######## mem_readout_scanner ########
**mem_readout_scanner: supply network**

Bar = 50 um. Pins as bars on the die edge. Tap cells in gray.
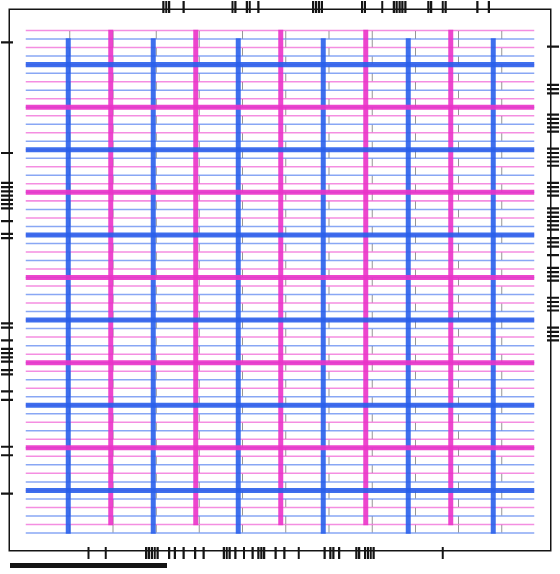

File: src/rtl/proc_pkg.sv
// Shared constants and sweep state type for the memory readout scanner.
package proc_pkg;

    localparam int unsigned RW = 24;

    typedef enum logic [1:0] {
        IDLE,
        SCAN,
        DRAIN,
        DONE
    } scan_state_t;

endpackage

File: src/rtl/readout_fifo.sv
// Synchronous FIFO with occupancy count; the top bit of each entry carries the end-of-sweep tag.
module readout_fifo #(
    parameter int unsigned WIDTH = 25,
    parameter int unsigned DEPTH = 4,
    localparam int unsigned PW = (DEPTH > 1) ? $clog2(DEPTH) : 1,
    localparam int unsigned CW = $clog2(DEPTH + 1)
) (
    input  logic             clk,
    input  logic             rst,
    input  logic             push,
    input  logic [WIDTH-1:0] push_data,
    input  logic             pop,
    output logic [WIDTH-1:0] head,
    output logic [CW-1:0]    count,
    output logic             empty
);

    logic [WIDTH-1:0] mem [DEPTH];
    logic [PW-1:0]    wr_ptr;
    logic [PW-1:0]    rd_ptr;
    logic             full;
    logic             do_push;
    logic             do_pop;

    function automatic logic [PW-1:0] ptr_inc(input logic [PW-1:0] p);
        return (p == PW'(DEPTH - 1)) ? '0 : p + PW'(1);
    endfunction

    assign empty   = (count == '0);
    assign full    = (count == CW'(DEPTH));
    assign do_pop  = pop && !empty;
    assign do_push = push && (!full || do_pop);
    assign head    = mem[rd_ptr];

    // Storage needs no reset; validity is tracked by count.
    always_ff @(posedge clk) begin
        if (do_push) begin
            mem[wr_ptr] <= push_data;
        end
    end

    always_ff @(posedge clk or posedge rst) begin
        if (rst) begin
            wr_ptr <= '0;
            rd_ptr <= '0;
            count  <= '0;
        end else begin
            if (do_push) begin
                wr_ptr <= ptr_inc(wr_ptr);
            end
            if (do_pop) begin
                rd_ptr <= ptr_inc(rd_ptr);
            end
            case ({do_push, do_pop})
                2'b10:   count <= count + CW'(1);
                2'b01:   count <= count - CW'(1);
                default: count <= count;
            endcase
        end
    end

endmodule

File: src/rtl/mem_readout_scanner.sv
// Sweeps a block of the memory's inspection port and streams the words out over valid/ready,
// using read credits so in-flight reads always have a FIFO slot waiting for them.
module mem_readout_scanner
    import proc_pkg::*;
#(
    parameter int unsigned AW     = RW,
    parameter int unsigned DW     = RW,
    parameter int unsigned RD_LAT = 1,
    parameter int unsigned DEPTH  = 4
) (
    input  logic          clk,
    input  logic          rst,
    input  logic          start,
    input  logic [AW-1:0] base_addr,
    input  logic [AW-1:0] length,
    output logic [AW-1:0] addr,
    input  logic [DW-1:0] q,
    output logic [DW-1:0] out_data,
    output logic          out_valid,
    output logic          out_last,
    input  logic          out_ready,
    output logic          busy,
    output logic          done
);

    localparam int unsigned CW = $clog2(DEPTH + 1);
    localparam int unsigned SW = CW + 1;

    if (DEPTH < RD_LAT + 2) begin : g_depth_check
        $error("readout FIFO DEPTH must be at least RD_LAT+2");
    end

    scan_state_t   state;
    scan_state_t   next_state;
    logic [AW-1:0] base_q;
    logic [AW-1:0] len_q;
    logic [AW-1:0] issued;
    logic [AW-1:0] issue_addr;
    logic          issue;
    logic          issue_last;
    logic          credit;
    logic [RD_LAT:0] rd_v;
    logic [RD_LAT:0] rd_last;
    logic [CW-1:0] inflight;
    logic [CW-1:0] fifo_count;
    logic [DW:0]   head;
    logic          fifo_empty;
    logic          pop;
    logic          push;

    assign credit    = (SW'(fifo_count) + SW'(inflight)) < SW'(DEPTH);
    assign push      = rd_v[RD_LAT];
    assign out_valid = !fifo_empty;
    assign out_data  = head[DW-1:0];
    assign out_last  = head[DW] && !fifo_empty;
    assign pop       = out_valid && out_ready;

    always_ff @(posedge clk or posedge rst) begin
        if (rst) begin
            state <= IDLE;
        end else begin
            state <= next_state;
        end
    end

    // The first read is issued on the accepting edge so addr shows base_addr one cycle after start.
    always_comb begin
        next_state = state;
        issue      = 1'b0;
        issue_last = 1'b0;
        issue_addr = base_q + issued;
        case (state)
            IDLE: begin
                if (start) begin
                    if (length == '0) begin
                        next_state = DONE;
                    end else begin
                        next_state = SCAN;
                        issue      = 1'b1;
                        issue_addr = base_addr;
                        issue_last = (length == AW'(1));
                    end
                end
            end
            SCAN: begin
                if (issued == len_q) begin
                    next_state = DRAIN;
                end else if (credit) begin
                    issue      = 1'b1;
                    issue_last = (issued == len_q - AW'(1));
                end
            end
            DRAIN: begin
                if (pop && head[DW]) begin
                    next_state = DONE;
                end
            end
            DONE: begin
                next_state = IDLE;
            end
            default: begin
                next_state = IDLE;
            end
        endcase
    end

    always_ff @(posedge clk or posedge rst) begin
        if (rst) begin
            addr     <= '0;
            base_q   <= '0;
            len_q    <= '0;
            issued   <= '0;
            rd_v     <= '0;
            rd_last  <= '0;
            inflight <= '0;
        end else begin
            if (state == IDLE && start) begin
                base_q <= base_addr;
                len_q  <= length;
            end
            if (issue) begin
                addr   <= issue_addr;
                issued <= (state == IDLE) ? AW'(1) : issued + AW'(1);
            end else if (state == IDLE) begin
                issued <= '0;
            end
            // rd_v[0] marks a live address; rd_v[RD_LAT] marks q holding its word.
            rd_v    <= {rd_v[RD_LAT-1:0], issue};
            rd_last <= {rd_last[RD_LAT-1:0], issue_last};
            case ({issue, push})
                2'b10:   inflight <= inflight + CW'(1);
                2'b01:   inflight <= inflight - CW'(1);
                default: inflight <= inflight;
            endcase
        end
    end

    always_ff @(posedge clk or posedge rst) begin
        if (rst) begin
            busy <= 1'b0;
            done <= 1'b0;
        end else begin
            busy <= (next_state == SCAN) || (next_state == DRAIN);
            done <= (next_state == DONE);
        end
    end

    readout_fifo #(
        .WIDTH (DW + 1),
        .DEPTH (DEPTH)
    ) u_fifo (
        .clk       (clk),
        .rst       (rst),
        .push      (push),
        .push_data ({rd_last[RD_LAT], q}),
        .pop       (pop),
        .head      (head),
        .count     (fifo_count),
        .empty     (fifo_empty)
    );

endmodule

File: config.mk
export PLATFORM = sky130hd
export DESIGN_NAME = mem_readout_scanner
export DESIGN_NICKNAME = d
export VERILOG_FILES = /design/src/rtl/proc_pkg.sv /design/src/rtl/readout_fifo.sv /design/src/rtl/mem_readout_scanner.sv
export SDC_FILE = /design/constraint.sdc
export NUM_CORES = 1
export LEC_CHECK = 0
export CELL_PAD_IN_SITES_DETAIL_PLACEMENT = 1
export CELL_PAD_IN_SITES_GLOBAL_PLACEMENT = 2
export CORE_MARGIN = 5
export CORE_UTILIZATION = 40
export CTS_CLUSTER_DIAMETER = 120
export DETAILED_ROUTE_END_ITERATION = 10
export GPL_ROUTABILITY_DRIVEN = 0
export PLACE_DENSITY = 0.89
export SETUP_SLACK_MARGIN = 0.15
export SLEW_MARGIN = 20
export SYNTH_ARGS = -nofsm -noshare
export SYNTH_HDL_FRONTEND = slang
export SYNTH_SLANG_ARGS = --single-unit
File: constraint.sdc
create_clock -name clk -period 9.8 [get_ports clk]
set_clock_uncertainty 0.15 [all_clocks]
set_input_delay 1.47 -clock clk [delete_from_list [all_inputs] [get_ports clk]]
set_output_delay 1.47 -clock clk [all_outputs]
set_load 0.01 [all_outputs]
######## branch_resolve_unit_flat ########
**src/rtl/branch_resolve_unit_if.sv**
```systemverilog
// Branch resolution bus: ID-stage request/operand signals in, redirect/stall/stats out.
interface branch_resolve_unit_if #(
  parameter int CNT_W = 16
);
  logic             BranchValid;
  logic [2:0]       BranchType;
  logic             Jump;
  logic             JumpReg;
  logic             RsBusy;
  logic             RtBusy;
  logic [31:0]      PC_ID;
  logic [31:0]      Imm;
  logic [25:0]      JumpIndex;
  logic [31:0]      RegTarget;
  logic             CmpResult;
  logic [2:0]       CmpControl;
  logic             Stall;
  logic             Redirect;
  logic             Flush;
  logic [31:0]      TargetPC;
  logic             HazardTimeout;
  logic [CNT_W-1:0] BranchCount;
  logic [CNT_W-1:0] TakenCount;

  modport master (
    output BranchValid, BranchType, Jump, JumpReg, RsBusy, RtBusy,
           PC_ID, Imm, JumpIndex, RegTarget, CmpResult,
    input  CmpControl, Stall, Redirect, Flush, TargetPC, HazardTimeout,
           BranchCount, TakenCount
  );

  modport slave (
    input  BranchValid, BranchType, Jump, JumpReg, RsBusy, RtBusy,
           PC_ID, Imm, JumpIndex, RegTarget, CmpResult,
    output CmpControl, Stall, Redirect, Flush, TargetPC, HazardTimeout,
           BranchCount, TakenCount
  );
endinterface

```
**src/rtl/branch_resolve_unit.sv**
```systemverilog
// ID-stage branch/jump resolver: stalls on unforwardable operands, issues a
// one-cycle registered redirect+flush, tracks hazard timeout and branch stats.
module branch_resolve_unit #(
  parameter int CNT_W    = 16,
  parameter int MAX_WAIT = 4
) (
  input  logic                  Clock,
  input  logic                  Reset,
  branch_resolve_unit_if.slave  bus
);
  localparam int WCW = $clog2(MAX_WAIT + 1);
  localparam logic [WCW-1:0] WMAX = WCW'(MAX_WAIT);

  typedef enum logic [1:0] {S_IDLE, S_WAIT, S_REDIR} state_t;

  state_t           state_q, state_d;
  logic [WCW-1:0]   wait_q, wait_d;
  logic             redirect_q, flush_q, hazard_q;
  logic [31:0]      target_q;
  logic [CNT_W-1:0] bcnt_q, tcnt_q;

  logic        sel_jr, sel_j, sel_br, req;
  logic        need_rs, need_rt, busy;
  logic        type_ok, br_taken, taken;
  logic [31:0] target;
  logic        stall_c, resolve, hz_set;

  // Request decode: JumpReg beats Jump beats a conditional branch.
  always_comb begin
    sel_jr   = bus.JumpReg;
    sel_j    = ~bus.JumpReg & bus.Jump;
    sel_br   = ~bus.JumpReg & ~bus.Jump & bus.BranchValid;
    req      = sel_jr | sel_j | sel_br;
    need_rs  = sel_jr | sel_br;
    // Only the two-register compares (BEQ/BNE) look at Rt.
    need_rt  = sel_br & ((bus.BranchType == 3'b000) | (bus.BranchType == 3'b101));
    busy     = (need_rs & bus.RsBusy) | (need_rt & bus.RtBusy);
    type_ok  = (bus.BranchType <= 3'b101);
    br_taken = sel_br & type_ok & bus.CmpResult;
    taken    = sel_jr | sel_j | br_taken;
    if (sel_jr)
      target = bus.RegTarget;
    else if (sel_j)
      target = {bus.PC_ID[31:28], bus.JumpIndex, 2'b00};
    else
      target = bus.PC_ID + {bus.Imm[29:0], 2'b00};
  end

  // Next state, wait count and stall; REDIRECT ignores the squashed ID slot.
  always_comb begin
    state_d = state_q;
    wait_d  = wait_q;
    stall_c = 1'b0;
    resolve = 1'b0;
    unique case (state_q)
      S_IDLE, S_WAIT: begin
        if (!req) begin
          state_d = S_IDLE;
          wait_d  = '0;
        end else if (busy) begin
          stall_c = 1'b1;
          state_d = S_WAIT;
          wait_d  = (wait_q == WMAX) ? wait_q : wait_q + 1'b1;
        end else begin
          resolve = 1'b1;
          wait_d  = '0;
          state_d = taken ? S_REDIR : S_IDLE;
        end
      end
      S_REDIR: begin
        state_d = S_IDLE;
        wait_d  = '0;
      end
      default: begin
        state_d = S_IDLE;
        wait_d  = '0;
      end
    endcase
    hz_set = stall_c & (wait_d == WMAX);
  end

  // FSM state and consecutive-wait counter.
  always_ff @(posedge Clock or negedge Reset) begin
    if (!Reset) begin
      state_q <= S_IDLE;
      wait_q  <= '0;
    end else begin
      state_q <= state_d;
      wait_q  <= wait_d;
    end
  end

  // Registered redirect outputs, sticky timeout flag and wrapping counters.
  always_ff @(posedge Clock or negedge Reset) begin
    if (!Reset) begin
      redirect_q <= 1'b0;
      flush_q    <= 1'b0;
      target_q   <= '0;
      hazard_q   <= 1'b0;
      bcnt_q     <= '0;
      tcnt_q     <= '0;
    end else begin
      redirect_q <= resolve & taken;
      flush_q    <= resolve & taken;
      if (resolve & taken) target_q <= target;
      if (hz_set)          hazard_q <= 1'b1;
      if (resolve & sel_br)   bcnt_q <= bcnt_q + 1'b1;
      if (resolve & br_taken) tcnt_q <= tcnt_q + 1'b1;
    end
  end

  // Stall is gated by reset so an in-flight hazard cannot hold the pipe during reset.
  assign bus.Stall         = stall_c & Reset;
  assign bus.CmpControl    = bus.BranchType;
  assign bus.Redirect      = redirect_q;
  assign bus.Flush         = flush_q;
  assign bus.TargetPC      = target_q;
  assign bus.HazardTimeout = hazard_q;
  assign bus.BranchCount   = bcnt_q;
  assign bus.TakenCount    = tcnt_q;
endmodule
```
**src/flat_wrapper.sv**
```systemverilog
// flat-port wrapper written by rule: the top's interface ports become plain ports
module branch_resolve_unit_flat 
#(
  parameter int CNT_W    = 16,
  parameter int MAX_WAIT = 4
)
  (Clock, Reset, bus_BranchValid, bus_BranchType, bus_Jump, bus_JumpReg, bus_RsBusy, bus_RtBusy, bus_PC_ID, bus_Imm, bus_JumpIndex, bus_RegTarget, bus_CmpResult, bus_CmpControl, bus_Stall, bus_Redirect, bus_Flush, bus_TargetPC, bus_HazardTimeout, bus_BranchCount, bus_TakenCount);
  branch_resolve_unit_if #(.CNT_W(CNT_W)) bus_i ();
  input  logic Clock;
  input  logic Reset;
  input wire logic [$bits(bus_i.BranchValid)-1:0] bus_BranchValid;
  input wire logic [$bits(bus_i.BranchType)-1:0] bus_BranchType;
  input wire logic [$bits(bus_i.Jump)-1:0] bus_Jump;
  input wire logic [$bits(bus_i.JumpReg)-1:0] bus_JumpReg;
  input wire logic [$bits(bus_i.RsBusy)-1:0] bus_RsBusy;
  input wire logic [$bits(bus_i.RtBusy)-1:0] bus_RtBusy;
  input wire logic [$bits(bus_i.PC_ID)-1:0] bus_PC_ID;
  input wire logic [$bits(bus_i.Imm)-1:0] bus_Imm;
  input wire logic [$bits(bus_i.JumpIndex)-1:0] bus_JumpIndex;
  input wire logic [$bits(bus_i.RegTarget)-1:0] bus_RegTarget;
  input wire logic [$bits(bus_i.CmpResult)-1:0] bus_CmpResult;
  output wire logic [$bits(bus_i.CmpControl)-1:0] bus_CmpControl;
  output wire logic [$bits(bus_i.Stall)-1:0] bus_Stall;
  output wire logic [$bits(bus_i.Redirect)-1:0] bus_Redirect;
  output wire logic [$bits(bus_i.Flush)-1:0] bus_Flush;
  output wire logic [$bits(bus_i.TargetPC)-1:0] bus_TargetPC;
  output wire logic [$bits(bus_i.HazardTimeout)-1:0] bus_HazardTimeout;
  output wire logic [$bits(bus_i.BranchCount)-1:0] bus_BranchCount;
  output wire logic [$bits(bus_i.TakenCount)-1:0] bus_TakenCount;
  assign bus_i.BranchValid = bus_BranchValid;
  assign bus_i.BranchType = bus_BranchType;
  assign bus_i.Jump = bus_Jump;
  assign bus_i.JumpReg = bus_JumpReg;
  assign bus_i.RsBusy = bus_RsBusy;
  assign bus_i.RtBusy = bus_RtBusy;
  assign bus_i.PC_ID = bus_PC_ID;
  assign bus_i.Imm = bus_Imm;
  assign bus_i.JumpIndex = bus_JumpIndex;
  assign bus_i.RegTarget = bus_RegTarget;
  assign bus_i.CmpResult = bus_CmpResult;
  assign bus_CmpControl = bus_i.CmpControl;
  assign bus_Stall = bus_i.Stall;
  assign bus_Redirect = bus_i.Redirect;
  assign bus_Flush = bus_i.Flush;
  assign bus_TargetPC = bus_i.TargetPC;
  assign bus_HazardTimeout = bus_i.HazardTimeout;
  assign bus_BranchCount = bus_i.BranchCount;
  assign bus_TakenCount = bus_i.TakenCount;
  branch_resolve_unit #(.CNT_W(CNT_W), .MAX_WAIT(MAX_WAIT)) u_core (.Clock(Clock), .Reset(Reset), .bus(bus_i));
endmodule
```
**config.mk**
```make
export PLATFORM = sky130hd
export DESIGN_NAME = branch_resolve_unit_flat
export DESIGN_NICKNAME = d
export VERILOG_FILES = /design/src/rtl/branch_resolve_unit_if.sv /design/src/rtl/branch_resolve_unit.sv /design/src/flat_wrapper.sv
export SDC_FILE = /design/constraint.sdc
export NUM_CORES = 1
export LEC_CHECK = 0
export CORE_ASPECT_RATIO = 0.9
export CORE_MARGIN = 4
export CORE_UTILIZATION = 47
export CTS_CLUSTER_SIZE = 8
export DETAILED_ROUTE_END_ITERATION = 10
export PLACE_DENSITY = 0.92
export SLEW_MARGIN = 0
export SYNTH_ARGS = -nofsm -noshare
export SYNTH_HDL_FRONTEND = slang
export SYNTH_SLANG_ARGS = --single-unit
```
**constraint.sdc**
```tcl
create_clock -name Clock -period 4.4 [get_ports Clock]
set_input_delay 0.66 -clock Clock [delete_from_list [all_inputs] [get_ports Clock]]
set_output_delay 0.66 -clock Clock [all_outputs]
set_load 0.01 [all_outputs]
```
######## cdc_pulse_pacer_flat ########
===== config.mk =====
export PLATFORM = sky130hd
export DESIGN_NAME = cdc_pulse_pacer_flat
export DESIGN_NICKNAME = d
export VERILOG_FILES = /design/src/rtl/cdc_pulse_pacer_if.sv /design/src/rtl/cdc_pulse_pacer.sv /design/src/flat_wrapper.sv
export SDC_FILE = /design/constraint.sdc
export NUM_CORES = 1
export LEC_CHECK = 0
export CAP_MARGIN = 0
export CORE_ASPECT_RATIO = 0.7
export CORE_MARGIN = 2
export CORE_UTILIZATION = 52
export DETAILED_ROUTE_END_ITERATION = 16
export HOLD_SLACK_MARGIN = 0.02
export PLACE_DENSITY = 0.91
export REMOVE_ABC_BUFFERS = 1
export SETUP_SLACK_MARGIN = 0.5
export SYNTH_ARGS = -nofsm -noshare
export SYNTH_HDL_FRONTEND = slang
export SYNTH_SLANG_ARGS = --single-unit

===== constraint.sdc =====
create_clock -name clk_fast -period 4.1 [get_ports clk_fast]
set_clock_uncertainty 0.05 [all_clocks]
set_input_delay 0.41 -clock clk_fast [delete_from_list [all_inputs] [get_ports clk_fast]]
set_output_delay 0.41 -clock clk_fast [all_outputs]
set_load 0.01 [all_outputs]

===== src/rtl/cdc_pulse_pacer_if.sv =====
// Signal bundle for cdc_pulse_pacer: event/control inputs and paced-pulse/status outputs.
// evt_i is a one-cycle strobe with no ready: every high cycle is one event, accepted or dropped.
interface cdc_pulse_pacer_if #(
   parameter int CNT_W = 8,
   parameter int GAP_W = 8
);
   logic             enable_i;
   logic             evt_i;
   logic [GAP_W-1:0] gap_i;
   logic             flush_i;
   logic             clr_i;
   logic             pulse_o;
   logic [CNT_W-1:0] pending_o;
   logic             busy_o;
   logic             overflow_o;
   logic [CNT_W-1:0] drop_cnt_o;
   logic [1:0]       state_o;

   modport master (
      output enable_i, evt_i, gap_i, flush_i, clr_i,
      input  pulse_o, pending_o, busy_o, overflow_o, drop_cnt_o, state_o
   );

   modport slave (
      input  enable_i, evt_i, gap_i, flush_i, clr_i,
      output pulse_o, pending_o, busy_o, overflow_o, drop_cnt_o, state_o
   );
endinterface


===== src/rtl/cdc_pulse_pacer.sv =====
// Counts fast event strobes and re-issues them as single-cycle pulses spaced at least
// max(gap_i,1)+1 cycles apart, so the downstream pulse CDC never sees two pulses in flight.
module cdc_pulse_pacer #(
   parameter int CNT_W = 8,
   parameter int GAP_W = 8
) (
   input logic              clk_fast,
   input logic              resetn_i,
   cdc_pulse_pacer_if.slave bus
);
   localparam logic [1:0] IDLE = 2'd0;
   localparam logic [1:0] FIRE = 2'd1;
   localparam logic [1:0] HOLD = 2'd2;

   localparam logic [CNT_W-1:0] CNT_ONE = CNT_W'(1);
   localparam logic [GAP_W-1:0] GAP_ONE = GAP_W'(1);

   logic [1:0]       state_q, state_d;
   logic [CNT_W-1:0] pending_q;
   logic [CNT_W-1:0] drop_cnt_q;
   logic             overflow_q;
   logic             pulse_q;
   logic [GAP_W-1:0] hold_q;

   logic             enter_fire;
   logic             can_fire;
   logic             evt_in;
   logic             drop;

   assign can_fire = (pending_q != '0) && bus.enable_i;

   always_comb begin
      state_d    = state_q;
      enter_fire = 1'b0;
      case (state_q)
         IDLE: begin
            if (can_fire) begin
               state_d    = FIRE;
               enter_fire = 1'b1;
            end
         end
         FIRE: state_d = HOLD;
         HOLD: begin
            if (hold_q == '0) begin
               if (can_fire) begin
                  state_d    = FIRE;
                  enter_fire = 1'b1;
               end else begin
                  state_d = IDLE;
               end
            end
         end
         default: state_d = IDLE;
      endcase
   end

   // A flush discards the same-cycle event; a simultaneous fire decrement cancels the increment.
   assign evt_in = bus.evt_i && !bus.flush_i;
   assign drop   = evt_in && (&pending_q) && !enter_fire;

   always_ff @(posedge clk_fast or negedge resetn_i) begin
      if (!resetn_i) begin
         state_q <= IDLE;
         pulse_q <= 1'b0;
         hold_q  <= '0;
      end else begin
         state_q <= state_d;
         pulse_q <= enter_fire;
         if (enter_fire) begin
            hold_q <= (bus.gap_i == '0) ? '0 : bus.gap_i - GAP_ONE;
         end else if (state_q == HOLD && hold_q != '0) begin
            hold_q <= hold_q - GAP_ONE;
         end
      end
   end

   always_ff @(posedge clk_fast or negedge resetn_i) begin
      if (!resetn_i) begin
         pending_q <= '0;
      end else if (bus.flush_i) begin
         pending_q <= '0;
      end else if (evt_in && !enter_fire && !(&pending_q)) begin
         pending_q <= pending_q + CNT_ONE;
      end else if (enter_fire && !evt_in) begin
         pending_q <= pending_q - CNT_ONE;
      end
   end

   // A drop on the same edge as a clear leaves the record of that drop.
   always_ff @(posedge clk_fast or negedge resetn_i) begin
      if (!resetn_i) begin
         overflow_q <= 1'b0;
         drop_cnt_q <= '0;
      end else if (bus.clr_i) begin
         overflow_q <= drop;
         drop_cnt_q <= drop ? CNT_ONE : '0;
      end else if (drop) begin
         overflow_q <= 1'b1;
         if (!(&drop_cnt_q)) begin
            drop_cnt_q <= drop_cnt_q + CNT_ONE;
         end
      end
   end

   assign bus.pulse_o    = pulse_q;
   assign bus.pending_o  = pending_q;
   assign bus.busy_o     = (state_q != IDLE);
   assign bus.overflow_o = overflow_q;
   assign bus.drop_cnt_o = drop_cnt_q;
   assign bus.state_o    = state_q;
endmodule


===== src/flat_wrapper.sv =====
// flat-port wrapper written by rule: the top's interface ports become plain ports
module cdc_pulse_pacer_flat 
#(
   parameter int CNT_W = 8,
   parameter int GAP_W = 8
)
  (clk_fast, resetn_i, bus_enable_i, bus_evt_i, bus_gap_i, bus_flush_i, bus_clr_i, bus_pulse_o, bus_pending_o, bus_busy_o, bus_overflow_o, bus_drop_cnt_o, bus_state_o);
  cdc_pulse_pacer_if #(.CNT_W(CNT_W), .GAP_W(GAP_W)) bus_i ();
  input logic clk_fast;
  input logic resetn_i;
  input wire logic [$bits(bus_i.enable_i)-1:0] bus_enable_i;
  input wire logic [$bits(bus_i.evt_i)-1:0] bus_evt_i;
  input wire logic [$bits(bus_i.gap_i)-1:0] bus_gap_i;
  input wire logic [$bits(bus_i.flush_i)-1:0] bus_flush_i;
  input wire logic [$bits(bus_i.clr_i)-1:0] bus_clr_i;
  output wire logic [$bits(bus_i.pulse_o)-1:0] bus_pulse_o;
  output wire logic [$bits(bus_i.pending_o)-1:0] bus_pending_o;
  output wire logic [$bits(bus_i.busy_o)-1:0] bus_busy_o;
  output wire logic [$bits(bus_i.overflow_o)-1:0] bus_overflow_o;
  output wire logic [$bits(bus_i.drop_cnt_o)-1:0] bus_drop_cnt_o;
  output wire logic [$bits(bus_i.state_o)-1:0] bus_state_o;
  assign bus_i.enable_i = bus_enable_i;
  assign bus_i.evt_i = bus_evt_i;
  assign bus_i.gap_i = bus_gap_i;
  assign bus_i.flush_i = bus_flush_i;
  assign bus_i.clr_i = bus_clr_i;
  assign bus_pulse_o = bus_i.pulse_o;
  assign bus_pending_o = bus_i.pending_o;
  assign bus_busy_o = bus_i.busy_o;
  assign bus_overflow_o = bus_i.overflow_o;
  assign bus_drop_cnt_o = bus_i.drop_cnt_o;
  assign bus_state_o = bus_i.state_o;
  cdc_pulse_pacer #(.CNT_W(CNT_W), .GAP_W(GAP_W)) u_core (.clk_fast(clk_fast), .resetn_i(resetn_i), .bus(bus_i));
endmodule

**cdc_pulse_pacer_flat: supply network**

Bar = 20 um. Pins as bars on the die edge. Tap cells in gray.
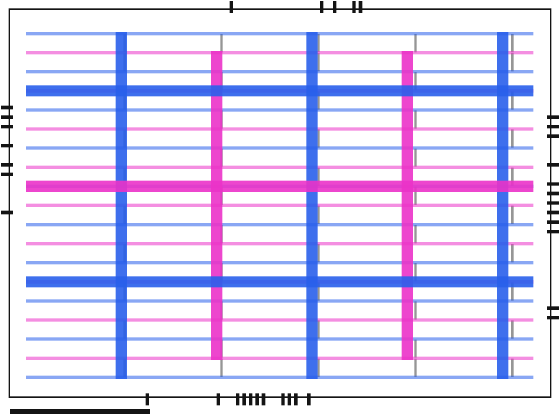
net	color
VDD	magenta
VSS	blue
rows	18
met4 straps	5
met1 rails	19
tap cells	50
met5 straps	3

==> flow_summary.toml, cdc_pulse_pacer_flat <==
# generated from flow reports
[drt]
wl_met1_mm = 2.382
first_pass_iters = 5

[floorplan]
die_area_mm2 = 0.004232

[synthesis]
top_area_frac = 0.3622
synthAdderAreaFrac = 0.06856
ys_sh_xor = 0.05886
simple_gate_share = 0.2361

[worst_setup_path]
cp-startpoint = "u_core.hold_q[0]$_DFFE_PN0P_"
r2r_cells = 13
max_stage_delay_ns = 0.42
cp_max_fo = 7

[global_route]
first_global_vias = 1536
grt_overflow = 0
met3_usage = 0.04221

[outcome]
status = "completed"

[place]
io_buffer_count = 34
routabilityCongestion = 0.9772
-- cdc_pulse_pacer_flat: sequential cells by signal (all words and copies together), names as in the netlist --
| register | flops |
|---|---|
| u_core.bus.pulse_o | 1 |
| u_core.bus.state_o | 2 |
| u_core.bus.drop_cnt_o | 8 |
| u_core.hold_q | 8 |
| u_core.bus.overflow_o | 1 |
| u_core.bus.pending_o | 8 |
-- cdc_pulse_pacer_flat: logic make-up after synthesis --
logic type,after synthesis
fa+ha+maj,10
mux,3
simple gates,82
buf+inv,19
compound gates,58
xor+xnor,13
flops,28
-- cdc_pulse_pacer_flat: final cells by class --
class	count	area [um^2]	share of cell area
repair buffers	48	445.4	0.1737
flip-flops and latches	28	700.7	0.2733
clock inverters	1	30.03	0.01171
clock buffers	3	41.29	0.01611
multi-input cells	166	1230	0.4797
inverters	13	53.80	0.02099
well taps	50	62.56	0.02440
-- cdc_pulse_pacer_flat: critical path: cells and delay by family, from the launching register on --
kind                     cells  cell delay [ns]
AND-OR/OR-AND                5             1.30
XOR/XNOR                     1             0.15
adder cells (fa/ha/maj)      2             0.41
buffers and inverters        1             0.08
flip-flops                   1             0.42
multiplexers                 1             0.26
AND/OR/NAND/NOR              3             0.75
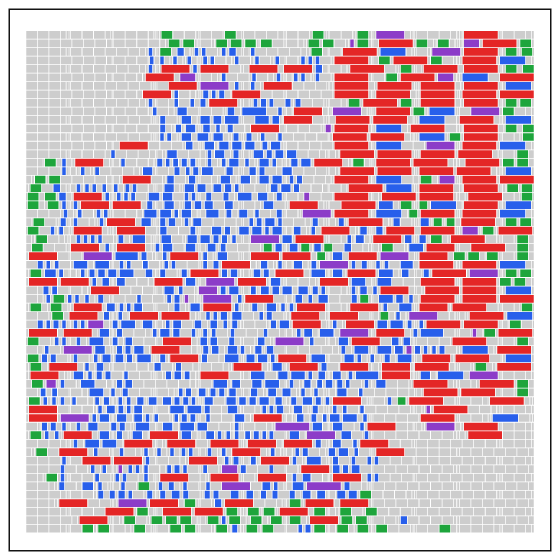
**Above:** mem_readout_scanner (placement by cell class).
Fill, decap, tap and diode cells in gray.
class	color	cells	share of their area
combinational and other logic	blue	696	36%
clock drivers and dummy loads	purple	43	6.5%
flops	red	214	47%
other buffers and delay cells	green	138	11%

## Picture notes: 'supply network' of mem_readout_scanner
net	color
VDD	magenta
VSS	blue
signal pins	128
met4 straps	11
met1 rails	60
tap cells	335
Core Area: 0.02606 mm^2
Max rail drop VDD: 185.5 uV

==> flow_summary.toml, mem_readout_scanner <==
# generated from flow reports
[outcome]
status = "completed"

[cts]
cts_buffers = 24

[sta]
rsz0062_at_grt = "no"
finalHoldViolCount = 0

[worst_setup_path]
path_buffers = 3
slowest_stage = "nor4_1"
endpoint_kind = "flip-flop"

[finish]
syn_to_final_growth_pct = 23.11
clkbuf_count = 36

[power_and_ir_drop]
total_power_mw = 3.553
p_int_mw = 2.345
p_leak_nw = 5.182

[synthesis]
synth.area.top_cells = "edfxtp_1, dfrtp_1, nand2_1"
avgSynthCellArea_um2 = 11.16

[floorplan]
die_w_um = 172.5

[global_route]
met3_usage = 0.02492
mem_readout_scanner: registers in the layout, summed over array words and instances, names as in the netlist:
signal	cells
u_fifo.wr_ptr	2
inflight	3
u_fifo.rd_ptr	2
base_q	24
u_fifo.mem	100
state	2
rd_v	2
busy	1
issued	24
rd_last	2
len_q	24
addr	24
done	1
u_fifo.count	3
mem_readout_scanner: per-stage QoR:
step,std cells,worst slack (ns),hold slack (ns)
after global placement,1383,4.500,0.1829
after CTS,1426,4.922,0.2025
after global routing,1426,4.646,0.2183
final,1426,4.854,0.2000
after floorplan,946,5.164,0.1812
after detailed placement,1383,4.410,0.1895
mem_readout_scanner: final timing paths:
check	depth (start not counted)	slack, ns	to	start
min in group asynchronous	2	1.21	addr[22]$_DFFE_PP0P_	rst
min reg2reg	0	0.20	rd_v[1]$_DFF_PP0_	rd_v[0]$_DFF_PP0_
min	0	0.20	rd_v[1]$_DFF_PP0_	rd_v[0]$_DFF_PP0_
max in group asynchronous	3	6.92	len_q[11]$_DFFE_PP0P_	rst
max	13	4.85	inflight[2]$_DFFE_PP0P_	length[12]
max reg2reg	11	6.02	addr[22]$_DFFE_PP0P_	issued[0]$_DFFE_PP0P_
**branch_resolve_unit_flat: wire density map**

23 x 21 tiles, from dark blue (low) to red (high), scaled to the fullest tile. Values are wire area over tile area, all layers added.
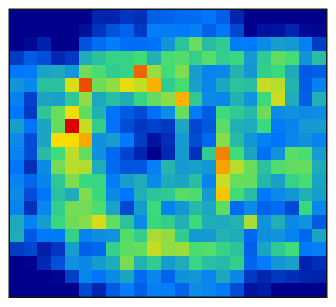
mean over tiles	0.23
tiles over half the peak	18%
nearly empty tiles	8.1%
fullest tile	0.70
Vias: 5152
Total Routing Usage GR: 0.2713
wirelength, routed: 16.75 mm
Avg WL per Cell: 19.29 um

==> flow_summary.toml, branch_resolve_unit_flat <==
# generated from flow reports
[sta]
layout_min_cycle_time_ns = 3.809

[outcome]
status = "completed"

[finish]
syn_to_final_growth_pct = 50.25
dominant_cells = "multi-input combinational cells"

[global_route]
grt_pass1_wl_mm = 26.19

[power_and_ir_drop]
p_int_mw = 1.741
power_density_mw_per_mm2 = 352.9
vdd_drop_max_uv = 250.6

[cts]
cts_tree = "done"
cts_setup_buffers = 0
h-tree-depth = 3

[synthesis]
synth_stat.cells = 540
edf_count = 0

[worst_setup_path]
crit_required_ns = 3.74

[place]
place_ws_ns = 0.6922
-- branch_resolve_unit_flat: worst max-delay path: cells and delay by family --
kind / cells / cell delay [ns]
and+or+nand+nor: 3 / 1.09
xor gates and xnor gates: 1 / 0.18
AOI/OAI and AO/OA: 1 / 0.19
buffers and inverters: 2 / 1.02
-- branch_resolve_unit_flat: logic make-up (layout without fill, tap and decap cells) --
family | Yosys count | after routing | synth area share
muxes | 7 | 7 | 0.01477
AOI/OAI and AO/OA | 164 | 164 | 0.2252
and+or+nand+nor | 171 | 171 | 0.1695
DFF | 70 | 70 | 0.3628
adders and majority gates | 34 | 34 | 0.08966
buffers and inverters | 36 | 238 | 0.03291
xor gates and xnor gates | 58 | 58 | 0.1052
-- branch_resolve_unit_flat: registers in the layout, indices dropped and copies added, names as in the netlist --
signal and count:
u_core.bus.Redirect 1, u_core.bus.TargetPC 32, u_core.bus.TakenCount 16, u_core.bus.BranchCount 16, u_core.state_q 1, u_core.bus.HazardTimeout 1, u_core.wait_q 3
-- branch_resolve_unit_flat: metal layers --
layer	vias to the layer above	global-route usage	share of wire
li1	2379	-	-
met1	2474	0.3287	0.39
met5	-	0	0
met4	0	0.09975	0.027
met2	253	0.4723	0.51
met3	46	0.05177	0.070

######## sel_sequencer_flat ########
**sel_sequencer_flat: port wiring**

Bar = 20 um.
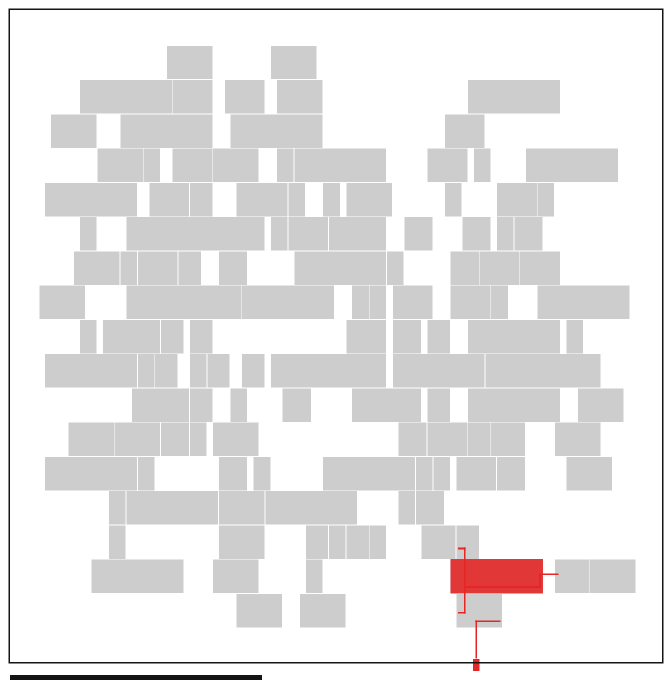

--- config.mk ---
export PLATFORM = sky130hd
export DESIGN_NAME = sel_sequencer_flat
export DESIGN_NICKNAME = d
export VERILOG_FILES = /design/src/rtl/sel_sequencer_if.sv /design/src/rtl/sel_sequencer.sv /design/src/flat_wrapper.sv
export SDC_FILE = /design/constraint.sdc
export NUM_CORES = 1
export LEC_CHECK = 0
export CAP_MARGIN = 20
export CORE_MARGIN = 2
export CORE_UTILIZATION = 42
export CTS_BUF_LIST = sky130_fd_sc_hd__clkbuf_16
export DETAILED_ROUTE_END_ITERATION = 6
export GPL_TIMING_DRIVEN = 0
export HOLD_SLACK_MARGIN = 0.15
export PLACE_DENSITY_LB_ADDON = 0.1
export SYNTH_ARGS = -nofsm -noshare
export SYNTH_HDL_FRONTEND = slang
export SYNTH_SLANG_ARGS = --single-unit
--- constraint.sdc ---
create_clock -name clk -period 5.2 [get_ports clk]
set_clock_uncertainty 0.2 [all_clocks]
set_input_delay 1.3 -clock clk [delete_from_list [all_inputs] [get_ports clk]]
set_output_delay 1.3 -clock clk [all_outputs]
set_load 0.02 [all_outputs]
--- src/rtl/sel_sequencer_if.sv ---
// rtl/sel_sequencer_if.sv - request/status bundle between a controller and sel_sequencer
interface sel_sequencer_if;
    logic       start;
    logic       stop;
    logic [1:0] mode;
    logic       loop;
    logic [2:0] s;
    logic [2:0] idx;
    logic       valid;
    logic       busy;
    logic       done;

    modport master (
        output start, stop, mode, loop,
        input  s, idx, valid, busy, done
    );

    modport slave (
        input  start, stop, mode, loop,
        output s, idx, valid, busy, done
    );
endinterface

--- src/rtl/sel_sequencer.sv ---
// rtl/sel_sequencer.sv - steps a 3-bit select code through eight values with a programmable dwell
module sel_sequencer #(
    parameter int STEP_CYCLES = 100
) (
    input  logic            clk,
    input  logic            rst,
    sel_sequencer_if.slave  bus
);
    localparam int CNT_W = (STEP_CYCLES > 1) ? $clog2(STEP_CYCLES) : 1;
    localparam logic [CNT_W-1:0] LAST_CNT = CNT_W'(STEP_CYCLES - 1);

    typedef enum logic [1:0] {
        ST_IDLE = 2'd0,
        ST_RUN  = 2'd1,
        ST_DONE = 2'd2
    } state_t;

    state_t           state_q, state_d;
    logic [CNT_W-1:0] cnt_q, cnt_d;
    logic [1:0]       mode_q, mode_d;
    logic             loop_q, loop_d;
    logic [2:0]       s_q, s_d;
    logic [2:0]       idx_q, idx_d;
    logic             valid_q, valid_d;
    logic             busy_q, busy_d;
    logic             done_q, done_d;

    // mode[0] walks the index backwards, mode[1] Gray-encodes the result
    function automatic logic [2:0] code_of(input logic [1:0] m, input logic [2:0] i);
        logic [2:0] g;
        g = m[0] ? ~i : i;
        code_of = m[1] ? (g ^ (g >> 1)) : g;
    endfunction

    // Next-state and next-output computation; stop beats a dwell expiry in RUN
    always_comb begin
        state_d = state_q;
        cnt_d   = cnt_q;
        mode_d  = mode_q;
        loop_d  = loop_q;
        s_d     = s_q;
        idx_d   = idx_q;
        valid_d = valid_q;
        busy_d  = busy_q;
        done_d  = 1'b0;
        case (state_q)
            ST_IDLE: begin
                if (bus.start && !bus.stop) begin
                    state_d = ST_RUN;
                    mode_d  = bus.mode;
                    loop_d  = bus.loop;
                    idx_d   = 3'd0;
                    cnt_d   = '0;
                    valid_d = 1'b1;
                    busy_d  = 1'b1;
                    s_d     = code_of(bus.mode, 3'd0);
                end
            end
            ST_RUN: begin
                if (bus.stop) begin
                    state_d = ST_IDLE;
                    cnt_d   = '0;
                    idx_d   = 3'd0;
                    s_d     = 3'd0;
                    valid_d = 1'b0;
                    busy_d  = 1'b0;
                end else if (cnt_q == LAST_CNT) begin
                    cnt_d = '0;
                    if (idx_q != 3'd7) begin
                        idx_d = idx_q + 3'd1;
                        s_d   = code_of(mode_q, idx_q + 3'd1);
                    end else if (loop_q) begin
                        idx_d = 3'd0;
                        s_d   = code_of(mode_q, 3'd0);
                    end else begin
                        state_d = ST_DONE;
                        done_d  = 1'b1;
                        idx_d   = 3'd0;
                        s_d     = 3'd0;
                        valid_d = 1'b0;
                        busy_d  = 1'b0;
                    end
                end else begin
                    cnt_d = cnt_q + 1'b1;
                end
            end
            ST_DONE: begin
                state_d = ST_IDLE;
            end
            default: begin
                state_d = ST_IDLE;
                idx_d   = 3'd0;
                s_d     = 3'd0;
                valid_d = 1'b0;
                busy_d  = 1'b0;
            end
        endcase
    end

    // State and registered outputs; reset returns everything to idle values
    always_ff @(posedge clk) begin
        if (rst) begin
            state_q <= ST_IDLE;
            cnt_q   <= '0;
            mode_q  <= 2'b00;
            loop_q  <= 1'b0;
            s_q     <= 3'd0;
            idx_q   <= 3'd0;
            valid_q <= 1'b0;
            busy_q  <= 1'b0;
            done_q  <= 1'b0;
        end else begin
            state_q <= state_d;
            cnt_q   <= cnt_d;
            mode_q  <= mode_d;
            loop_q  <= loop_d;
            s_q     <= s_d;
            idx_q   <= idx_d;
            valid_q <= valid_d;
            busy_q  <= busy_d;
            done_q  <= done_d;
        end
    end

    assign bus.s     = s_q;
    assign bus.idx   = idx_q;
    assign bus.valid = valid_q;
    assign bus.busy  = busy_q;
    assign bus.done  = done_q;
endmodule

--- src/flat_wrapper.sv ---
// flat-port wrapper written by rule: the top's interface ports become plain ports
module sel_sequencer_flat 
#(
    parameter int STEP_CYCLES = 100
)
  (clk, rst, bus_start, bus_stop, bus_mode, bus_loop, bus_s, bus_idx, bus_valid, bus_busy, bus_done);
  sel_sequencer_if bus_i ();
  input  logic clk;
  input  logic rst;
  input wire logic [$bits(bus_i.start)-1:0] bus_start;
  input wire logic [$bits(bus_i.stop)-1:0] bus_stop;
  input wire logic [$bits(bus_i.mode)-1:0] bus_mode;
  input wire logic [$bits(bus_i.loop)-1:0] bus_loop;
  output wire logic [$bits(bus_i.s)-1:0] bus_s;
  output wire logic [$bits(bus_i.idx)-1:0] bus_idx;
  output wire logic [$bits(bus_i.valid)-1:0] bus_valid;
  output wire logic [$bits(bus_i.busy)-1:0] bus_busy;
  output wire logic [$bits(bus_i.done)-1:0] bus_done;
  assign bus_i.start = bus_start;
  assign bus_i.stop = bus_stop;
  assign bus_i.mode = bus_mode;
  assign bus_i.loop = bus_loop;
  assign bus_s = bus_i.s;
  assign bus_idx = bus_i.idx;
  assign bus_valid = bus_i.valid;
  assign bus_busy = bus_i.busy;
  assign bus_done = bus_i.done;
  sel_sequencer #(.STEP_CYCLES(STEP_CYCLES)) u_core (.clk(clk), .rst(rst), .bus(bus_i));
endmodule
######## mono_hit_tot_proc ########
### config.mk
export PLATFORM = sky130hd
export DESIGN_NAME = mono_hit_tot_proc
export DESIGN_NICKNAME = d
export VERILOG_FILES = /design/src/rtl/mono_pkg.sv /design/src/rtl/mono_tot_out_fifo.sv /design/src/rtl/mono_hit_tot_proc.sv
export SDC_FILE = /design/constraint.sdc
export NUM_CORES = 1
export LEC_CHECK = 0
export ABC_AREA = 1
export CORE_ASPECT_RATIO = 0.8
export CORE_MARGIN = 3
export CORE_UTILIZATION = 45
export DETAILED_ROUTE_END_ITERATION = 8
export PLACE_DENSITY = 0.73
export SLEW_MARGIN = 20
export SYNTH_ARGS = -nofsm -noshare
export SYNTH_HDL_FRONTEND = slang
export SYNTH_SLANG_ARGS = --single-unit
### constraint.sdc
create_clock -name BUS_CLK -period 5.2 [get_ports BUS_CLK]
set_input_delay 0.78 -clock BUS_CLK [delete_from_list [all_inputs] [get_ports BUS_CLK]]
set_output_delay 0.78 -clock BUS_CLK [all_outputs]
set_load 0.05 [all_outputs]
### src/rtl/mono_pkg.sv
// Shared definitions for the Monopix hit ToT processor: FSM states, hit word
// field layout, output word layout and counter helpers.
package mono_pkg;

  localparam int unsigned WORD_W  = 32;
  localparam int unsigned CNT_W   = 16;
  localparam int unsigned ID_W    = 2;
  localparam int unsigned TS_W    = 8;
  localparam int unsigned ROW_W   = 8;
  localparam int unsigned COL_W   = 6;

  // Input word MSB positions: {id, le, te, row, col}
  localparam int unsigned ID_MSB  = 31;
  localparam int unsigned LE_MSB  = 29;
  localparam int unsigned TE_MSB  = 21;
  localparam int unsigned ROW_MSB = 13;
  localparam int unsigned COL_MSB = 5;

  typedef enum logic [3:0] {
    ST_IDLE = 4'b0001,
    ST_REQ  = 4'b0010,
    ST_CAPT = 4'b0100,
    ST_PROC = 4'b1000
  } state_t;

  typedef struct packed {
    logic [ID_W-1:0]  id;
    logic [TS_W-1:0]  le;
    logic [TS_W-1:0]  te;
    logic [ROW_W-1:0] row;
    logic [COL_W-1:0] col;
  } hit_word_t;

  // Readout word handed to the arbiter
  typedef struct packed {
    logic [ID_W-1:0]  id;
    logic [COL_W-1:0] col;
    logic [ROW_W-1:0] row;
    logic [TS_W-1:0]  le;
    logic [TS_W-1:0]  tot;
  } out_word_t;

  function automatic logic [TS_W-1:0] calc_tot(input logic [TS_W-1:0] le,
                                               input logic [TS_W-1:0] te);
    return TS_W'(te - le);
  endfunction

  function automatic logic [CNT_W-1:0] sat_inc(input logic [CNT_W-1:0] v);
    return (v == '1) ? v : CNT_W'(v + CNT_W'(1));
  endfunction

endpackage

### src/rtl/mono_tot_out_fifo.sv
// First-word-fall-through FIFO with registered head, full and empty flags.
module mono_tot_out_fifo #(
  parameter int unsigned WIDTH = 32,
  parameter int unsigned DEPTH = 4
) (
  input  logic             clk,
  input  logic             rst_n,
  input  logic             wr_en,
  input  logic [WIDTH-1:0] wr_data,
  input  logic             rd_en,
  output logic [WIDTH-1:0] rd_data,
  output logic             full,
  output logic             empty
);

  localparam int unsigned AW = (DEPTH > 1) ? $clog2(DEPTH) : 1;
  localparam int unsigned CW = AW + 1;

  logic [WIDTH-1:0] mem [DEPTH];
  logic [AW-1:0]    wr_ptr, rd_ptr, rd_ptr_n;
  logic [CW-1:0]    count, count_n;
  logic             do_wr_c, do_rd_c;

  assign do_wr_c = wr_en && !full;
  assign do_rd_c = rd_en && !empty;

  always_comb begin
    rd_ptr_n = rd_ptr;
    count_n  = count;
    if (do_rd_c) rd_ptr_n = AW'(rd_ptr + AW'(1));
    count_n = CW'(count + CW'(do_wr_c) - CW'(do_rd_c));
  end

  // Head register tracks whichever entry will sit at rd_ptr after this edge
  always_ff @(posedge clk or negedge rst_n) begin
    if (!rst_n) begin
      wr_ptr  <= '0;
      rd_ptr  <= '0;
      count   <= '0;
      rd_data <= '0;
      full    <= 1'b0;
      empty   <= 1'b1;
      for (int i = 0; i < int'(DEPTH); i++) mem[i] <= '0;
    end else begin
      if (do_wr_c) begin
        mem[wr_ptr] <= wr_data;
        wr_ptr      <= AW'(wr_ptr + AW'(1));
      end
      rd_ptr <= rd_ptr_n;
      count  <= count_n;
      full   <= (count_n == CW'(DEPTH));
      empty  <= (count_n == '0);
      if (count_n == '0)
        rd_data <= '0;
      else if (do_wr_c && (wr_ptr == rd_ptr_n))
        rd_data <= wr_data;
      else
        rd_data <= mem[rd_ptr_n];
    end
  end

endmodule

### src/rtl/mono_hit_tot_proc.sv
// Monopix hit processor: pops hit words, computes 8-bit wrapping ToT, filters
// by threshold and column range, and queues readout words in an output FIFO.
module mono_hit_tot_proc
  import mono_pkg::*;
#(
  parameter int unsigned N_COLS    = 36,
  parameter int unsigned OUT_DEPTH = 4
) (
  input  logic              BUS_CLK,
  input  logic              BUS_RST_N,
  input  logic              CONF_EN,
  input  logic [7:0]        CONF_TOT_MIN,
  input  logic              IN_EMPTY,
  output logic              IN_READ,
  input  logic [WORD_W-1:0] IN_DATA,
  input  logic              OUT_READ,
  output logic              OUT_EMPTY,
  output logic [WORD_W-1:0] OUT_DATA,
  output logic [CNT_W-1:0]  HIT_CNT,
  output logic [CNT_W-1:0]  DROP_CNT,
  output logic [CNT_W-1:0]  ERR_CNT
);

  state_t           state, state_n;
  hit_word_t        hit_q;
  logic             in_read_q;
  logic             out_full;
  logic [TS_W-1:0]  tot_c;
  logic             col_err_c, tot_low_c, out_wr_c;
  out_word_t        out_word_c;
  logic [CNT_W-1:0] hit_cnt_q, drop_cnt_q, err_cnt_q;

  assign IN_READ  = in_read_q;
  assign HIT_CNT  = hit_cnt_q;
  assign DROP_CNT = drop_cnt_q;
  assign ERR_CNT  = err_cnt_q;

  // Classification of the captured word; column error outranks threshold
  always_comb begin
    tot_c          = calc_tot(hit_q.le, hit_q.te);
    col_err_c      = (32'(hit_q.col) >= 32'(N_COLS));
    tot_low_c      = (tot_c < CONF_TOT_MIN);
    out_wr_c       = (state == ST_PROC) && !col_err_c && !tot_low_c;
    out_word_c     = '0;
    out_word_c.id  = hit_q.id;
    out_word_c.col = hit_q.col;
    out_word_c.row = hit_q.row;
    out_word_c.le  = hit_q.le;
    out_word_c.tot = tot_c;
  end

  // Only admit a word when the FIFO has room, so the PROC write never overflows
  always_comb begin
    state_n = state;
    unique case (state)
      ST_IDLE: if (CONF_EN && !IN_EMPTY && !out_full) state_n = ST_REQ;
      ST_REQ:  state_n = ST_CAPT;
      ST_CAPT: state_n = ST_PROC;
      ST_PROC: state_n = ST_IDLE;
      default: state_n = ST_IDLE;
    endcase
  end

  always_ff @(posedge BUS_CLK or negedge BUS_RST_N) begin
    if (!BUS_RST_N) begin
      state     <= ST_IDLE;
      in_read_q <= 1'b0;
      hit_q     <= '0;
    end else begin
      state     <= state_n;
      in_read_q <= (state_n == ST_REQ);
      if (state == ST_CAPT) begin
        hit_q.id  <= IN_DATA[ID_MSB  -: ID_W];
        hit_q.le  <= IN_DATA[LE_MSB  -: TS_W];
        hit_q.te  <= IN_DATA[TE_MSB  -: TS_W];
        hit_q.row <= IN_DATA[ROW_MSB -: ROW_W];
        hit_q.col <= IN_DATA[COL_MSB -: COL_W];
      end
    end
  end

  always_ff @(posedge BUS_CLK or negedge BUS_RST_N) begin
    if (!BUS_RST_N) begin
      hit_cnt_q  <= '0;
      drop_cnt_q <= '0;
      err_cnt_q  <= '0;
    end else if (state == ST_PROC) begin
      if (col_err_c)      err_cnt_q  <= sat_inc(err_cnt_q);
      else if (tot_low_c) drop_cnt_q <= sat_inc(drop_cnt_q);
      else                hit_cnt_q  <= sat_inc(hit_cnt_q);
    end
  end

  mono_tot_out_fifo #(
    .WIDTH (WORD_W),
    .DEPTH (OUT_DEPTH)
  ) u_out_fifo (
    .clk     (BUS_CLK),
    .rst_n   (BUS_RST_N),
    .wr_en   (out_wr_c),
    .wr_data (out_word_c),
    .rd_en   (OUT_READ),
    .rd_data (OUT_DATA),
    .full    (out_full),
    .empty   (OUT_EMPTY)
  );

endmodule

######## serial_sub ########
<file path="src/rtl/serial_sub_pkg.sv">
// serial_sub_pkg: shared state encoding for the bit-serial subtractor
package serial_sub_pkg;
  typedef enum logic [1:0] {
    S_IDLE = 2'd0,
    S_RUN  = 2'd1,
    S_DONE = 2'd2
  } state_t;
endpackage

</file>
<file path="src/rtl/serial_sub_fs.sv">
// fs: combinational full-subtractor built from two half-subtractor stages
module fs (
  output logic d,
  output logic bo,
  input  logic x,
  input  logic y,
  input  logic bi
);
  logic d1, b1, b2;
  assign d1 = x ^ y;
  assign b1 = ~x & y;
  assign d  = d1 ^ bi;
  assign b2 = ~d1 & bi;
  assign bo = b1 | b2;
endmodule

</file>
<file path="src/rtl/serial_sub.sv">
// serial_sub: LSB-first bit-serial subtractor with start/busy/done handshake
module serial_sub
  import serial_sub_pkg::*;
#(
  parameter int WIDTH = 8
) (
  input  logic             clk,
  input  logic             rst_n,
  input  logic             start,
  input  logic [WIDTH-1:0] a,
  input  logic [WIDTH-1:0] b,
  output logic [WIDTH-1:0] diff,
  output logic             bout,
  output logic             ovf,
  output logic             busy,
  output logic             done
);
  localparam int CW = $clog2(WIDTH) + 1;
  state_t state;
  logic [WIDTH-1:0] sa, sb, pr, res;
  logic [CW-1:0] cnt;
  logic borrow, a_msb, b_msb, d, bnext;
  fs u_fs (.d(d), .bo(bnext), .x(sa[0]), .y(sb[0]), .bi(borrow));
  assign res  = {d, pr[WIDTH-1:1]};
  assign busy = (state == S_RUN) || (state == S_DONE);
  // sequencer: load operands, shift one bit per edge, publish result on the last bit
  always_ff @(posedge clk) begin
    if (!rst_n) begin
      state  <= S_IDLE;
      sa     <= '0;
      sb     <= '0;
      pr     <= '0;
      cnt    <= '0;
      borrow <= 1'b0;
      a_msb  <= 1'b0;
      b_msb  <= 1'b0;
      diff   <= '0;
      bout   <= 1'b0;
      ovf    <= 1'b0;
      done   <= 1'b0;
    end else begin
      case (state)
        S_IDLE: if (start) begin
          sa     <= a;
          sb     <= b;
          borrow <= 1'b0;
          cnt    <= '0;
          a_msb  <= a[WIDTH-1];
          b_msb  <= b[WIDTH-1];
          state  <= S_RUN;
        end
        S_RUN: begin
          sa     <= sa >> 1;
          sb     <= sb >> 1;
          pr     <= res;
          borrow <= bnext;
          cnt    <= cnt + CW'(1);
          if (cnt == CW'(WIDTH - 1)) begin
            diff  <= res;
            bout  <= bnext;
            ovf   <= (a_msb != b_msb) && (d != a_msb);
            done  <= 1'b1;
            state <= S_DONE;
          end
        end
        S_DONE: begin
          done  <= 1'b0;
          state <= S_IDLE;
        end
        default: begin
          done  <= 1'b0;
          state <= S_IDLE;
        end
      endcase
    end
  end
endmodule

</file>
<file path="config.mk">
export PLATFORM = sky130hd
export DESIGN_NAME = serial_sub
export DESIGN_NICKNAME = d
export VERILOG_FILES = /design/src/rtl/serial_sub_pkg.sv /design/src/rtl/serial_sub_fs.sv /design/src/rtl/serial_sub.sv
export SDC_FILE = /design/constraint.sdc
export NUM_CORES = 1
export LEC_CHECK = 0
export ABC_AREA = 1
export CAP_MARGIN = 20
export CORE_UTILIZATION = 55
export DETAILED_ROUTE_END_ITERATION = 6
export GPL_TIMING_DRIVEN = 0
export PLACE_DENSITY_LB_ADDON = 0.3
export SYNTH_ARGS = -nofsm -noshare
export SYNTH_HDL_FRONTEND = slang
export SYNTH_SLANG_ARGS = --single-unit
</file>
<file path="constraint.sdc">
create_clock -name clk -period 2.6 [get_ports clk]
set_input_delay 0.39 -clock clk [delete_from_list [all_inputs] [get_ports clk]]
set_output_delay 0.39 -clock clk [all_outputs]
set_load 0.01 [all_outputs]
</file>
**serial_sub: port wiring**

Bar = 20 um.
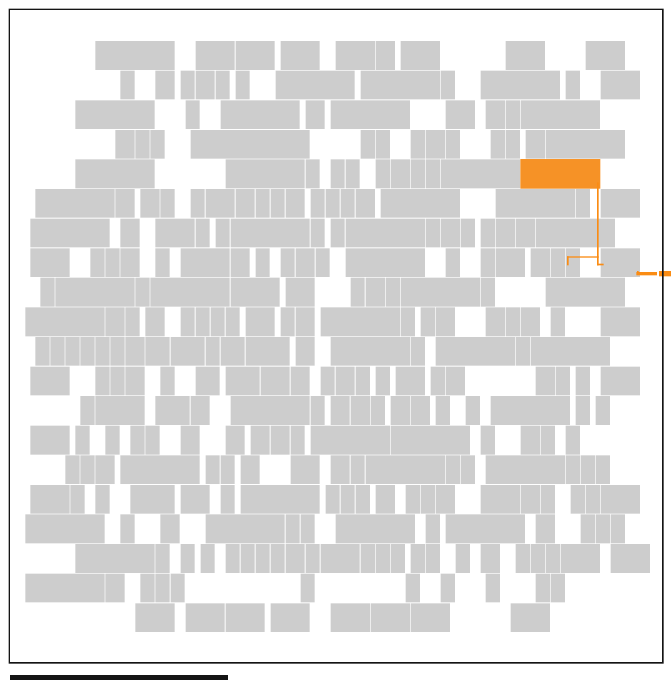
port	color	bits	direction	end cells	buffers	wire
bout	orange	1	output	1	1	13.2 um

==> flow_summary.toml, serial_sub <==
# generated from flow reports
[place]
io_buffer_count = 30

[sta]
hold_ws_ns = 0.4709

[finish]
layout.core_utilization = 0.7300
final_cells = 345
top_regs = "diff: 8 flops, sa: 8 flops, sb: 8 flops"

[worst_setup_path]
crit_required_ns = 2.21
critPathKind = "reg -> out"
rr_endpoint = "cnt[3]$_SDFFE_PN0P_"
cp_max_fo = 3
r2r_cells = 7

[cts]
hold_buffers = 0
cts-root-buf = "clkbuf_4"
cts_tree = "done"
clock-sinks = 43

[job]
drv_cap = 0

[power_and_ir_drop]
p_int_uw = 986.9
vdd_drop_max_uv = 363.2
switchingPower_uw = 372.0
power_density_mw_per_mm2 = 595.1
combPwrFrac = 0.158
clock_power_uw = 429

[synthesis]
synth_stat.cells = 263
simple_gate_share = 0.2947
yosys_most_used_dff = "dfxtp_1"
avgSynthCellArea_um2 = 7.022

[outcome]
status = "completed"

[drt]
wirelength_mm = 4.036

[global_route]
antenna_found_initial = 0

[floorplan]
die_h_um = 59.95
## serial_sub: synthesized netlist by cell type (3+ instances only)
master    number
nand2_1       91
dfxtp_1       43
nor2_1        41
a21oi_1       26
o21ai_0       13
inv_1         12
o21ai_1        7
nand3_1        6
buf_2          4
clkbuf_1       4
buf_4          3
ha_1           3
## serial_sub: per-layer routing
layer | GRT usage | wire [um] | vias up
met3 | 0.04113 | 183 | 10
met2 | 0.4063 | 1931 | 49
met4 | 0.1262 | 86 | 0
li1 | - | - | 902
met1 | 0.3279 | 1834 | 771
met5 | 0 | 0 | -
## serial_sub: worst max-delay path, stage by stage (launching register included)
cell,delay [ns]
dfxtp_1,0.41
inv_1,0.06
ha_1,0.28
clkdlybuf4s50_1,0.53
## serial_sub: area by class of cell
cell class	instances	area, um^2	share of cell area
sequential	43	860.8	0.3770
multi-input combinational	193	849.6	0.3721
timing repair buffer	30	300.3	0.1315
buffer	14	87.58	0.03836
tap	44	55.05	0.02411
inverter	13	48.80	0.02137
clock inverter	3	43.79	0.01918
clock buffer	5	37.54	0.01644
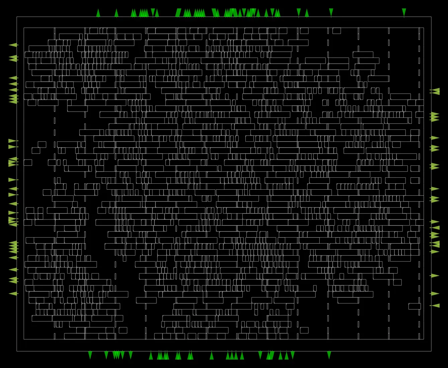
**Above:** mono_hit_tot_proc (cell placement).
Final Non-Filler Cells: 1885
seq_cells: 254
fill cell count: 2291
Seq/total area: 0.4462

==> flow_summary.toml, mono_hit_tot_proc <==
# generated from flow reports
[outcome]
status = "completed"

[drt]
wl_met1_mm = 14.10
dr_wl_met2_mm = 13.82
antenna_left = 0
met3WireLength_mm = 2.094

[synthesis]
ys_seq_frac = 0.5312
simple_gate_share = 0.2162

[floorplan]
pin_count = 127
nWellTaps = 351
die_w_um = 188.3

[finish]
clkbuf_count = 34
layout-drive-gt1-share = 0.05219
final_area_mm2 = 0.01425
n_all_buffers = 138
syn_to_final_growth_pct = 19.04

[worst_setup_path]
crit_required_ns = 5.65
cp_max_fo = 33
slowest_stage = "buf_4"
r2r_cells = 27

[place]
dp_hpwl_mm = 18.94
place_ws_ns = 0.7964

[sta]
fmax_ghz = 0.2222
fin_ws_ns = 0.6997
fin_setup_tns_ns = 0

[cts]
cts_buffer_depth = 3
clk_pin_slew_worst_paths_ns = 0.06

[global_route]
met3_usage = 0.03732
==> mono_hit_tot_proc: path summary, 6_finish.rpt <==
kind                                       start                               to  slack, ns
max                        hit_q[24]$_DFFE_PN0P_  u_out_fifo.rd_data[8]$_DFF_PN0_       0.70
min                                    BUS_RST_N    u_out_fifo.mem[9]$_DFFE_PN0P_       0.36
max reg2reg                hit_q[24]$_DFFE_PN0P_  u_out_fifo.rd_data[8]$_DFF_PN0_       0.70
min reg2reg                   state[2]$_DFF_PN0_               state[2]$_DFF_PN0_       0.46
max in group asynchronous              BUS_RST_N   u_out_fifo.mem[85]$_DFFE_PN0P_       3.74
min in group BUS_CLK          state[2]$_DFF_PN0_               state[2]$_DFF_PN0_       0.46
==> mono_hit_tot_proc: cell families after synthesis <==
family          count (synthesis)
simple gates                  618
compound gates                284
buf+inv                       197
fa+ha+maj                      25
xor+xnor                       43
flops                         254
==> mono_hit_tot_proc: power by group <==
group,total (mW),internal (mW),switching (mW)
sequential,2.35,2.22,0.125
clock,1.83,1.06,0.773
combinational,2.95,0.893,2.06
**sel_sequencer_flat: placement by cell class**

Fill, decap, tap and diode cells in gray.
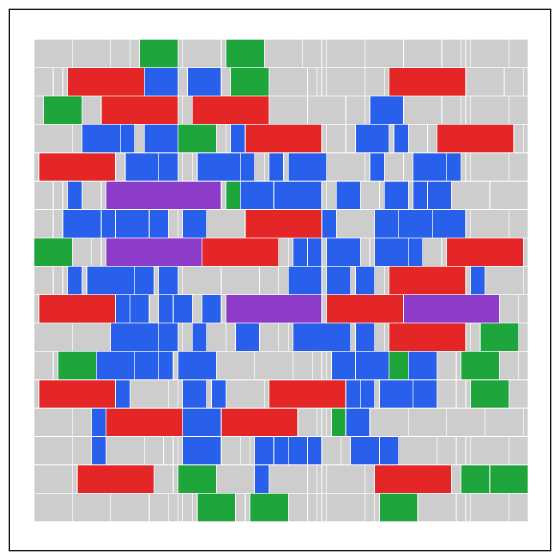
class	color	cells	share of their area
other buffers and delay cells	green	19	14%
flops	red	20	33%
clock drivers and dummy loads	purple	4	8.7%
combinational and other logic	blue	84	44%

## Picture notes: 'port wiring' of sel_sequencer_flat
port	color	bits	direction	end cells	buffers	wire
bus_busy	red	1	output	1	1	19.1 um
I/O pin count: 16
Port Buffer Count: 15

==> flow_summary.toml, sel_sequencer_flat <==
# generated from flow reports
[outcome]
status = "completed"

[synthesis]
synthTopCellsByCount = "dfxtp_1, nor2_1, nand2_1"
synth_stat.cells = 108
ys_sh_mux = 0.06266
aoi_share = 0.1319
yosysWarnings = 0

[power_and_ir_drop]
switchingPower_uw = 79.96
p_leak_nw = 0.4716
powerSeq_uw = 162

[finish]
dominant_cells = "multi-input combinational cells"
layout-drive-gt1-share = 0.07874

[drt]
via_count = 765
dr_wl_met2_um = 859

[floorplan]
initial_utilization = 0.4375
die_area_mm2 = 0.002680

[sta]
setup_viol = 0
-- sel_sequencer_flat: worst paths after layout --
check | from | end | slack [ns] | cells past startpoint
setup / recovery | bus_stop | u_core.bus.s[0]$_SDFFE_PP0P_ | 2.27 | 6
setup reg to reg | u_core.state_q[0]$_SDFFE_PP0P_ | u_core.bus.s[0]$_SDFFE_PP0P_ | 3.35 | 5
hold / removal | u_core.bus.s[2]$_SDFFE_PP0P_ | u_core.bus.s[2]$_SDFFE_PP0P_ | 0.28 | 1
hold reg to reg | u_core.bus.s[2]$_SDFFE_PP0P_ | u_core.bus.s[2]$_SDFFE_PP0P_ | 0.28 | 1
-- sel_sequencer_flat: state kept, by name (all words and copies together), names as in the netlist --
register          cells
u_core.mode_q         2
u_core.state_q        2
u_core.loop_q         1
u_core.bus.valid      1
u_core.bus.done       1
u_core.cnt_q          7
u_core.bus.idx        3
u_core.bus.s          3
-- sel_sequencer_flat: per-layer routing --
layer | up-vias | global-route usage
li1 | 406 | -
met1 | 345 | 0.1846
met5 | - | 0
met3 | 2 | 0.06034
met2 | 12 | 0.2799
met4 | 0 | 0.05263

==> screenshots <==
Supply network.
picture 1
Bar = 20 um. Pins as bars on the die edge. Tap cells in gray.
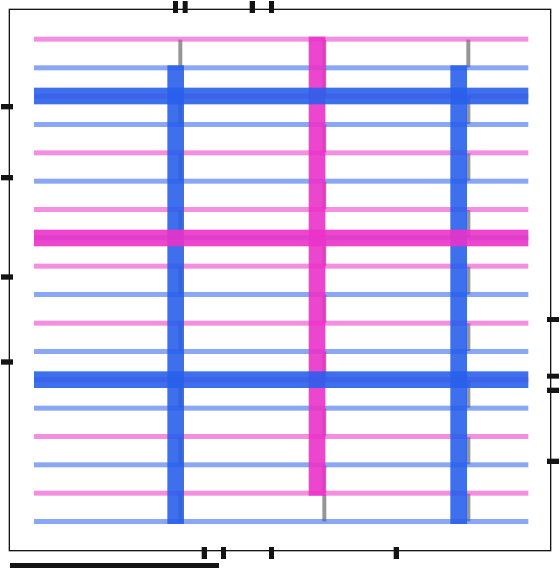
picture 2
Bar = 50 um. Pins as bars on the die edge. Tap cells in gray.
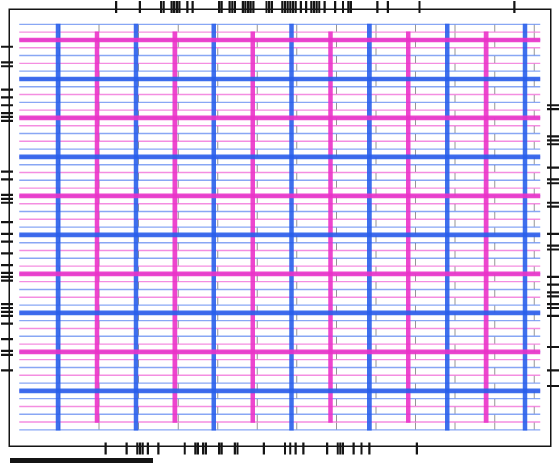
picture 3
Bar = 20 um. Pins as bars on the die edge. Tap cells in gray.
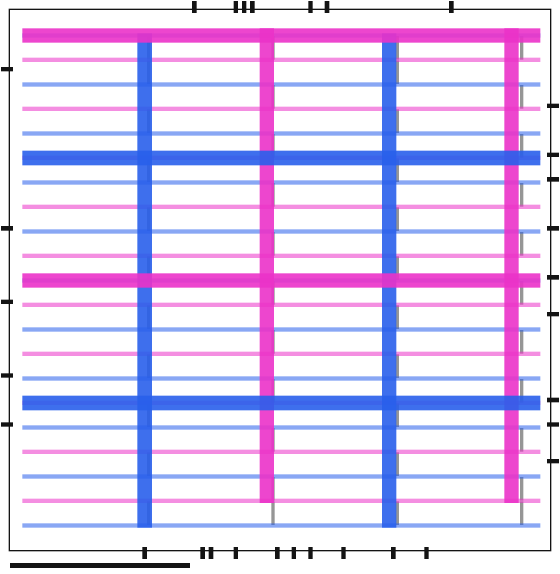
| from | picture |
|---|---|
| sel_sequencer_flat | picture 1 |
| mono_hit_tot_proc | picture 2 |
| serial_sub | picture 3 |
Of these, largest die: picture 2

Key to picture 3:
net	color
VSS	blue
VDD	magenta
rows	20
met1 rails	21


######## sync_edge_filter ########
**sync_edge_filter: cell placement**

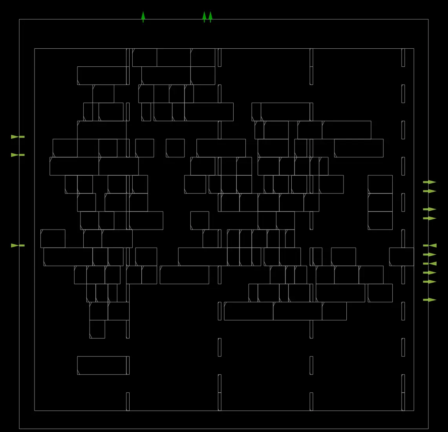

--- config.mk ---
export PLATFORM = sky130hd
export DESIGN_NAME = sync_edge_filter
export DESIGN_NICKNAME = d
export VERILOG_FILES = /design/src/rtl/sync_pkg.sv /design/src/rtl/sync_edge_filter_sat_counter.sv /design/src/rtl/sync_edge_filter.sv
export SDC_FILE = /design/constraint.sdc
export NUM_CORES = 1
export LEC_CHECK = 0
export ABC_AREA = 0
export CAP_MARGIN = 40
export CORE_MARGIN = 2
export CORE_UTILIZATION = 25
export DETAILED_ROUTE_END_ITERATION = 7
export SLEW_MARGIN = 15
export SYNTH_ARGS = -nofsm -noshare
export SYNTH_HDL_FRONTEND = slang
export SYNTH_HIERARCHICAL = 1
export SYNTH_SLANG_ARGS = --single-unit
--- constraint.sdc ---
create_clock -name clk -period 2.2 [get_ports clk]
set_input_delay 0.44 -clock clk [delete_from_list [all_inputs] [get_ports clk]]
set_output_delay 0.44 -clock clk [all_outputs]
set_load 0.02 [all_outputs]
--- src/rtl/sync_pkg.sv ---
// Shared types and helpers for the synchronized-input filtering blocks.
package sync_pkg;

  typedef enum logic [1:0] {
    LOW       = 2'd0,
    QUAL_HIGH = 2'd1,
    HIGH      = 2'd2,
    QUAL_LOW  = 2'd3
  } filt_state_t;

  // Bits needed to hold a stability count of 0..max_val (at least one bit).
  function automatic int stab_width(input int max_val);
    int w;
    w = $clog2(max_val + 1);
    if (w < 1) w = 1;
    return w;
  endfunction

endpackage

--- src/rtl/sync_edge_filter_sat_counter.sv ---
// Saturating up-counter with synchronous clear; clear and increment in the
// same cycle leaves the counter at one.
module sat_counter #(
  parameter int CNT_W = 8
) (
  input  logic             clk,
  input  logic             rst,
  input  logic             inc,
  input  logic             clr,
  output logic [CNT_W-1:0] cnt
);

  // Count register: reset, clear-then-count, or saturating increment.
  always_ff @(posedge clk) begin
    if (rst) begin
      cnt <= '0;
    end else if (clr) begin
      cnt <= inc ? CNT_W'(1) : '0;
    end else if (inc && (cnt != {CNT_W{1'b1}})) begin
      cnt <= cnt + CNT_W'(1);
    end
  end

endmodule

--- src/rtl/sync_edge_filter.sv ---
// Level qualification filter for an already-synchronized input.
//
// state     | meaning
// ----------+-----------------------------------------------------------
// LOW       | q=0 accepted, input currently matches
// QUAL_HIGH | q=0 accepted, input high; counting consecutive high samples
// HIGH      | q=1 accepted, input currently matches
// QUAL_LOW  | q=1 accepted, input low; counting consecutive low samples
module sync_edge_filter
  import sync_pkg::*;
#(
  parameter int STABLE_CYCLES = 4,
  parameter int CNT_W         = 8
) (
  input  logic             clk,
  input  logic             rst,
  input  logic             d_sync,
  input  logic             en,
  input  logic             cnt_clr,
  output logic             q,
  output logic             rise,
  output logic             fall,
  output logic [CNT_W-1:0] edge_cnt
);

  localparam int STAB_W = stab_width(STABLE_CYCLES);
  localparam logic [STAB_W-1:0] STAB_LAST = STAB_W'(STABLE_CYCLES - 1);

  filt_state_t       state, state_n;
  logic [STAB_W-1:0] stab_cnt, stab_n;
  logic              q_n, rise_n, fall_n;

  // State, stability count and registered outputs.
  always_ff @(posedge clk) begin
    if (rst) begin
      state    <= LOW;
      stab_cnt <= '0;
      q        <= 1'b0;
      rise     <= 1'b0;
      fall     <= 1'b0;
    end else begin
      state    <= state_n;
      stab_cnt <= stab_n;
      q        <= q_n;
      rise     <= rise_n;
      fall     <= fall_n;
    end
  end

  // Next-state logic; with en low everything holds and no pulse is produced.
  always_comb begin
    state_n = state;
    stab_n  = stab_cnt;
    q_n     = q;
    rise_n  = 1'b0;
    fall_n  = 1'b0;
    if (en) begin
      case (state)
        LOW: begin
          if (d_sync) begin
            if (STABLE_CYCLES == 1) begin
              state_n = HIGH;
              stab_n  = '0;
              q_n     = 1'b1;
              rise_n  = 1'b1;
            end else begin
              state_n = QUAL_HIGH;
              stab_n  = STAB_W'(1);
            end
          end
        end
        QUAL_HIGH: begin
          if (d_sync) begin
            if (stab_cnt == STAB_LAST) begin
              state_n = HIGH;
              stab_n  = '0;
              q_n     = 1'b1;
              rise_n  = 1'b1;
            end else begin
              stab_n = stab_cnt + STAB_W'(1);
            end
          end else begin
            state_n = LOW;
            stab_n  = '0;
          end
        end
        HIGH: begin
          if (!d_sync) begin
            if (STABLE_CYCLES == 1) begin
              state_n = LOW;
              stab_n  = '0;
              q_n     = 1'b0;
              fall_n  = 1'b1;
            end else begin
              state_n = QUAL_LOW;
              stab_n  = STAB_W'(1);
            end
          end
        end
        QUAL_LOW: begin
          if (!d_sync) begin
            if (stab_cnt == STAB_LAST) begin
              state_n = LOW;
              stab_n  = '0;
              q_n     = 1'b0;
              fall_n  = 1'b1;
            end else begin
              stab_n = stab_cnt + STAB_W'(1);
            end
          end else begin
            state_n = HIGH;
            stab_n  = '0;
          end
        end
        default: begin
          state_n = LOW;
          stab_n  = '0;
        end
      endcase
    end
  end

  // Accepted-edge counter advances on the same edge the pulse is registered.
  sat_counter #(
    .CNT_W (CNT_W)
  ) u_edge_cnt (
    .clk (clk),
    .rst (rst),
    .inc (rise_n | fall_n),
    .clr (cnt_clr),
    .cnt (edge_cnt)
  );

endmodule

######## codec_i2c_sequencer ########
**config.mk**
```make
export PLATFORM = sky130hd
export DESIGN_NAME = codec_i2c_sequencer
export DESIGN_NICKNAME = d
export VERILOG_FILES = /design/src/rtl/codec_i2c_sequencer.sv
export SDC_FILE = /design/constraint.sdc
export NUM_CORES = 1
export LEC_CHECK = 0
export ABC_AREA = 1
export CAP_MARGIN = 20
export CORE_UTILIZATION = 50
export DETAILED_ROUTE_END_ITERATION = 16
export PLACE_DENSITY = 0.71
export SLEW_MARGIN = 20
export SYNTH_ARGS = -nofsm -noshare
export SYNTH_HDL_FRONTEND = slang
export SYNTH_SLANG_ARGS = --single-unit
```
**constraint.sdc**
```tcl
create_clock -name clk -period 5.35 [get_ports clk]
set_input_delay 1.07 -clock clk [delete_from_list [all_inputs] [get_ports clk]]
set_output_delay 1.07 -clock clk [all_outputs]
set_load 0.03 [all_outputs]
```
**src/rtl/codec_i2c_sequencer.sv**
```systemverilog
// codec_i2c_sequencer: serialises {SubAddrL, data} codec commands into 3-byte I2C
// write frames (device address, sub-address, data), retrying after a NACK.
module codec_i2c_sequencer #(
   parameter logic [6:0] DEV_ADDR  = 7'h1A,
   parameter int         CLK_DIV   = 250,
   parameter int         MAX_RETRY = 3
) (
   input  logic       clk,
   input  logic       reset,
   input  logic       write,
   input  logic [7:0] SubAddrL,
   input  logic [7:0] data,
   output logic       NewCom,
   output logic       busy,
   output logic       ack_err,
   output logic       scl,
   output logic       sda_oe,
   input  logic       sda_in
);

   localparam logic [2:0] S_IDLE  = 3'd0;
   localparam logic [2:0] S_START = 3'd1;
   localparam logic [2:0] S_BIT   = 3'd2;
   localparam logic [2:0] S_ACK   = 3'd3;
   localparam logic [2:0] S_STOP  = 3'd4;
   localparam logic [2:0] S_DONE  = 3'd5;

   localparam int                 RETRY_W   = $clog2(MAX_RETRY + 2);
   localparam logic [RETRY_W-1:0] RETRY_MAX = RETRY_W'(MAX_RETRY);
   localparam logic [9:0]         DIV_LAST  = 10'(CLK_DIV - 1);

   logic [2:0]         state, nextState;
   logic [9:0]         divCnt, nextDivCnt;
   logic [1:0]         quarter, nextQuarter;
   logic [2:0]         bitIdx, nextBitIdx;
   logic [1:0]         byteIdx, nextByteIdx;
   logic [7:0]         shadowSub, shadowData;
   logic               loadShadow;
   logic [RETRY_W-1:0] retryCnt, nextRetryCnt;
   logic               attemptFailed, nextAttemptFailed;
   logic               ackSample, nextAckSample;
   logic               nextNewCom, nextBusy, nextAckErr;
   logic               frameActive, tick, slotEnd, retryLeft;
   logic [7:0]         nextByte;
   logic               nextBit;
   logic [1:0]         nextLevels;

   // Bus levels {scl, sda_oe} for a given slot and quarter.
   function automatic logic [1:0] busLevel(input logic [2:0] st, input logic [1:0] q,
                                           input logic b);
      logic [1:0] lv;
      case (st)
         S_START: lv = {1'b1, q[1]};
         S_BIT:   lv = {q[1], ~b};
         S_ACK:   lv = {q[1], 1'b0};
         S_STOP: begin
            if (q == 2'd0)      lv = 2'b01;
            else if (q == 2'd1) lv = 2'b11;
            else                lv = 2'b10;
         end
         default: lv = 2'b10;
      endcase
      return lv;
   endfunction

   assign frameActive = (state == S_START) || (state == S_BIT) ||
                        (state == S_ACK)   || (state == S_STOP);
   assign tick        = frameActive && (divCnt == DIV_LAST);
   assign slotEnd     = tick && (quarter == 2'd3);
   assign retryLeft   = (retryCnt < RETRY_MAX);

   always_comb begin
      nextState         = state;
      nextDivCnt        = divCnt;
      nextQuarter       = quarter;
      nextBitIdx        = bitIdx;
      nextByteIdx       = byteIdx;
      nextRetryCnt      = retryCnt;
      nextAttemptFailed = attemptFailed;
      nextAckSample     = ackSample;
      nextNewCom        = 1'b0;
      nextBusy          = busy;
      nextAckErr        = ack_err;
      loadShadow        = 1'b0;

      if (frameActive) begin
         nextDivCnt = tick ? 10'd0 : divCnt + 10'd1;
         if (tick) nextQuarter = quarter + 2'd1;
      end

      case (state)
         S_IDLE: begin
            if (write) begin
               loadShadow        = 1'b1;
               nextBusy          = 1'b1;
               nextState         = S_START;
               nextDivCnt        = 10'd0;
               nextQuarter       = 2'd0;
               nextByteIdx       = 2'd0;
               nextBitIdx        = 3'd7;
               nextAttemptFailed = 1'b0;
            end
         end
         S_START: begin
            if (slotEnd) begin
               nextState   = S_BIT;
               nextByteIdx = 2'd0;
               nextBitIdx  = 3'd7;
            end
         end
         S_BIT: begin
            if (slotEnd) begin
               if (bitIdx == 3'd0) nextState  = S_ACK;
               else                nextBitIdx = bitIdx - 3'd1;
            end
         end
         S_ACK: begin
            // The slave's answer is taken at the end of q2, mid scl-high.
            if (tick && quarter == 2'd2) nextAckSample = sda_in;
            if (slotEnd) begin
               if (ackSample) begin
                  nextState         = S_STOP;
                  nextAttemptFailed = 1'b1;
               end else if (byteIdx == 2'd2) begin
                  nextState = S_STOP;
               end else begin
                  nextState   = S_BIT;
                  nextByteIdx = byteIdx + 2'd1;
                  nextBitIdx  = 3'd7;
               end
            end
         end
         S_STOP: begin
            if (slotEnd) begin
               if (!attemptFailed) begin
                  nextState    = S_DONE;
                  nextNewCom   = 1'b1;
                  nextRetryCnt = '0;
               end else if (retryLeft) begin
                  nextState         = S_START;
                  nextRetryCnt      = retryCnt + 1'b1;
                  nextAttemptFailed = 1'b0;
                  nextByteIdx       = 2'd0;
                  nextBitIdx        = 3'd7;
               end else begin
                  nextState    = S_DONE;
                  nextNewCom   = 1'b1;
                  nextAckErr   = 1'b1;
                  nextRetryCnt = '0;
               end
            end
         end
         S_DONE: begin
            nextState   = S_IDLE;
            nextBusy    = 1'b0;
            nextDivCnt  = 10'd0;
            nextQuarter = 2'd0;
         end
         default: nextState = S_IDLE;
      endcase
   end

   // Outputs are registered from the upcoming slot/quarter so they move only on boundaries.
   always_comb begin
      case (nextByteIdx)
         2'd0:    nextByte = {DEV_ADDR, 1'b0};
         2'd1:    nextByte = shadowSub;
         default: nextByte = shadowData;
      endcase
      nextBit    = nextByte[nextBitIdx];
      nextLevels = busLevel(nextState, nextQuarter, nextBit);
   end

   always_ff @(posedge clk or posedge reset) begin
      if (reset) begin
         state         <= S_IDLE;
         divCnt        <= 10'd0;
         quarter       <= 2'd0;
         bitIdx        <= 3'd7;
         byteIdx       <= 2'd0;
         retryCnt      <= '0;
         attemptFailed <= 1'b0;
         ackSample     <= 1'b0;
         NewCom        <= 1'b0;
         busy          <= 1'b0;
         ack_err       <= 1'b0;
         scl           <= 1'b1;
         sda_oe        <= 1'b0;
      end else begin
         state         <= nextState;
         divCnt        <= nextDivCnt;
         quarter       <= nextQuarter;
         bitIdx        <= nextBitIdx;
         byteIdx       <= nextByteIdx;
         retryCnt      <= nextRetryCnt;
         attemptFailed <= nextAttemptFailed;
         ackSample     <= nextAckSample;
         NewCom        <= nextNewCom;
         busy          <= nextBusy;
         ack_err       <= nextAckErr;
         scl           <= nextLevels[1];
         sda_oe        <= nextLevels[0];
      end
   end

   always_ff @(posedge clk or posedge reset) begin
      if (reset) begin
         shadowSub  <= 8'h00;
         shadowData <= 8'h00;
      end else if (loadShadow) begin
         shadowSub  <= SubAddrL;
         shadowData <= data;
      end
   end

endmodule

```

==> layout pictures side by side <==
Port wiring.
Bar = 20 um.
panel A
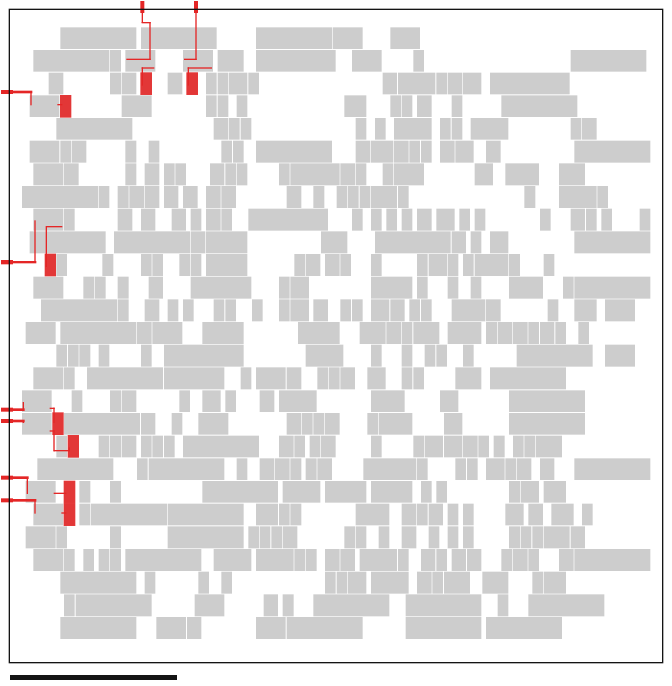
panel B
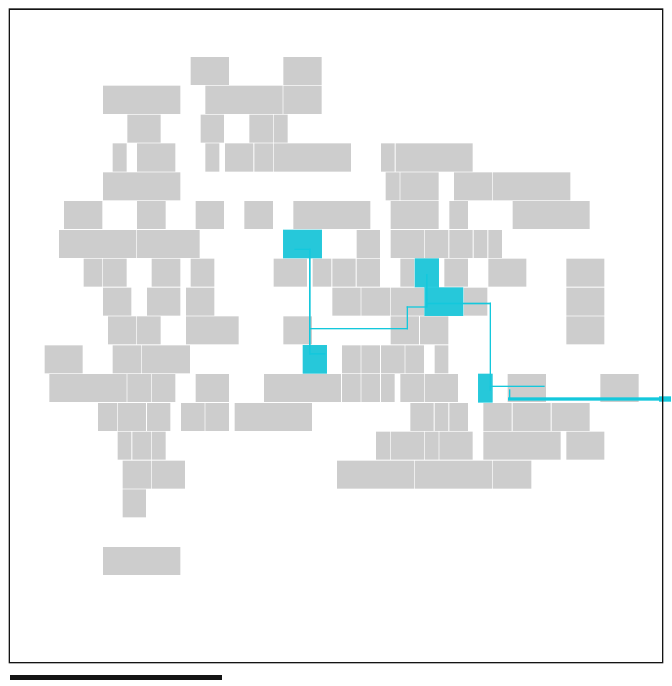
| picture | from |
|---|---|
| panel A | codec_i2c_sequencer |
| panel B | sync_edge_filter |
- most cells: panel A
- largest die: panel A

Key to panel A:
port	color	bits	direction	end cells	buffers	wire
data	red	8	input	8	8	62.5 um

**sync_edge_filter: placement by cell class**

Fill, decap, tap and diode cells in gray.
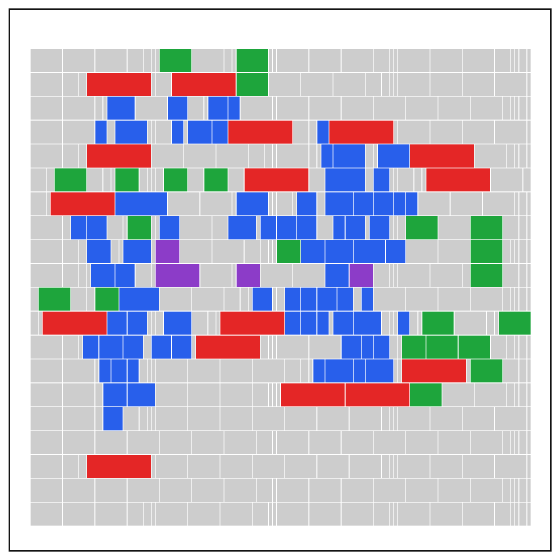
class	color	cells	share of their area
combinational and other logic	blue	76	47%
other buffers and delay cells	green	22	19%
flops	red	16	30%
clock drivers and dummy loads	purple	4	3.4%

## Picture notes: 'cell placement' of sync_edge_filter
Well-Tap Cells: 44
FP Rows: 20
seq_cells: 16

==> flow_summary.toml, sync_edge_filter <==
# generated from flow reports
[outcome]
status = "completed"

[floorplan]
initial_utilization = 0.2665
pin_count = 16

[cts]
ctsResizeCount = 0
cts_buffers = 3
clock-sinks = 16

[global_route]
grt_max_degree = 12
grt_overflow = 0
antenna_found_initial = 0
met3_usage = 0.03992

[job]
warnings = 26

[finish]
n_all_buffers = 22
layout-drive-gt1-share = 0.1271
clk_share = 0.03269
comb_share = 0.4262
seq_share = 0.2886
final_area_mm2 = 0.001110

[sta]
slew_violations = 0
slew_headroom = 0.6654
fin_ws_ns = 0.3330

[worst_setup_path]
crit_chain = "clkdlybuf4s50_1"
crit_required_ns = 1.76

[drt]
drc = 0
post_drt_via_cell_ratio = 5.000

[worst_hold_path]
min-delay-start = "stab_cnt[2]$_SDFFE_PP0P_"
holdPathStages = 2

[place]
routabilityCongestion = 0.7989

[synthesis]
avgSynthCellArea_um2 = 8.798
synth_cell_types = 33
## sync_edge_filter: sequential cells by signal, summed over array words and instances (netlist names), named ones only
name	count
fall	1
q	1
rise	1
stab_cnt	3
state	1
u_edge_cnt/cnt	8
## sync_edge_filter: kinds of logic after synthesis
logic type / after synthesis / share of synthesized area
AOI/OAI and AO/OA: 24 / 0.1861
buffers and inverters: 8 / 0.04084
xor gates and xnor gates: 1 / 0.01967
adders and majority gates: 2 / 0.03025
muxes: 4 / 0.04841
and+or+nand+nor: 39 / 0.2875
DFF: 16 / 0.3873
## sync_edge_filter: where the power goes
part	internal, mW	switching, mW
clock	0.101	0.105
combinational	0.0196	0.0176
sequential	0.292	0.00329
total	0.412	0.126
## sync_edge_filter: layout by cell type (no fill, tap or decap), drive strengths merged, types with 3 or more instances in the layout
master         Yosys  routed
mux2i              4       4
nand2b             5       5
buf                2       7
a31oi              6       6
inv                6       6
nand4b             3       3
clkdlybuf4s50      0      15
o21ai              3       3
clkbuf             0       4
nor2               3       3
nand4              4       4
dfxtp             16      16
a21oi              7       7
nand2              7       7
**codec_i2c_sequencer: supply network**

Bar = 20 um. Pins as bars on the die edge. Tap cells in gray.
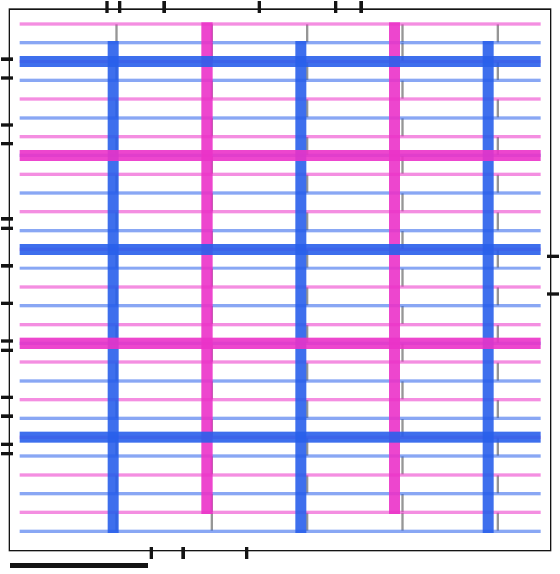
net	color
VSS	blue
VDD	magenta
met1 rails	28
rows	27
met4 straps	5
tap cells	72

==> flow_summary.toml, codec_i2c_sequencer <==
# generated from flow reports
[power_and_ir_drop]
power_density_mw_per_mm2 = 303.1
p_comb_uw = 300
p_leak_nw = 1.648

[synthesis]
synthTopCellsByCount = "nand2_1, inv_1, dfrtp_1"
top_area_frac = 0.3622
synth_cell_types = 43
ys_area_mm2 = 0.002902
synthArstFlopShare = 1.000
syn-num-nets = 416
yosysTopAreaCell = "dfrtp_1"

[cts]
cts-root-buf = "clkbuf_8"
cts_setup_buffers = 0

[worst_setup_path]
rr_endpoint = "sda_oe$_DFF_PP0_"
cp_max_fo = 8
critPathMostFrequentCell = "nand2_1"

[sta]
min_period_over_period = 0.4800
fin_setup_tns_ns = 0
worstMarginPinSlew_ns = 0.7755

[finish]
num-nets-final = 443
largest_reg_flops = 10
top_register = "divCnt"

[drt]
via_count = 2534
wl_met1_mm = 2.823

[floorplan]
die_w_um = 78.18

[place]
place_ws_ns = 2.469
routabilityCongestion = 0.8623

[global_route]
met2_usage = 0.4079

[job]
drv_cap = 0

[outcome]
status = "completed"

[worst_hold_path]
hold_end = "busy$_DFFE_PP0P_"
==> codec_i2c_sequencer: placed cells by master, fill, tap and decap left out, types with 3 or more instances in the layout <==
cell | synthesis | routed
a21oi_1 | 11 | 11
clkbuf_8 | 0 | 7
clkdlybuf4s50_1 | 0 | 24
dfrtp_1 | 42 | 42
dfstp_2 | 4 | 4
ha_1 | 9 | 9
inv_1 | 47 | 46
inv_2 | 6 | 6
nand2_1 | 112 | 112
nand2_2 | 4 | 4
nand2_4 | 4 | 4
nand3_1 | 39 | 39
nand3_2 | 4 | 4
nand4_1 | 5 | 5
nor2_1 | 33 | 33
nor2_2 | 4 | 4
nor2_4 | 4 | 4
nor3_1 | 8 | 8
o21ai_0 | 16 | 16
xor2_1 | 3 | 3
==> codec_i2c_sequencer: area by class of cell <==
| cell class | count | area, um^2 | share of cell area |
|---|---|---|---|
| Multi-Input combinational cell | 283 | 1519 | 0.4578 |
| Sequential cell | 46 | 1156 | 0.3484 |
| Clock inverter | 1 | 8.758 | 0.002640 |
| Clock buffer | 7 | 96.34 | 0.02903 |
| Tap cell | 72 | 90.09 | 0.02715 |
| Inverter | 53 | 200.2 | 0.06033 |
| Timing Repair Buffer | 25 | 247.7 | 0.07466 |

######## sand_brush_writer ########
**sand_brush_writer: placement by cell class**

Fill, decap, tap and diode cells in gray.
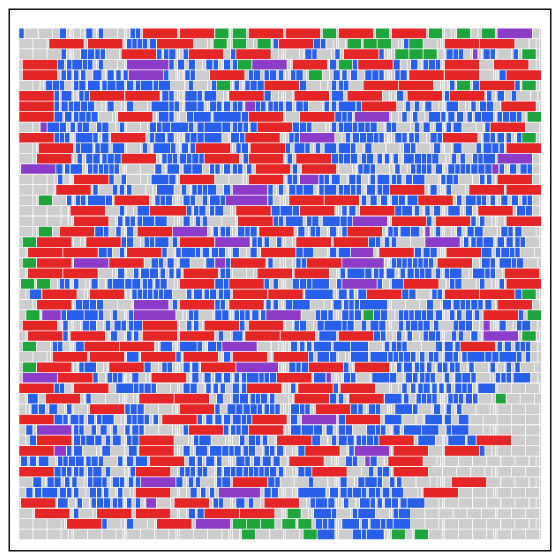

$ cat src/rtl/falling_sand_pkg.sv
// rtl/falling_sand_pkg.sv - shared types and constants for the falling sand brush writer
package falling_sand_pkg;

  typedef enum logic [1:0] {
    IDLE,
    REQUEST,
    PAINT,
    RELEASE
  } brush_state_t;

  localparam logic SAND  = 1'b1;
  localparam logic EMPTY = 1'b0;

  // Index of each direction button in the packed direction vectors.
  localparam int DIR_UP    = 0;
  localparam int DIR_DOWN  = 1;
  localparam int DIR_LEFT  = 2;
  localparam int DIR_RIGHT = 3;

endpackage

$ cat src/rtl/button_conditioner.sv
// rtl/button_conditioner.sv - 2-flop synchronizer plus registered rising-edge detect
module button_conditioner (
  input  logic clk_i,
  input  logic reset_i,
  input  logic btn_i,
  output logic level_o,
  output logic rise_o
);

  logic r_sync1;
  logic r_sync2;
  logic r_prev;
  logic r_rise;

  always_ff @(posedge clk_i or posedge reset_i) begin
    if (reset_i) begin
      r_sync1 <= 1'b0;
      r_sync2 <= 1'b0;
      r_prev  <= 1'b0;
      r_rise  <= 1'b0;
    end else begin
      r_sync1 <= btn_i;
      r_sync2 <= r_sync1;
      r_prev  <= r_sync2;
      r_rise  <= r_sync2 & ~r_prev;
    end
  end

  assign level_o = r_sync2;
  assign rise_o  = r_rise;

endmodule

$ cat src/rtl/sand_brush_writer.sv
// rtl/sand_brush_writer.sv - button-driven cursor and square brush stamper for the game RAM
// Optional erase button enabled by defining BRUSH_ERASE_EN.
module sand_brush_writer
  import falling_sand_pkg::*;
#(
  parameter int ACTIVE_COLUMNS = 640,
  parameter int ACTIVE_ROWS    = 480,
  parameter int ADDR_WIDTH     = $clog2(ACTIVE_COLUMNS * ACTIVE_ROWS),
  parameter int DATA_WIDTH     = 1,
  parameter int BRUSH_SIZE     = 4,
  parameter int MOVE_DIVIDER   = 1000000
) (
  input  logic                              clk_i,
  input  logic                              reset_i,
  input  logic                              btn_up_i,
  input  logic                              btn_down_i,
  input  logic                              btn_left_i,
  input  logic                              btn_right_i,
  input  logic                              btn_place_i,
`ifdef BRUSH_ERASE_EN
  input  logic                              btn_erase_i,
`endif
  input  logic                              grant_i,
  output logic                              wr_req_o,
  output logic                              wr_en_o,
  output logic [ADDR_WIDTH-1:0]             wr_address_o,
  output logic [DATA_WIDTH-1:0]             wr_data_o,
  output logic [$clog2(ACTIVE_COLUMNS)-1:0] cursor_x_o,
  output logic [$clog2(ACTIVE_ROWS)-1:0]    cursor_y_o,
  output logic                              busy_o
);

  localparam int XW = $clog2(ACTIVE_COLUMNS);
  localparam int YW = $clog2(ACTIVE_ROWS);
  localparam int BW = (BRUSH_SIZE > 1) ? $clog2(BRUSH_SIZE) : 1;
  localparam int CW = $clog2(MOVE_DIVIDER);

  localparam logic [XW-1:0]         X_RESET  = XW'(ACTIVE_COLUMNS / 2);
  localparam logic [XW-1:0]         X_MAX    = XW'(ACTIVE_COLUMNS - 1);
  localparam logic [YW-1:0]         Y_MAX    = YW'(ACTIVE_ROWS - 1);
  localparam logic [BW-1:0]         B_LAST   = BW'(BRUSH_SIZE - 1);
  localparam logic [CW-1:0]         REP_LAST = CW'(MOVE_DIVIDER - 1);
  localparam logic [ADDR_WIDTH-1:0] ROW_STEP = ADDR_WIDTH'(ACTIVE_COLUMNS);

  logic [3:0] w_btn;
  logic [3:0] w_level;
  logic [3:0] w_rise;
  logic [3:0] w_step;
  logic       w_place_rise;
  logic       w_unused_place_level;
  logic       w_start;

  assign w_btn = {btn_right_i, btn_left_i, btn_down_i, btn_up_i};

  for (genvar g = 0; g < 4; g++) begin : g_dir
    button_conditioner u_dir (
      .clk_i   (clk_i),
      .reset_i (reset_i),
      .btn_i   (w_btn[g]),
      .level_o (w_level[g]),
      .rise_o  (w_rise[g])
    );
  end

  button_conditioner u_place (
    .clk_i   (clk_i),
    .reset_i (reset_i),
    .btn_i   (btn_place_i),
    .level_o (w_unused_place_level),
    .rise_o  (w_place_rise)
  );

`ifdef BRUSH_ERASE_EN
  logic w_erase_rise;
  logic w_unused_erase_level;
  logic [DATA_WIDTH-1:0] r_wr_data;

  button_conditioner u_erase (
    .clk_i   (clk_i),
    .reset_i (reset_i),
    .btn_i   (btn_erase_i),
    .level_o (w_unused_erase_level),
    .rise_o  (w_erase_rise)
  );

  assign w_start   = w_place_rise | w_erase_rise;
  assign wr_data_o = r_wr_data;
`else
  assign w_start   = w_place_rise;
  assign wr_data_o = {DATA_WIDTH{SAND}};
`endif

  // Cursor: one step on the press edge, then one per MOVE_DIVIDER cycles while held.
  logic [XW-1:0] r_cursor_x;
  logic [YW-1:0] r_cursor_y;
  logic [CW-1:0] r_rep_cnt [4];

  always_comb begin
    w_step = '0;
    for (int i = 0; i < 4; i++) begin
      w_step[i] = w_rise[i] | (w_level[i] & (r_rep_cnt[i] == REP_LAST));
    end
  end

  always_ff @(posedge clk_i or posedge reset_i) begin
    if (reset_i) begin
      r_cursor_x <= X_RESET;
      r_cursor_y <= '0;
      for (int i = 0; i < 4; i++) r_rep_cnt[i] <= '0;
    end else begin
      for (int i = 0; i < 4; i++) begin
        if (!w_level[i] || w_rise[i] || (r_rep_cnt[i] == REP_LAST)) r_rep_cnt[i] <= '0;
        else r_rep_cnt[i] <= r_rep_cnt[i] + 1'b1;
      end
      if (w_step[DIR_UP] && !w_level[DIR_DOWN] && (r_cursor_y != '0))
        r_cursor_y <= r_cursor_y - 1'b1;
      else if (w_step[DIR_DOWN] && !w_level[DIR_UP] && (r_cursor_y != Y_MAX))
        r_cursor_y <= r_cursor_y + 1'b1;
      if (w_step[DIR_LEFT] && !w_level[DIR_RIGHT] && (r_cursor_x != '0))
        r_cursor_x <= r_cursor_x - 1'b1;
      else if (w_step[DIR_RIGHT] && !w_level[DIR_LEFT] && (r_cursor_x != X_MAX))
        r_cursor_x <= r_cursor_x + 1'b1;
    end
  end

  // Stamp engine
  brush_state_t          r_state;
  logic [XW-1:0]         r_x0;
  logic [YW-1:0]         r_y0;
  logic [BW-1:0]         r_bx;
  logic [BW-1:0]         r_by;
  logic [ADDR_WIDTH-1:0] r_row_addr;
  logic [ADDR_WIDTH-1:0] r_addr;
  logic                  r_done;
  logic                  r_wr_req;
  logic                  r_wr_en;
  logic [ADDR_WIDTH-1:0] r_wr_address;
  logic                  r_busy;

  logic [ADDR_WIDTH-1:0] w_base;
  logic                  w_in_range;
  logic                  w_last_x;
  logic                  w_last_cell;
  logic                  w_emit;

  assign w_base      = ADDR_WIDTH'(int'(r_cursor_y) * ACTIVE_COLUMNS + int'(r_cursor_x));
  assign w_in_range  = ((int'(r_x0) + int'(r_bx)) < ACTIVE_COLUMNS) &&
                       ((int'(r_y0) + int'(r_by)) < ACTIVE_ROWS);
  assign w_last_x    = (r_bx == B_LAST);
  assign w_last_cell = w_last_x && (r_by == B_LAST);
  // The grant that moves REQUEST to PAINT already paints the first cell.
  assign w_emit      = grant_i && ((r_state == REQUEST) || ((r_state == PAINT) && !r_done));

  always_ff @(posedge clk_i or posedge reset_i) begin
    if (reset_i) begin
      r_state      <= IDLE;
      r_x0         <= '0;
      r_y0         <= '0;
      r_bx         <= '0;
      r_by         <= '0;
      r_row_addr   <= '0;
      r_addr       <= '0;
      r_done       <= 1'b0;
      r_wr_req     <= 1'b0;
      r_wr_en      <= 1'b0;
      r_wr_address <= '0;
      r_busy       <= 1'b0;
`ifdef BRUSH_ERASE_EN
      r_wr_data    <= {DATA_WIDTH{SAND}};
`endif
    end else begin
      r_wr_en <= 1'b0;
      case (r_state)
        IDLE: begin
          if (w_start) begin
            r_x0       <= r_cursor_x;
            r_y0       <= r_cursor_y;
            r_row_addr <= w_base;
            r_addr     <= w_base;
            r_bx       <= '0;
            r_by       <= '0;
            r_done     <= 1'b0;
            r_wr_req   <= 1'b1;
            r_busy     <= 1'b1;
            r_state    <= REQUEST;
`ifdef BRUSH_ERASE_EN
            r_wr_data  <= w_place_rise ? {DATA_WIDTH{SAND}} : {DATA_WIDTH{EMPTY}};
`endif
          end
        end
        REQUEST: begin
          if (grant_i) r_state <= PAINT;
        end
        PAINT: begin
          if (r_done) begin
            r_wr_req <= 1'b0;
            r_state  <= RELEASE;
          end
        end
        RELEASE: begin
          r_busy  <= 1'b0;
          r_state <= IDLE;
        end
        default: r_state <= IDLE;
      endcase

      if (w_emit) begin
        r_wr_en      <= w_in_range;
        r_wr_address <= r_addr;
        if (w_last_cell) begin
          r_done <= 1'b1;
        end else if (w_last_x) begin
          r_bx       <= '0;
          r_by       <= r_by + 1'b1;
          r_row_addr <= r_row_addr + ROW_STEP;
          r_addr     <= r_row_addr + ROW_STEP;
        end else begin
          r_bx   <= r_bx + 1'b1;
          r_addr <= r_addr + 1'b1;
        end
      end
    end
  end

  assign wr_req_o     = r_wr_req;
  assign wr_en_o      = r_wr_en;
  assign wr_address_o = r_wr_address;
  assign busy_o       = r_busy;
  assign cursor_x_o   = r_cursor_x;
  assign cursor_y_o   = r_cursor_y;

endmodule

$ cat config.mk
export PLATFORM = sky130hd
export DESIGN_NAME = sand_brush_writer
export DESIGN_NICKNAME = d
export VERILOG_FILES = /design/src/rtl/falling_sand_pkg.sv /design/src/rtl/button_conditioner.sv /design/src/rtl/sand_brush_writer.sv
export SDC_FILE = /design/constraint.sdc
export NUM_CORES = 1
export LEC_CHECK = 0
export ABC_AREA = 1
export CAP_MARGIN = 0
export CORE_MARGIN = 2
export CORE_UTILIZATION = 60
export DETAILED_ROUTE_END_ITERATION = 10
export MAX_ROUTING_LAYER = met4
export PLACE_DENSITY = 0.79
export SETUP_SLACK_MARGIN = 0.4
export SYNTH_ARGS = -nofsm -noshare
export SYNTH_HDL_FRONTEND = slang
export SYNTH_HIERARCHICAL = 1
export SYNTH_SLANG_ARGS = --single-unit
$ cat constraint.sdc
create_clock -name clk_i -period 16.8 [get_ports clk_i]
set_input_delay 2.52 -clock clk_i [delete_from_list [all_inputs] [get_ports clk_i]]
set_output_delay 2.52 -clock clk_i [all_outputs]
set_load 0.05 [all_outputs]
######## and_pulse_counter ########
$ cat src/rtl/and_pulse_counter.sv
// rtl/and_pulse_counter.sv - debounced AND-level edge counter with sticky wrap flag
// Synchronises two operands, debounces their AND, pulses and counts accepted rises.
module and_pulse_counter #(
  parameter int WIDTH    = 8,
  parameter int DEBOUNCE = 4
) (
  input  logic             clk,
  input  logic             rst,
  input  logic             a,
  input  logic             b,
  input  logic             clr,
  output logic             out_level,
  output logic             rise_pulse,
  output logic [WIDTH-1:0] count,
  output logic             ovf
);

  localparam int CW = $clog2(DEBOUNCE) + 1;
  localparam logic [CW-1:0] DEB_LAST = CW'(DEBOUNCE - 1);

  typedef enum logic [1:0] {
    STABLE_LO = 2'd0,
    PEND_HI   = 2'd1,
    STABLE_HI = 2'd2,
    PEND_LO   = 2'd3
  } state_t;

  state_t        state;
  logic [CW-1:0] deb_cnt;
  logic          a_s1, a_s2, b_s1, b_s2;
  logic          raw;
  logic          accept_rise;
  logic          accept_fall;

  always_ff @(posedge clk or posedge rst) begin
    if (rst) begin
      a_s1 <= 1'b0;
      a_s2 <= 1'b0;
      b_s1 <= 1'b0;
      b_s2 <= 1'b0;
    end else begin
      a_s1 <= a;
      a_s2 <= a_s1;
      b_s1 <= b;
      b_s2 <= b_s1;
    end
  end

  always_comb begin
    raw         = a_s2 & b_s2;
    accept_rise = raw && !out_level && (deb_cnt == DEB_LAST);
    accept_fall = !raw && out_level && (deb_cnt == DEB_LAST);
  end

  // deb_cnt counts edges that have seen raw differ from the accepted level
  always_ff @(posedge clk or posedge rst) begin
    if (rst) begin
      state      <= STABLE_LO;
      deb_cnt    <= '0;
      out_level  <= 1'b0;
      rise_pulse <= 1'b0;
    end else begin
      rise_pulse <= accept_rise;
      if (accept_rise) begin
        state     <= STABLE_HI;
        deb_cnt   <= '0;
        out_level <= 1'b1;
      end else if (accept_fall) begin
        state     <= STABLE_LO;
        deb_cnt   <= '0;
        out_level <= 1'b0;
      end else begin
        case (state)
          STABLE_LO: begin
            if (raw) begin
              state   <= PEND_HI;
              deb_cnt <= deb_cnt + 1'b1;
            end
          end
          PEND_HI: begin
            if (raw) begin
              deb_cnt <= deb_cnt + 1'b1;
            end else begin
              state   <= STABLE_LO;
              deb_cnt <= '0;
            end
          end
          STABLE_HI: begin
            if (!raw) begin
              state   <= PEND_LO;
              deb_cnt <= deb_cnt + 1'b1;
            end
          end
          PEND_LO: begin
            if (!raw) begin
              deb_cnt <= deb_cnt + 1'b1;
            end else begin
              state   <= STABLE_HI;
              deb_cnt <= '0;
            end
          end
          default: begin
            state   <= STABLE_LO;
            deb_cnt <= '0;
          end
        endcase
      end
    end
  end

  // A rise coinciding with clr still counts, so the event survives the clear
  always_ff @(posedge clk or posedge rst) begin
    if (rst) begin
      count <= '0;
      ovf   <= 1'b0;
    end else if (clr) begin
      count <= accept_rise ? WIDTH'(1) : '0;
      ovf   <= 1'b0;
    end else if (accept_rise) begin
      count <= count + 1'b1;
      if (&count) ovf <= 1'b1;
    end
  end

endmodule

$ cat config.mk
export PLATFORM = sky130hd
export DESIGN_NAME = and_pulse_counter
export DESIGN_NICKNAME = d
export VERILOG_FILES = /design/src/rtl/and_pulse_counter.sv
export SDC_FILE = /design/constraint.sdc
export NUM_CORES = 1
export LEC_CHECK = 0
export ABC_AREA = 1
export CAP_MARGIN = 15
export CORE_ASPECT_RATIO = 0.75
export CORE_MARGIN = 4
export CORE_UTILIZATION = 35
export CTS_CLUSTER_SIZE = 28
export DETAILED_ROUTE_END_ITERATION = 12
export PLACE_DENSITY = 0.65
export SYNTH_ARGS = -nofsm -noshare
export SYNTH_HDL_FRONTEND = slang
export SYNTH_SLANG_ARGS = --single-unit
export TNS_END_PERCENT = 100
$ cat constraint.sdc
create_clock -name clk -period 2 [get_ports clk]
set_input_delay 0.6 -clock clk [delete_from_list [all_inputs] [get_ports clk]]
set_output_delay 0.6 -clock clk [all_outputs]
set_load 0.01 [all_outputs]
######## robot_wall_controller_flat ########
==> src/rtl/robot_wall_if.sv <==
// robot_wall_if: sensor/actuator link between the world model and the robot controller
interface robot_wall_if;
  logic head;
  logic left;
  logic under;
  logic barrier;
  logic front;
  logic turn;
  logic remove;
  modport master (output head, left, under, barrier, input front, turn, remove);
  modport slave (input head, left, under, barrier, output front, turn, remove);
endinterface

==> src/rtl/robot_wall_controller.sv <==
// robot_wall_controller: wall seeking, left-hand wall following, trash removal and target halt
module robot_wall_controller #(
  parameter int REMOVE_CYCLES = 3,
  parameter int STEP_W = 16
) (
  input  logic              clock,
  input  logic              reset,
  robot_wall_if.slave       bus,
  output logic              done,
  output logic [2:0]        fsm_state,
  output logic [STEP_W-1:0] step_count
);
  typedef enum logic [2:0] {SEEK, FOLLOW, FWD, TURN_R, REMOVE, DONE} state_t;
  localparam int RC_W = $clog2(REMOVE_CYCLES + 1);
  localparam logic [RC_W-1:0] RC_MAX = RC_W'(REMOVE_CYCLES);
  state_t state, ret, nxt;
  logic p, f, t, r;
  logic [1:0] tc;
  logic [RC_W-1:0] rc;
  always_comb begin
    f = 1'b0;
    t = 1'b0;
    r = 1'b0;
    nxt = state;
    case (state)
      SEEK, FOLLOW, FWD: begin
        if (bus.under) nxt = DONE;
        else if (bus.barrier) begin
          r = 1'b1;
          nxt = REMOVE;
        end else if (state == FOLLOW && !bus.left) begin
          t = 1'b1;
          nxt = FWD;
        end else if (!bus.head) begin
          f = 1'b1;
          nxt = state == FWD ? FOLLOW : state;
        end else begin
          t = 1'b1;
          nxt = TURN_R;
        end
      end
      TURN_R: begin
        t = 1'b1;
        nxt = tc == 2'd2 ? FOLLOW : TURN_R;
      end
      REMOVE: begin
        r = rc != RC_MAX;
        nxt = rc == RC_MAX ? ret : REMOVE;
      end
      default: ;
    endcase
  end
  assign bus.front = p & f;
  assign bus.turn = p & t;
  assign bus.remove = p & r;
  assign fsm_state = state;
  // counters restart from zero on exit so entering a state always lands them on 1
  always_ff @(posedge clock) begin
    if (reset) begin
      p <= 1'b0;
      state <= SEEK;
      ret <= SEEK;
      tc <= '0;
      rc <= '0;
      step_count <= '0;
      done <= 1'b0;
    end else begin
      p <= ~p;
      if (p) begin
        state <= nxt;
        done <= nxt == DONE;
        tc <= nxt == TURN_R ? tc + 2'd1 : 2'd0;
        rc <= nxt == REMOVE ? rc + RC_W'(1) : '0;
        if (nxt == REMOVE && state != REMOVE) ret <= state == SEEK ? SEEK : FOLLOW;
        if (f && step_count != '1) step_count <= step_count + STEP_W'(1);
      end
    end
  end
endmodule

==> src/flat_wrapper.sv <==
// flat-port wrapper written by rule: the top's interface ports become plain ports
module robot_wall_controller_flat 
#(
  parameter int REMOVE_CYCLES = 3,
  parameter int STEP_W = 16
)
  (clock, reset, done, fsm_state, step_count, bus_head, bus_left, bus_under, bus_barrier, bus_front, bus_turn, bus_remove);
  robot_wall_if bus_i ();
  input  logic clock;
  input  logic reset;
  output logic done;
  output logic [2:0] fsm_state;
  output logic [STEP_W-1:0] step_count;
  input wire logic [$bits(bus_i.head)-1:0] bus_head;
  input wire logic [$bits(bus_i.left)-1:0] bus_left;
  input wire logic [$bits(bus_i.under)-1:0] bus_under;
  input wire logic [$bits(bus_i.barrier)-1:0] bus_barrier;
  output wire logic [$bits(bus_i.front)-1:0] bus_front;
  output wire logic [$bits(bus_i.turn)-1:0] bus_turn;
  output wire logic [$bits(bus_i.remove)-1:0] bus_remove;
  assign bus_i.head = bus_head;
  assign bus_i.left = bus_left;
  assign bus_i.under = bus_under;
  assign bus_i.barrier = bus_barrier;
  assign bus_front = bus_i.front;
  assign bus_turn = bus_i.turn;
  assign bus_remove = bus_i.remove;
  robot_wall_controller #(.REMOVE_CYCLES(REMOVE_CYCLES), .STEP_W(STEP_W)) u_core (.clock(clock), .reset(reset), .bus(bus_i), .done(done), .fsm_state(fsm_state), .step_count(step_count));
endmodule
==> config.mk <==
export PLATFORM = sky130hd
export DESIGN_NAME = robot_wall_controller_flat
export DESIGN_NICKNAME = d
export VERILOG_FILES = /design/src/rtl/robot_wall_if.sv /design/src/rtl/robot_wall_controller.sv /design/src/flat_wrapper.sv
export SDC_FILE = /design/constraint.sdc
export NUM_CORES = 1
export LEC_CHECK = 0
export CAP_MARGIN = 20
export CORE_ASPECT_RATIO = 1.1
export CORE_MARGIN = 3
export CORE_UTILIZATION = 54
export DETAILED_ROUTE_END_ITERATION = 10
export GPL_TIMING_DRIVEN = 0
export PLACE_DENSITY = 0.87
export SYNTH_ARGS = -nofsm -noshare
export SYNTH_HDL_FRONTEND = slang
export SYNTH_SLANG_ARGS = --single-unit
==> constraint.sdc <==
create_clock -name clock -period 2.7 [get_ports clock]
set_input_delay 0.27 -clock clock [delete_from_list [all_inputs] [get_ports clock]]
set_output_delay 0.27 -clock clock [all_outputs]
set_load 0.05 [all_outputs]

==> screenshots <==
Cell placement.
image #1
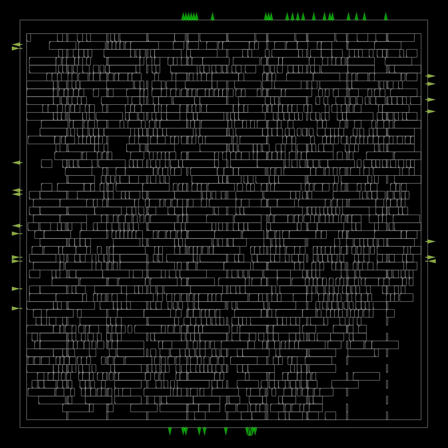
image #2
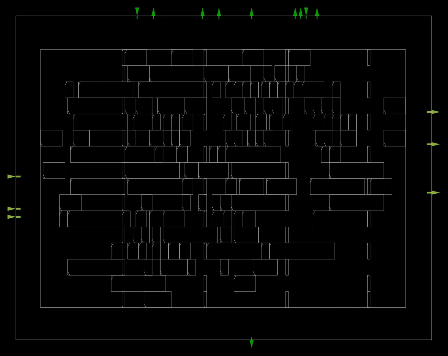
image #3
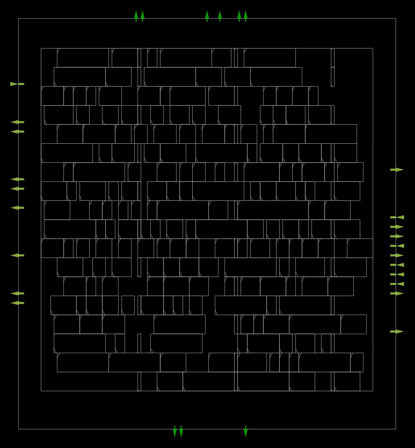
- robot_wall_controller_flat = image #3
- sand_brush_writer = image #1
- and_pulse_counter = image #2
Of these, most sequential cells: image #1
Of these, fewest sequential cells: image #2

**robot_wall_controller_flat: placement by cell class**

Fill, decap, tap and diode cells in gray.
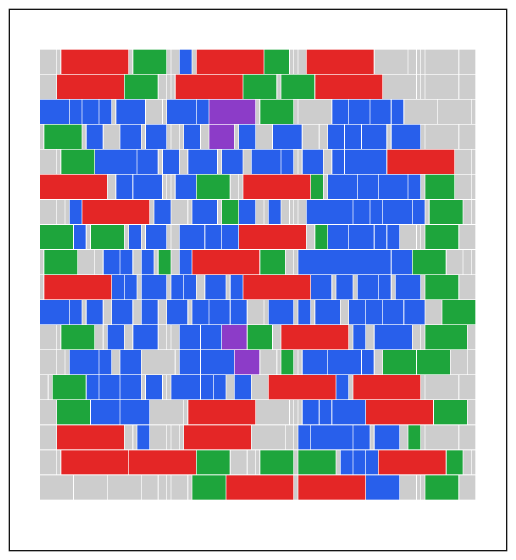
class	color	cells	share of their area
flops	red	26	31%
combinational and other logic	blue	130	47%
clock drivers and dummy loads	purple	4	2.1%
other buffers and delay cells	green	39	20%
FP Rows: 18
fin util: 0.7503
Core Area: 0.002320 mm^2
Seq/total area: 0.2991
design area: 0.001740 mm^2

==> flow_summary.toml, robot_wall_controller_flat <==
# generated from flow reports
[synthesis]
top_area_frac = 0.3824
ys_seq_frac = 0.3824
synth_cells = 164

[floorplan]
initial_utilization = 0.5868
die_h_um = 58.66

[finish]
fill_cells = 182

[worst_setup_path]
crit_required_ns = 2.43
r2r-start = "u_core.step_count[3]$_SDFFE_PP0P_"
cp-start-kind = "primary input"

[place]
place_inst = 222
routabilityCongestion = 0.8532

[cts]
clock_latency_ns = 0.32
cts_tree = "done"
ctsResizeCount = 4

[global_route]
grt_overflow = 0
busiest_layer = "met2"

[power_and_ir_drop]
power_density_mw_per_mm2 = 403.4
vdd_drop_max_uv = 296.7

[sta]
fin_ws_ns = 0.2086
slew_violations = 0

[outcome]
status = "completed"

[drt]
first_pass_iters = 4
[robot_wall_controller_flat: final timing paths]
check                                                    endpoint  depth (start not counted)
worst max-delay path                                    bus_front                          5
worst min-delay path                   u_core.ret[0]$_SDFFE_PP0P_                          2
worst max register to register  u_core.step_count[2]$_SDFFE_PP0P_                          6
worst min register to register         u_core.ret[0]$_SDFFE_PP0P_                          2
[robot_wall_controller_flat: kinds of logic (layout without fill, tap and decap cells)]
family                   Yosys count  after routing  synth area share
AND-OR/OR-AND                     25             25            0.1388
AND/OR/NAND/NOR                   84             84            0.3143
multiplexers                       3              3           0.02206
flip-flops                        26             26            0.3824
buffers and inverters             11             46           0.03768
XOR/XNOR                          12             12           0.07721
adder cells (fa/ha/maj)            3              3           0.02758
[robot_wall_controller_flat: layer usage]
metal | up-vias | wire length [um]
li1 | 647 | -
met1 | 607 | 1388
met2 | 46 | 1686
met3 | 4 | 168
met4 | 0 | 42
met5 | - | 0
[robot_wall_controller_flat: flip-flops by register name, indices dropped and copies added, names as in the netlist]
register / flops
u_core.step_count: 16
u_core.fsm_state: 3
u_core.rc: 2
u_core.tc: 2
u_core.done: 1
u_core.p: 1
u_core.ret: 1
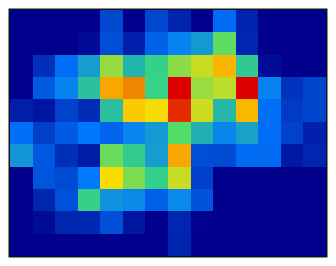
**Above:** and_pulse_counter (wire density map).
14 x 11 tiles, from dark blue (low) to red (high), scaled to the fullest tile. Values are wire area over tile area, all layers added.
fullest tile	0.37
densest ninth of the die	center
emptiest ninth of the die	south-east

==> flow_summary.toml, and_pulse_counter <==
# generated from flow reports
[finish]
diodes = 0

[global_route]
use_met1 = 0.1268

[synthesis]
synthTopCellsByCount = "nand2_1, dfrtp_1, inv_1"
simple_gate_share = 0.2996
yosys_most_used_dff = "dfrtp_1"
synth_cell_types = 21
aoi_share = 0.06165
ys_sh_xor = 0.008631

[sta]
fin_ws_ns = 0.1074
fin_setup_tns_ns = 0
slew_headroom = 0.8290

[cts]
cts_buffer_depth = 2
clk_pin_slew_worst_paths_ns = 0.08
cts_tree = "done"
clock_latency_ns = 0.26
h-tree-depth = 1

[worst_setup_path]
rr_endpoint = "deb_cnt[1]$_DFFE_PP0P_"
arrival_ns = 1.29
crit_required_ns = 1.40
r2r_cells = 7

[place]
io_buffer_count = 15

[job]
drv_cap = 0

[power_and_ir_drop]
power_density_mw_per_mm2 = 946.7

[outcome]
status = "completed"
==> and_pulse_counter: cell type report <==
cell class / instances / area, um^2 / area share
multi-input combinational: 78 / 412.9 / 0.3204
sequential: 20 / 500.5 / 0.3883
inverter: 20 / 101.3 / 0.07864
clock buffer: 3 / 41.29 / 0.03204
timing repair buffer: 16 / 157.7 / 0.1223
clock inverter: 1 / 30.03 / 0.02330
tap: 36 / 45.04 / 0.03495
==> and_pulse_counter: cells in the final DEF, fill, tap and decap left out, drive strengths merged <==
master | netlist | routed
nand2 | 35 | 35
dfrtp | 20 | 20
inv | 19 | 19
clkdlybuf4s50 | 0 | 15
nand3 | 11 | 11
nor2 | 11 | 11
o21ai | 8 | 8
a21oi | 3 | 3
nand4 | 3 | 3
ha | 3 | 3
clkbuf | 0 | 3
bufinv | 1 | 2
xnor2 | 1 | 1
o31ai | 1 | 1
nor3 | 1 | 1
nand3b | 1 | 1
buf | 0 | 1
==> and_pulse_counter: state kept, by name, indices dropped and copies added (netlist names) <==
signal and count:
rise_pulse 1, ovf 1, b_s1 1, state 2, a_s2 1, b_s2 1
a_s1 1, out_level 1, deb_cnt 3, count 8
**sand_brush_writer: supply network**

Bar = 50 um. Pins as bars on the die edge. Tap cells in gray.
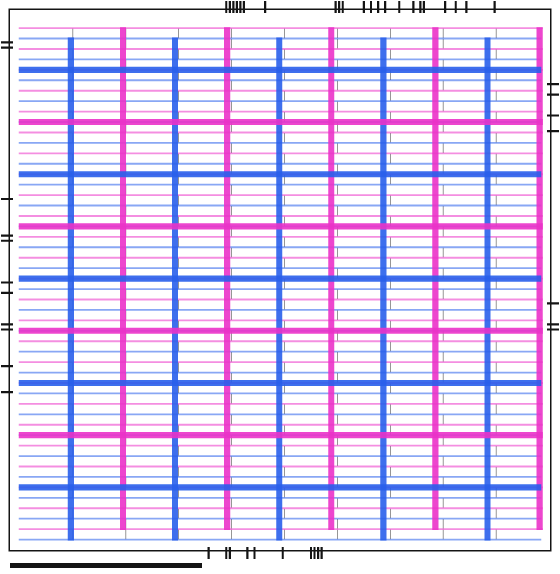
net	color
VSS	blue
VDD	magenta
tap cells	229
met5 straps	9
signal pins	50

## Picture notes: 'placement by cell class' of sand_brush_writer
class	color	cells	share of their area
other buffers and delay cells	green	50	4.0%
clock drivers and dummy loads	purple	44	7.1%
combinational and other logic	blue	1198	48%
flops	red	205	41%

==> flow_summary.toml, sand_brush_writer <==
# generated from flow reports
[finish]
top_register = "r_rep_cnt"

[outcome]
status = "completed"

[sta]
slew_headroom = 0.3248
min_period_over_period = 0.2879

[synthesis]
ys_area_mm2 = 0.01121
synth_cell_types = 45

[worst_hold_path]
min-delay-start = "u_place/r_sync1$_DFF_PP0_"
hold_end = "u_place/level_o$_DFF_PP0_"

[drt]
top_layer_used = "met4"
antenna_left = 0

[worst_setup_path]
max_stage_delay_ns = 0.79

[place]
routabilityCongestion = 0.8987

[job]
drv_cap = 0

[floorplan]
die_area_mm2 = 0.01980
die_h_um = 140.7
sand_brush_writer: layout make-up:
cell class / count / area share
repair buffers: 50 / 0.03883
inverters: 192 / 0.05688
flip-flops and latches: 205 / 0.4023
multi-input cells: 1006 / 0.4101
clock inverters: 14 / 0.01903
clock buffers: 30 / 0.05041
well taps: 229 / 0.02246
sand_brush_writer: metrics by stage:
stage,instances,hold slack (ns)
after floorplan,1433,0.3312
after global placement,1682,0.3334
after detailed placement,1682,0.3356
after CTS,1726,0.3479
after global routing,1726,0.3588
final,1726,0.3456
sand_brush_writer: cell families (layout without fill, tap and decap cells):
logic type      after synthesis  in the layout  synth area share
fa+ha+maj                    50             50           0.05846
xor+xnor                     38             38           0.02968
other cells                   1              1         0.0003344
flops                       205            205            0.4577
buf+inv                     222            286           0.07575
compound gates              236            236            0.1145
simple gates                681            681            0.2636
sand_brush_writer: synthesized netlist by cell type, drive strengths merged (3+ instances only):
cell,count
xnor2,14
or2,5
nor2,146
a21o,4
a32oi,3
fa,4
a21oi,74
nor3,46
nand4,36
nand3,104
xor2,24
o21ai,124
ha,46
a31oi,8
o211ai,9
a211oi,5
buf,12
nand2,324
dfrtp,203
clkbuf,18
inv,191
nor3b,3
nor4,13


==> gallery <==
Placement by cell class.
Fill, decap, tap and diode cells in gray.
Plate I
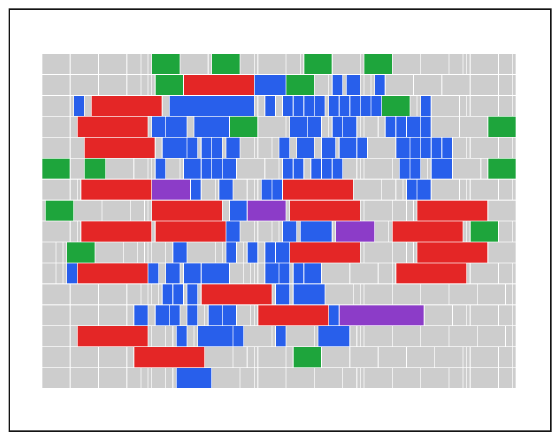
Plate II
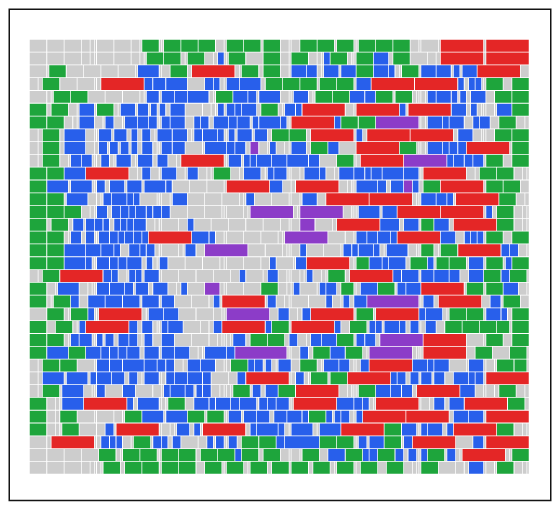
Plate III
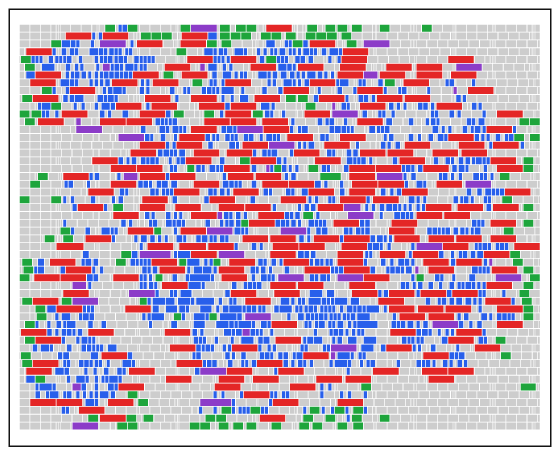
Plate IV
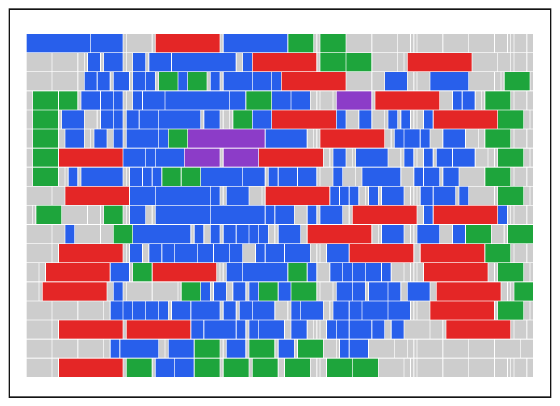
Plate V
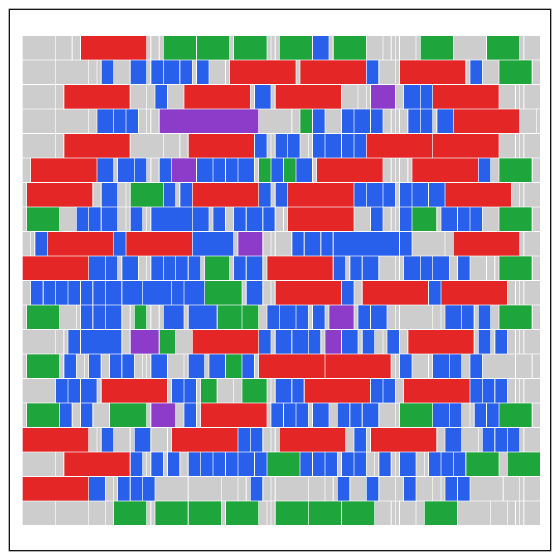
Plate VI
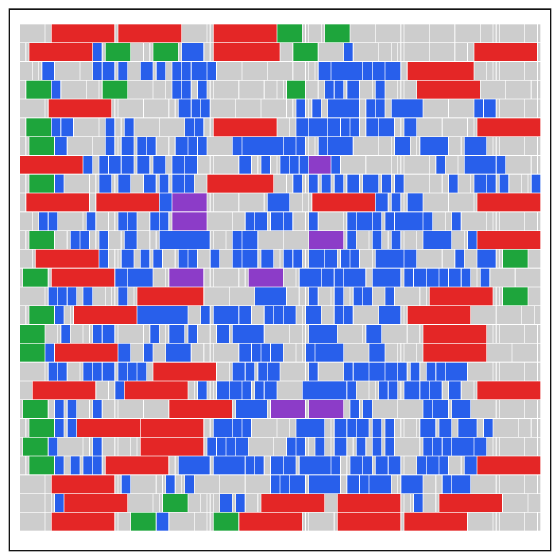
- cdc_pulse_pacer_flat = Plate IV
- branch_resolve_unit_flat = Plate II
- mono_hit_tot_proc = Plate III
- serial_sub = Plate V
- and_pulse_counter = Plate I
- codec_i2c_sequencer = Plate VI
Of these, most cells: Plate III
Of these, lowest utilization: Plate I

Key to Plate IV:
class	color	cells	share of their area
combinational and other logic	blue	179	51%
clock drivers and dummy loads	purple	4	2.9%
flops	red	28	28%
other buffers and delay cells	green	48	18%


==> screenshots <==
Port wiring.
(a)
Bar = 50 um.
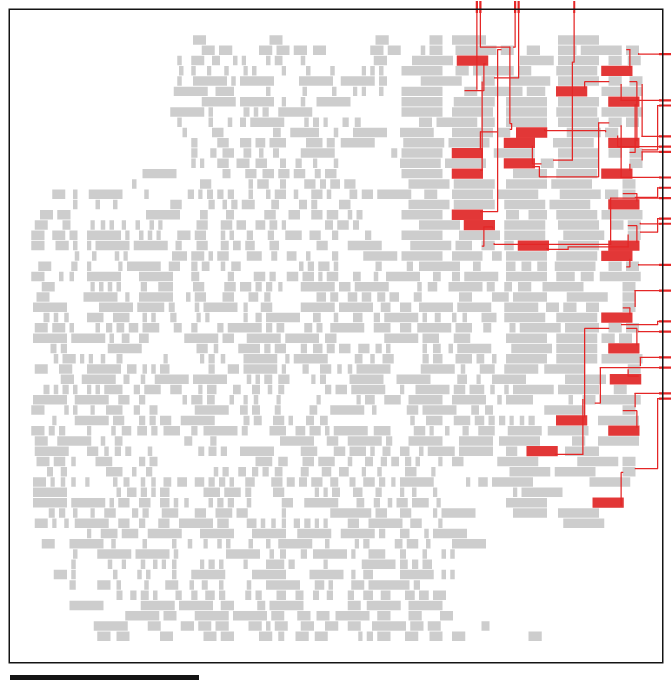
(b)
Bar = 20 um.
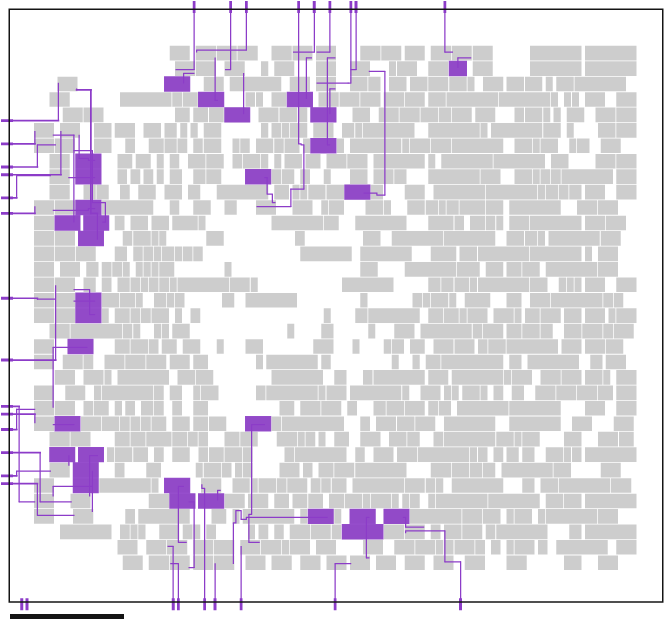
(c)
Bar = 50 um.
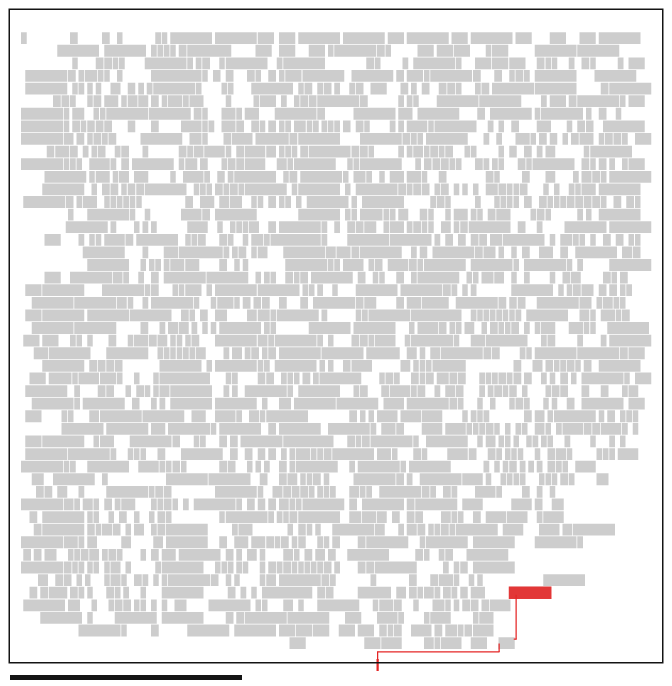
(d)
Bar = 20 um.
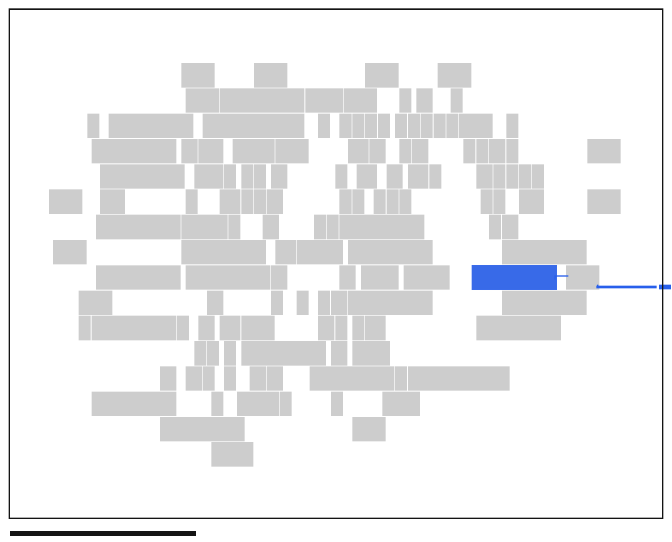
(e)
Bar = 20 um.
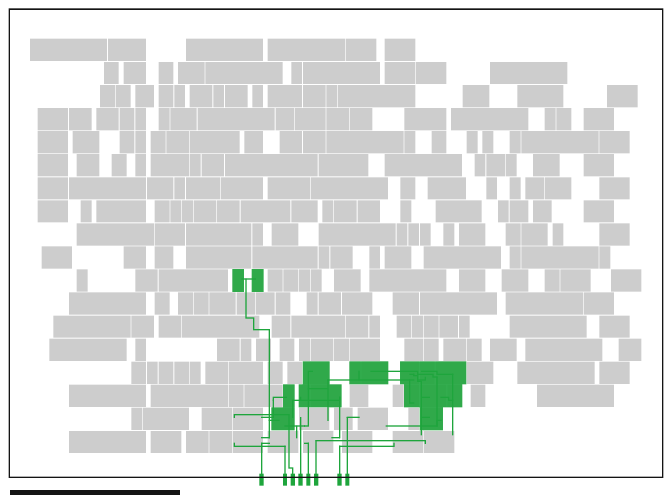
(f)
Bar = 50 um.
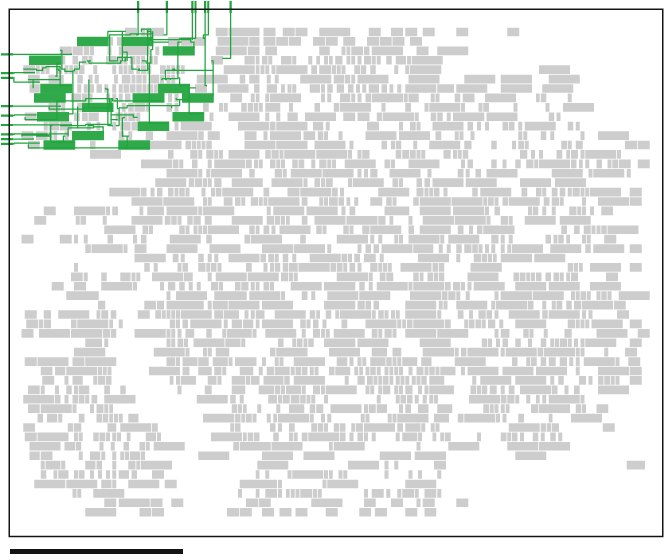
(e) -> cdc_pulse_pacer_flat
(d) -> and_pulse_counter
(b) -> branch_resolve_unit_flat
(f) -> mono_hit_tot_proc
(a) -> mem_readout_scanner
(c) -> sand_brush_writer
Of these, fewest cells: (d)

Key to (f):
port	color	bits	direction	end cells	buffers	wire
HIT_CNT	green	16	output	16	16	719 um

Power figures rest on the tool's default switching activity, not on a simulated workload.
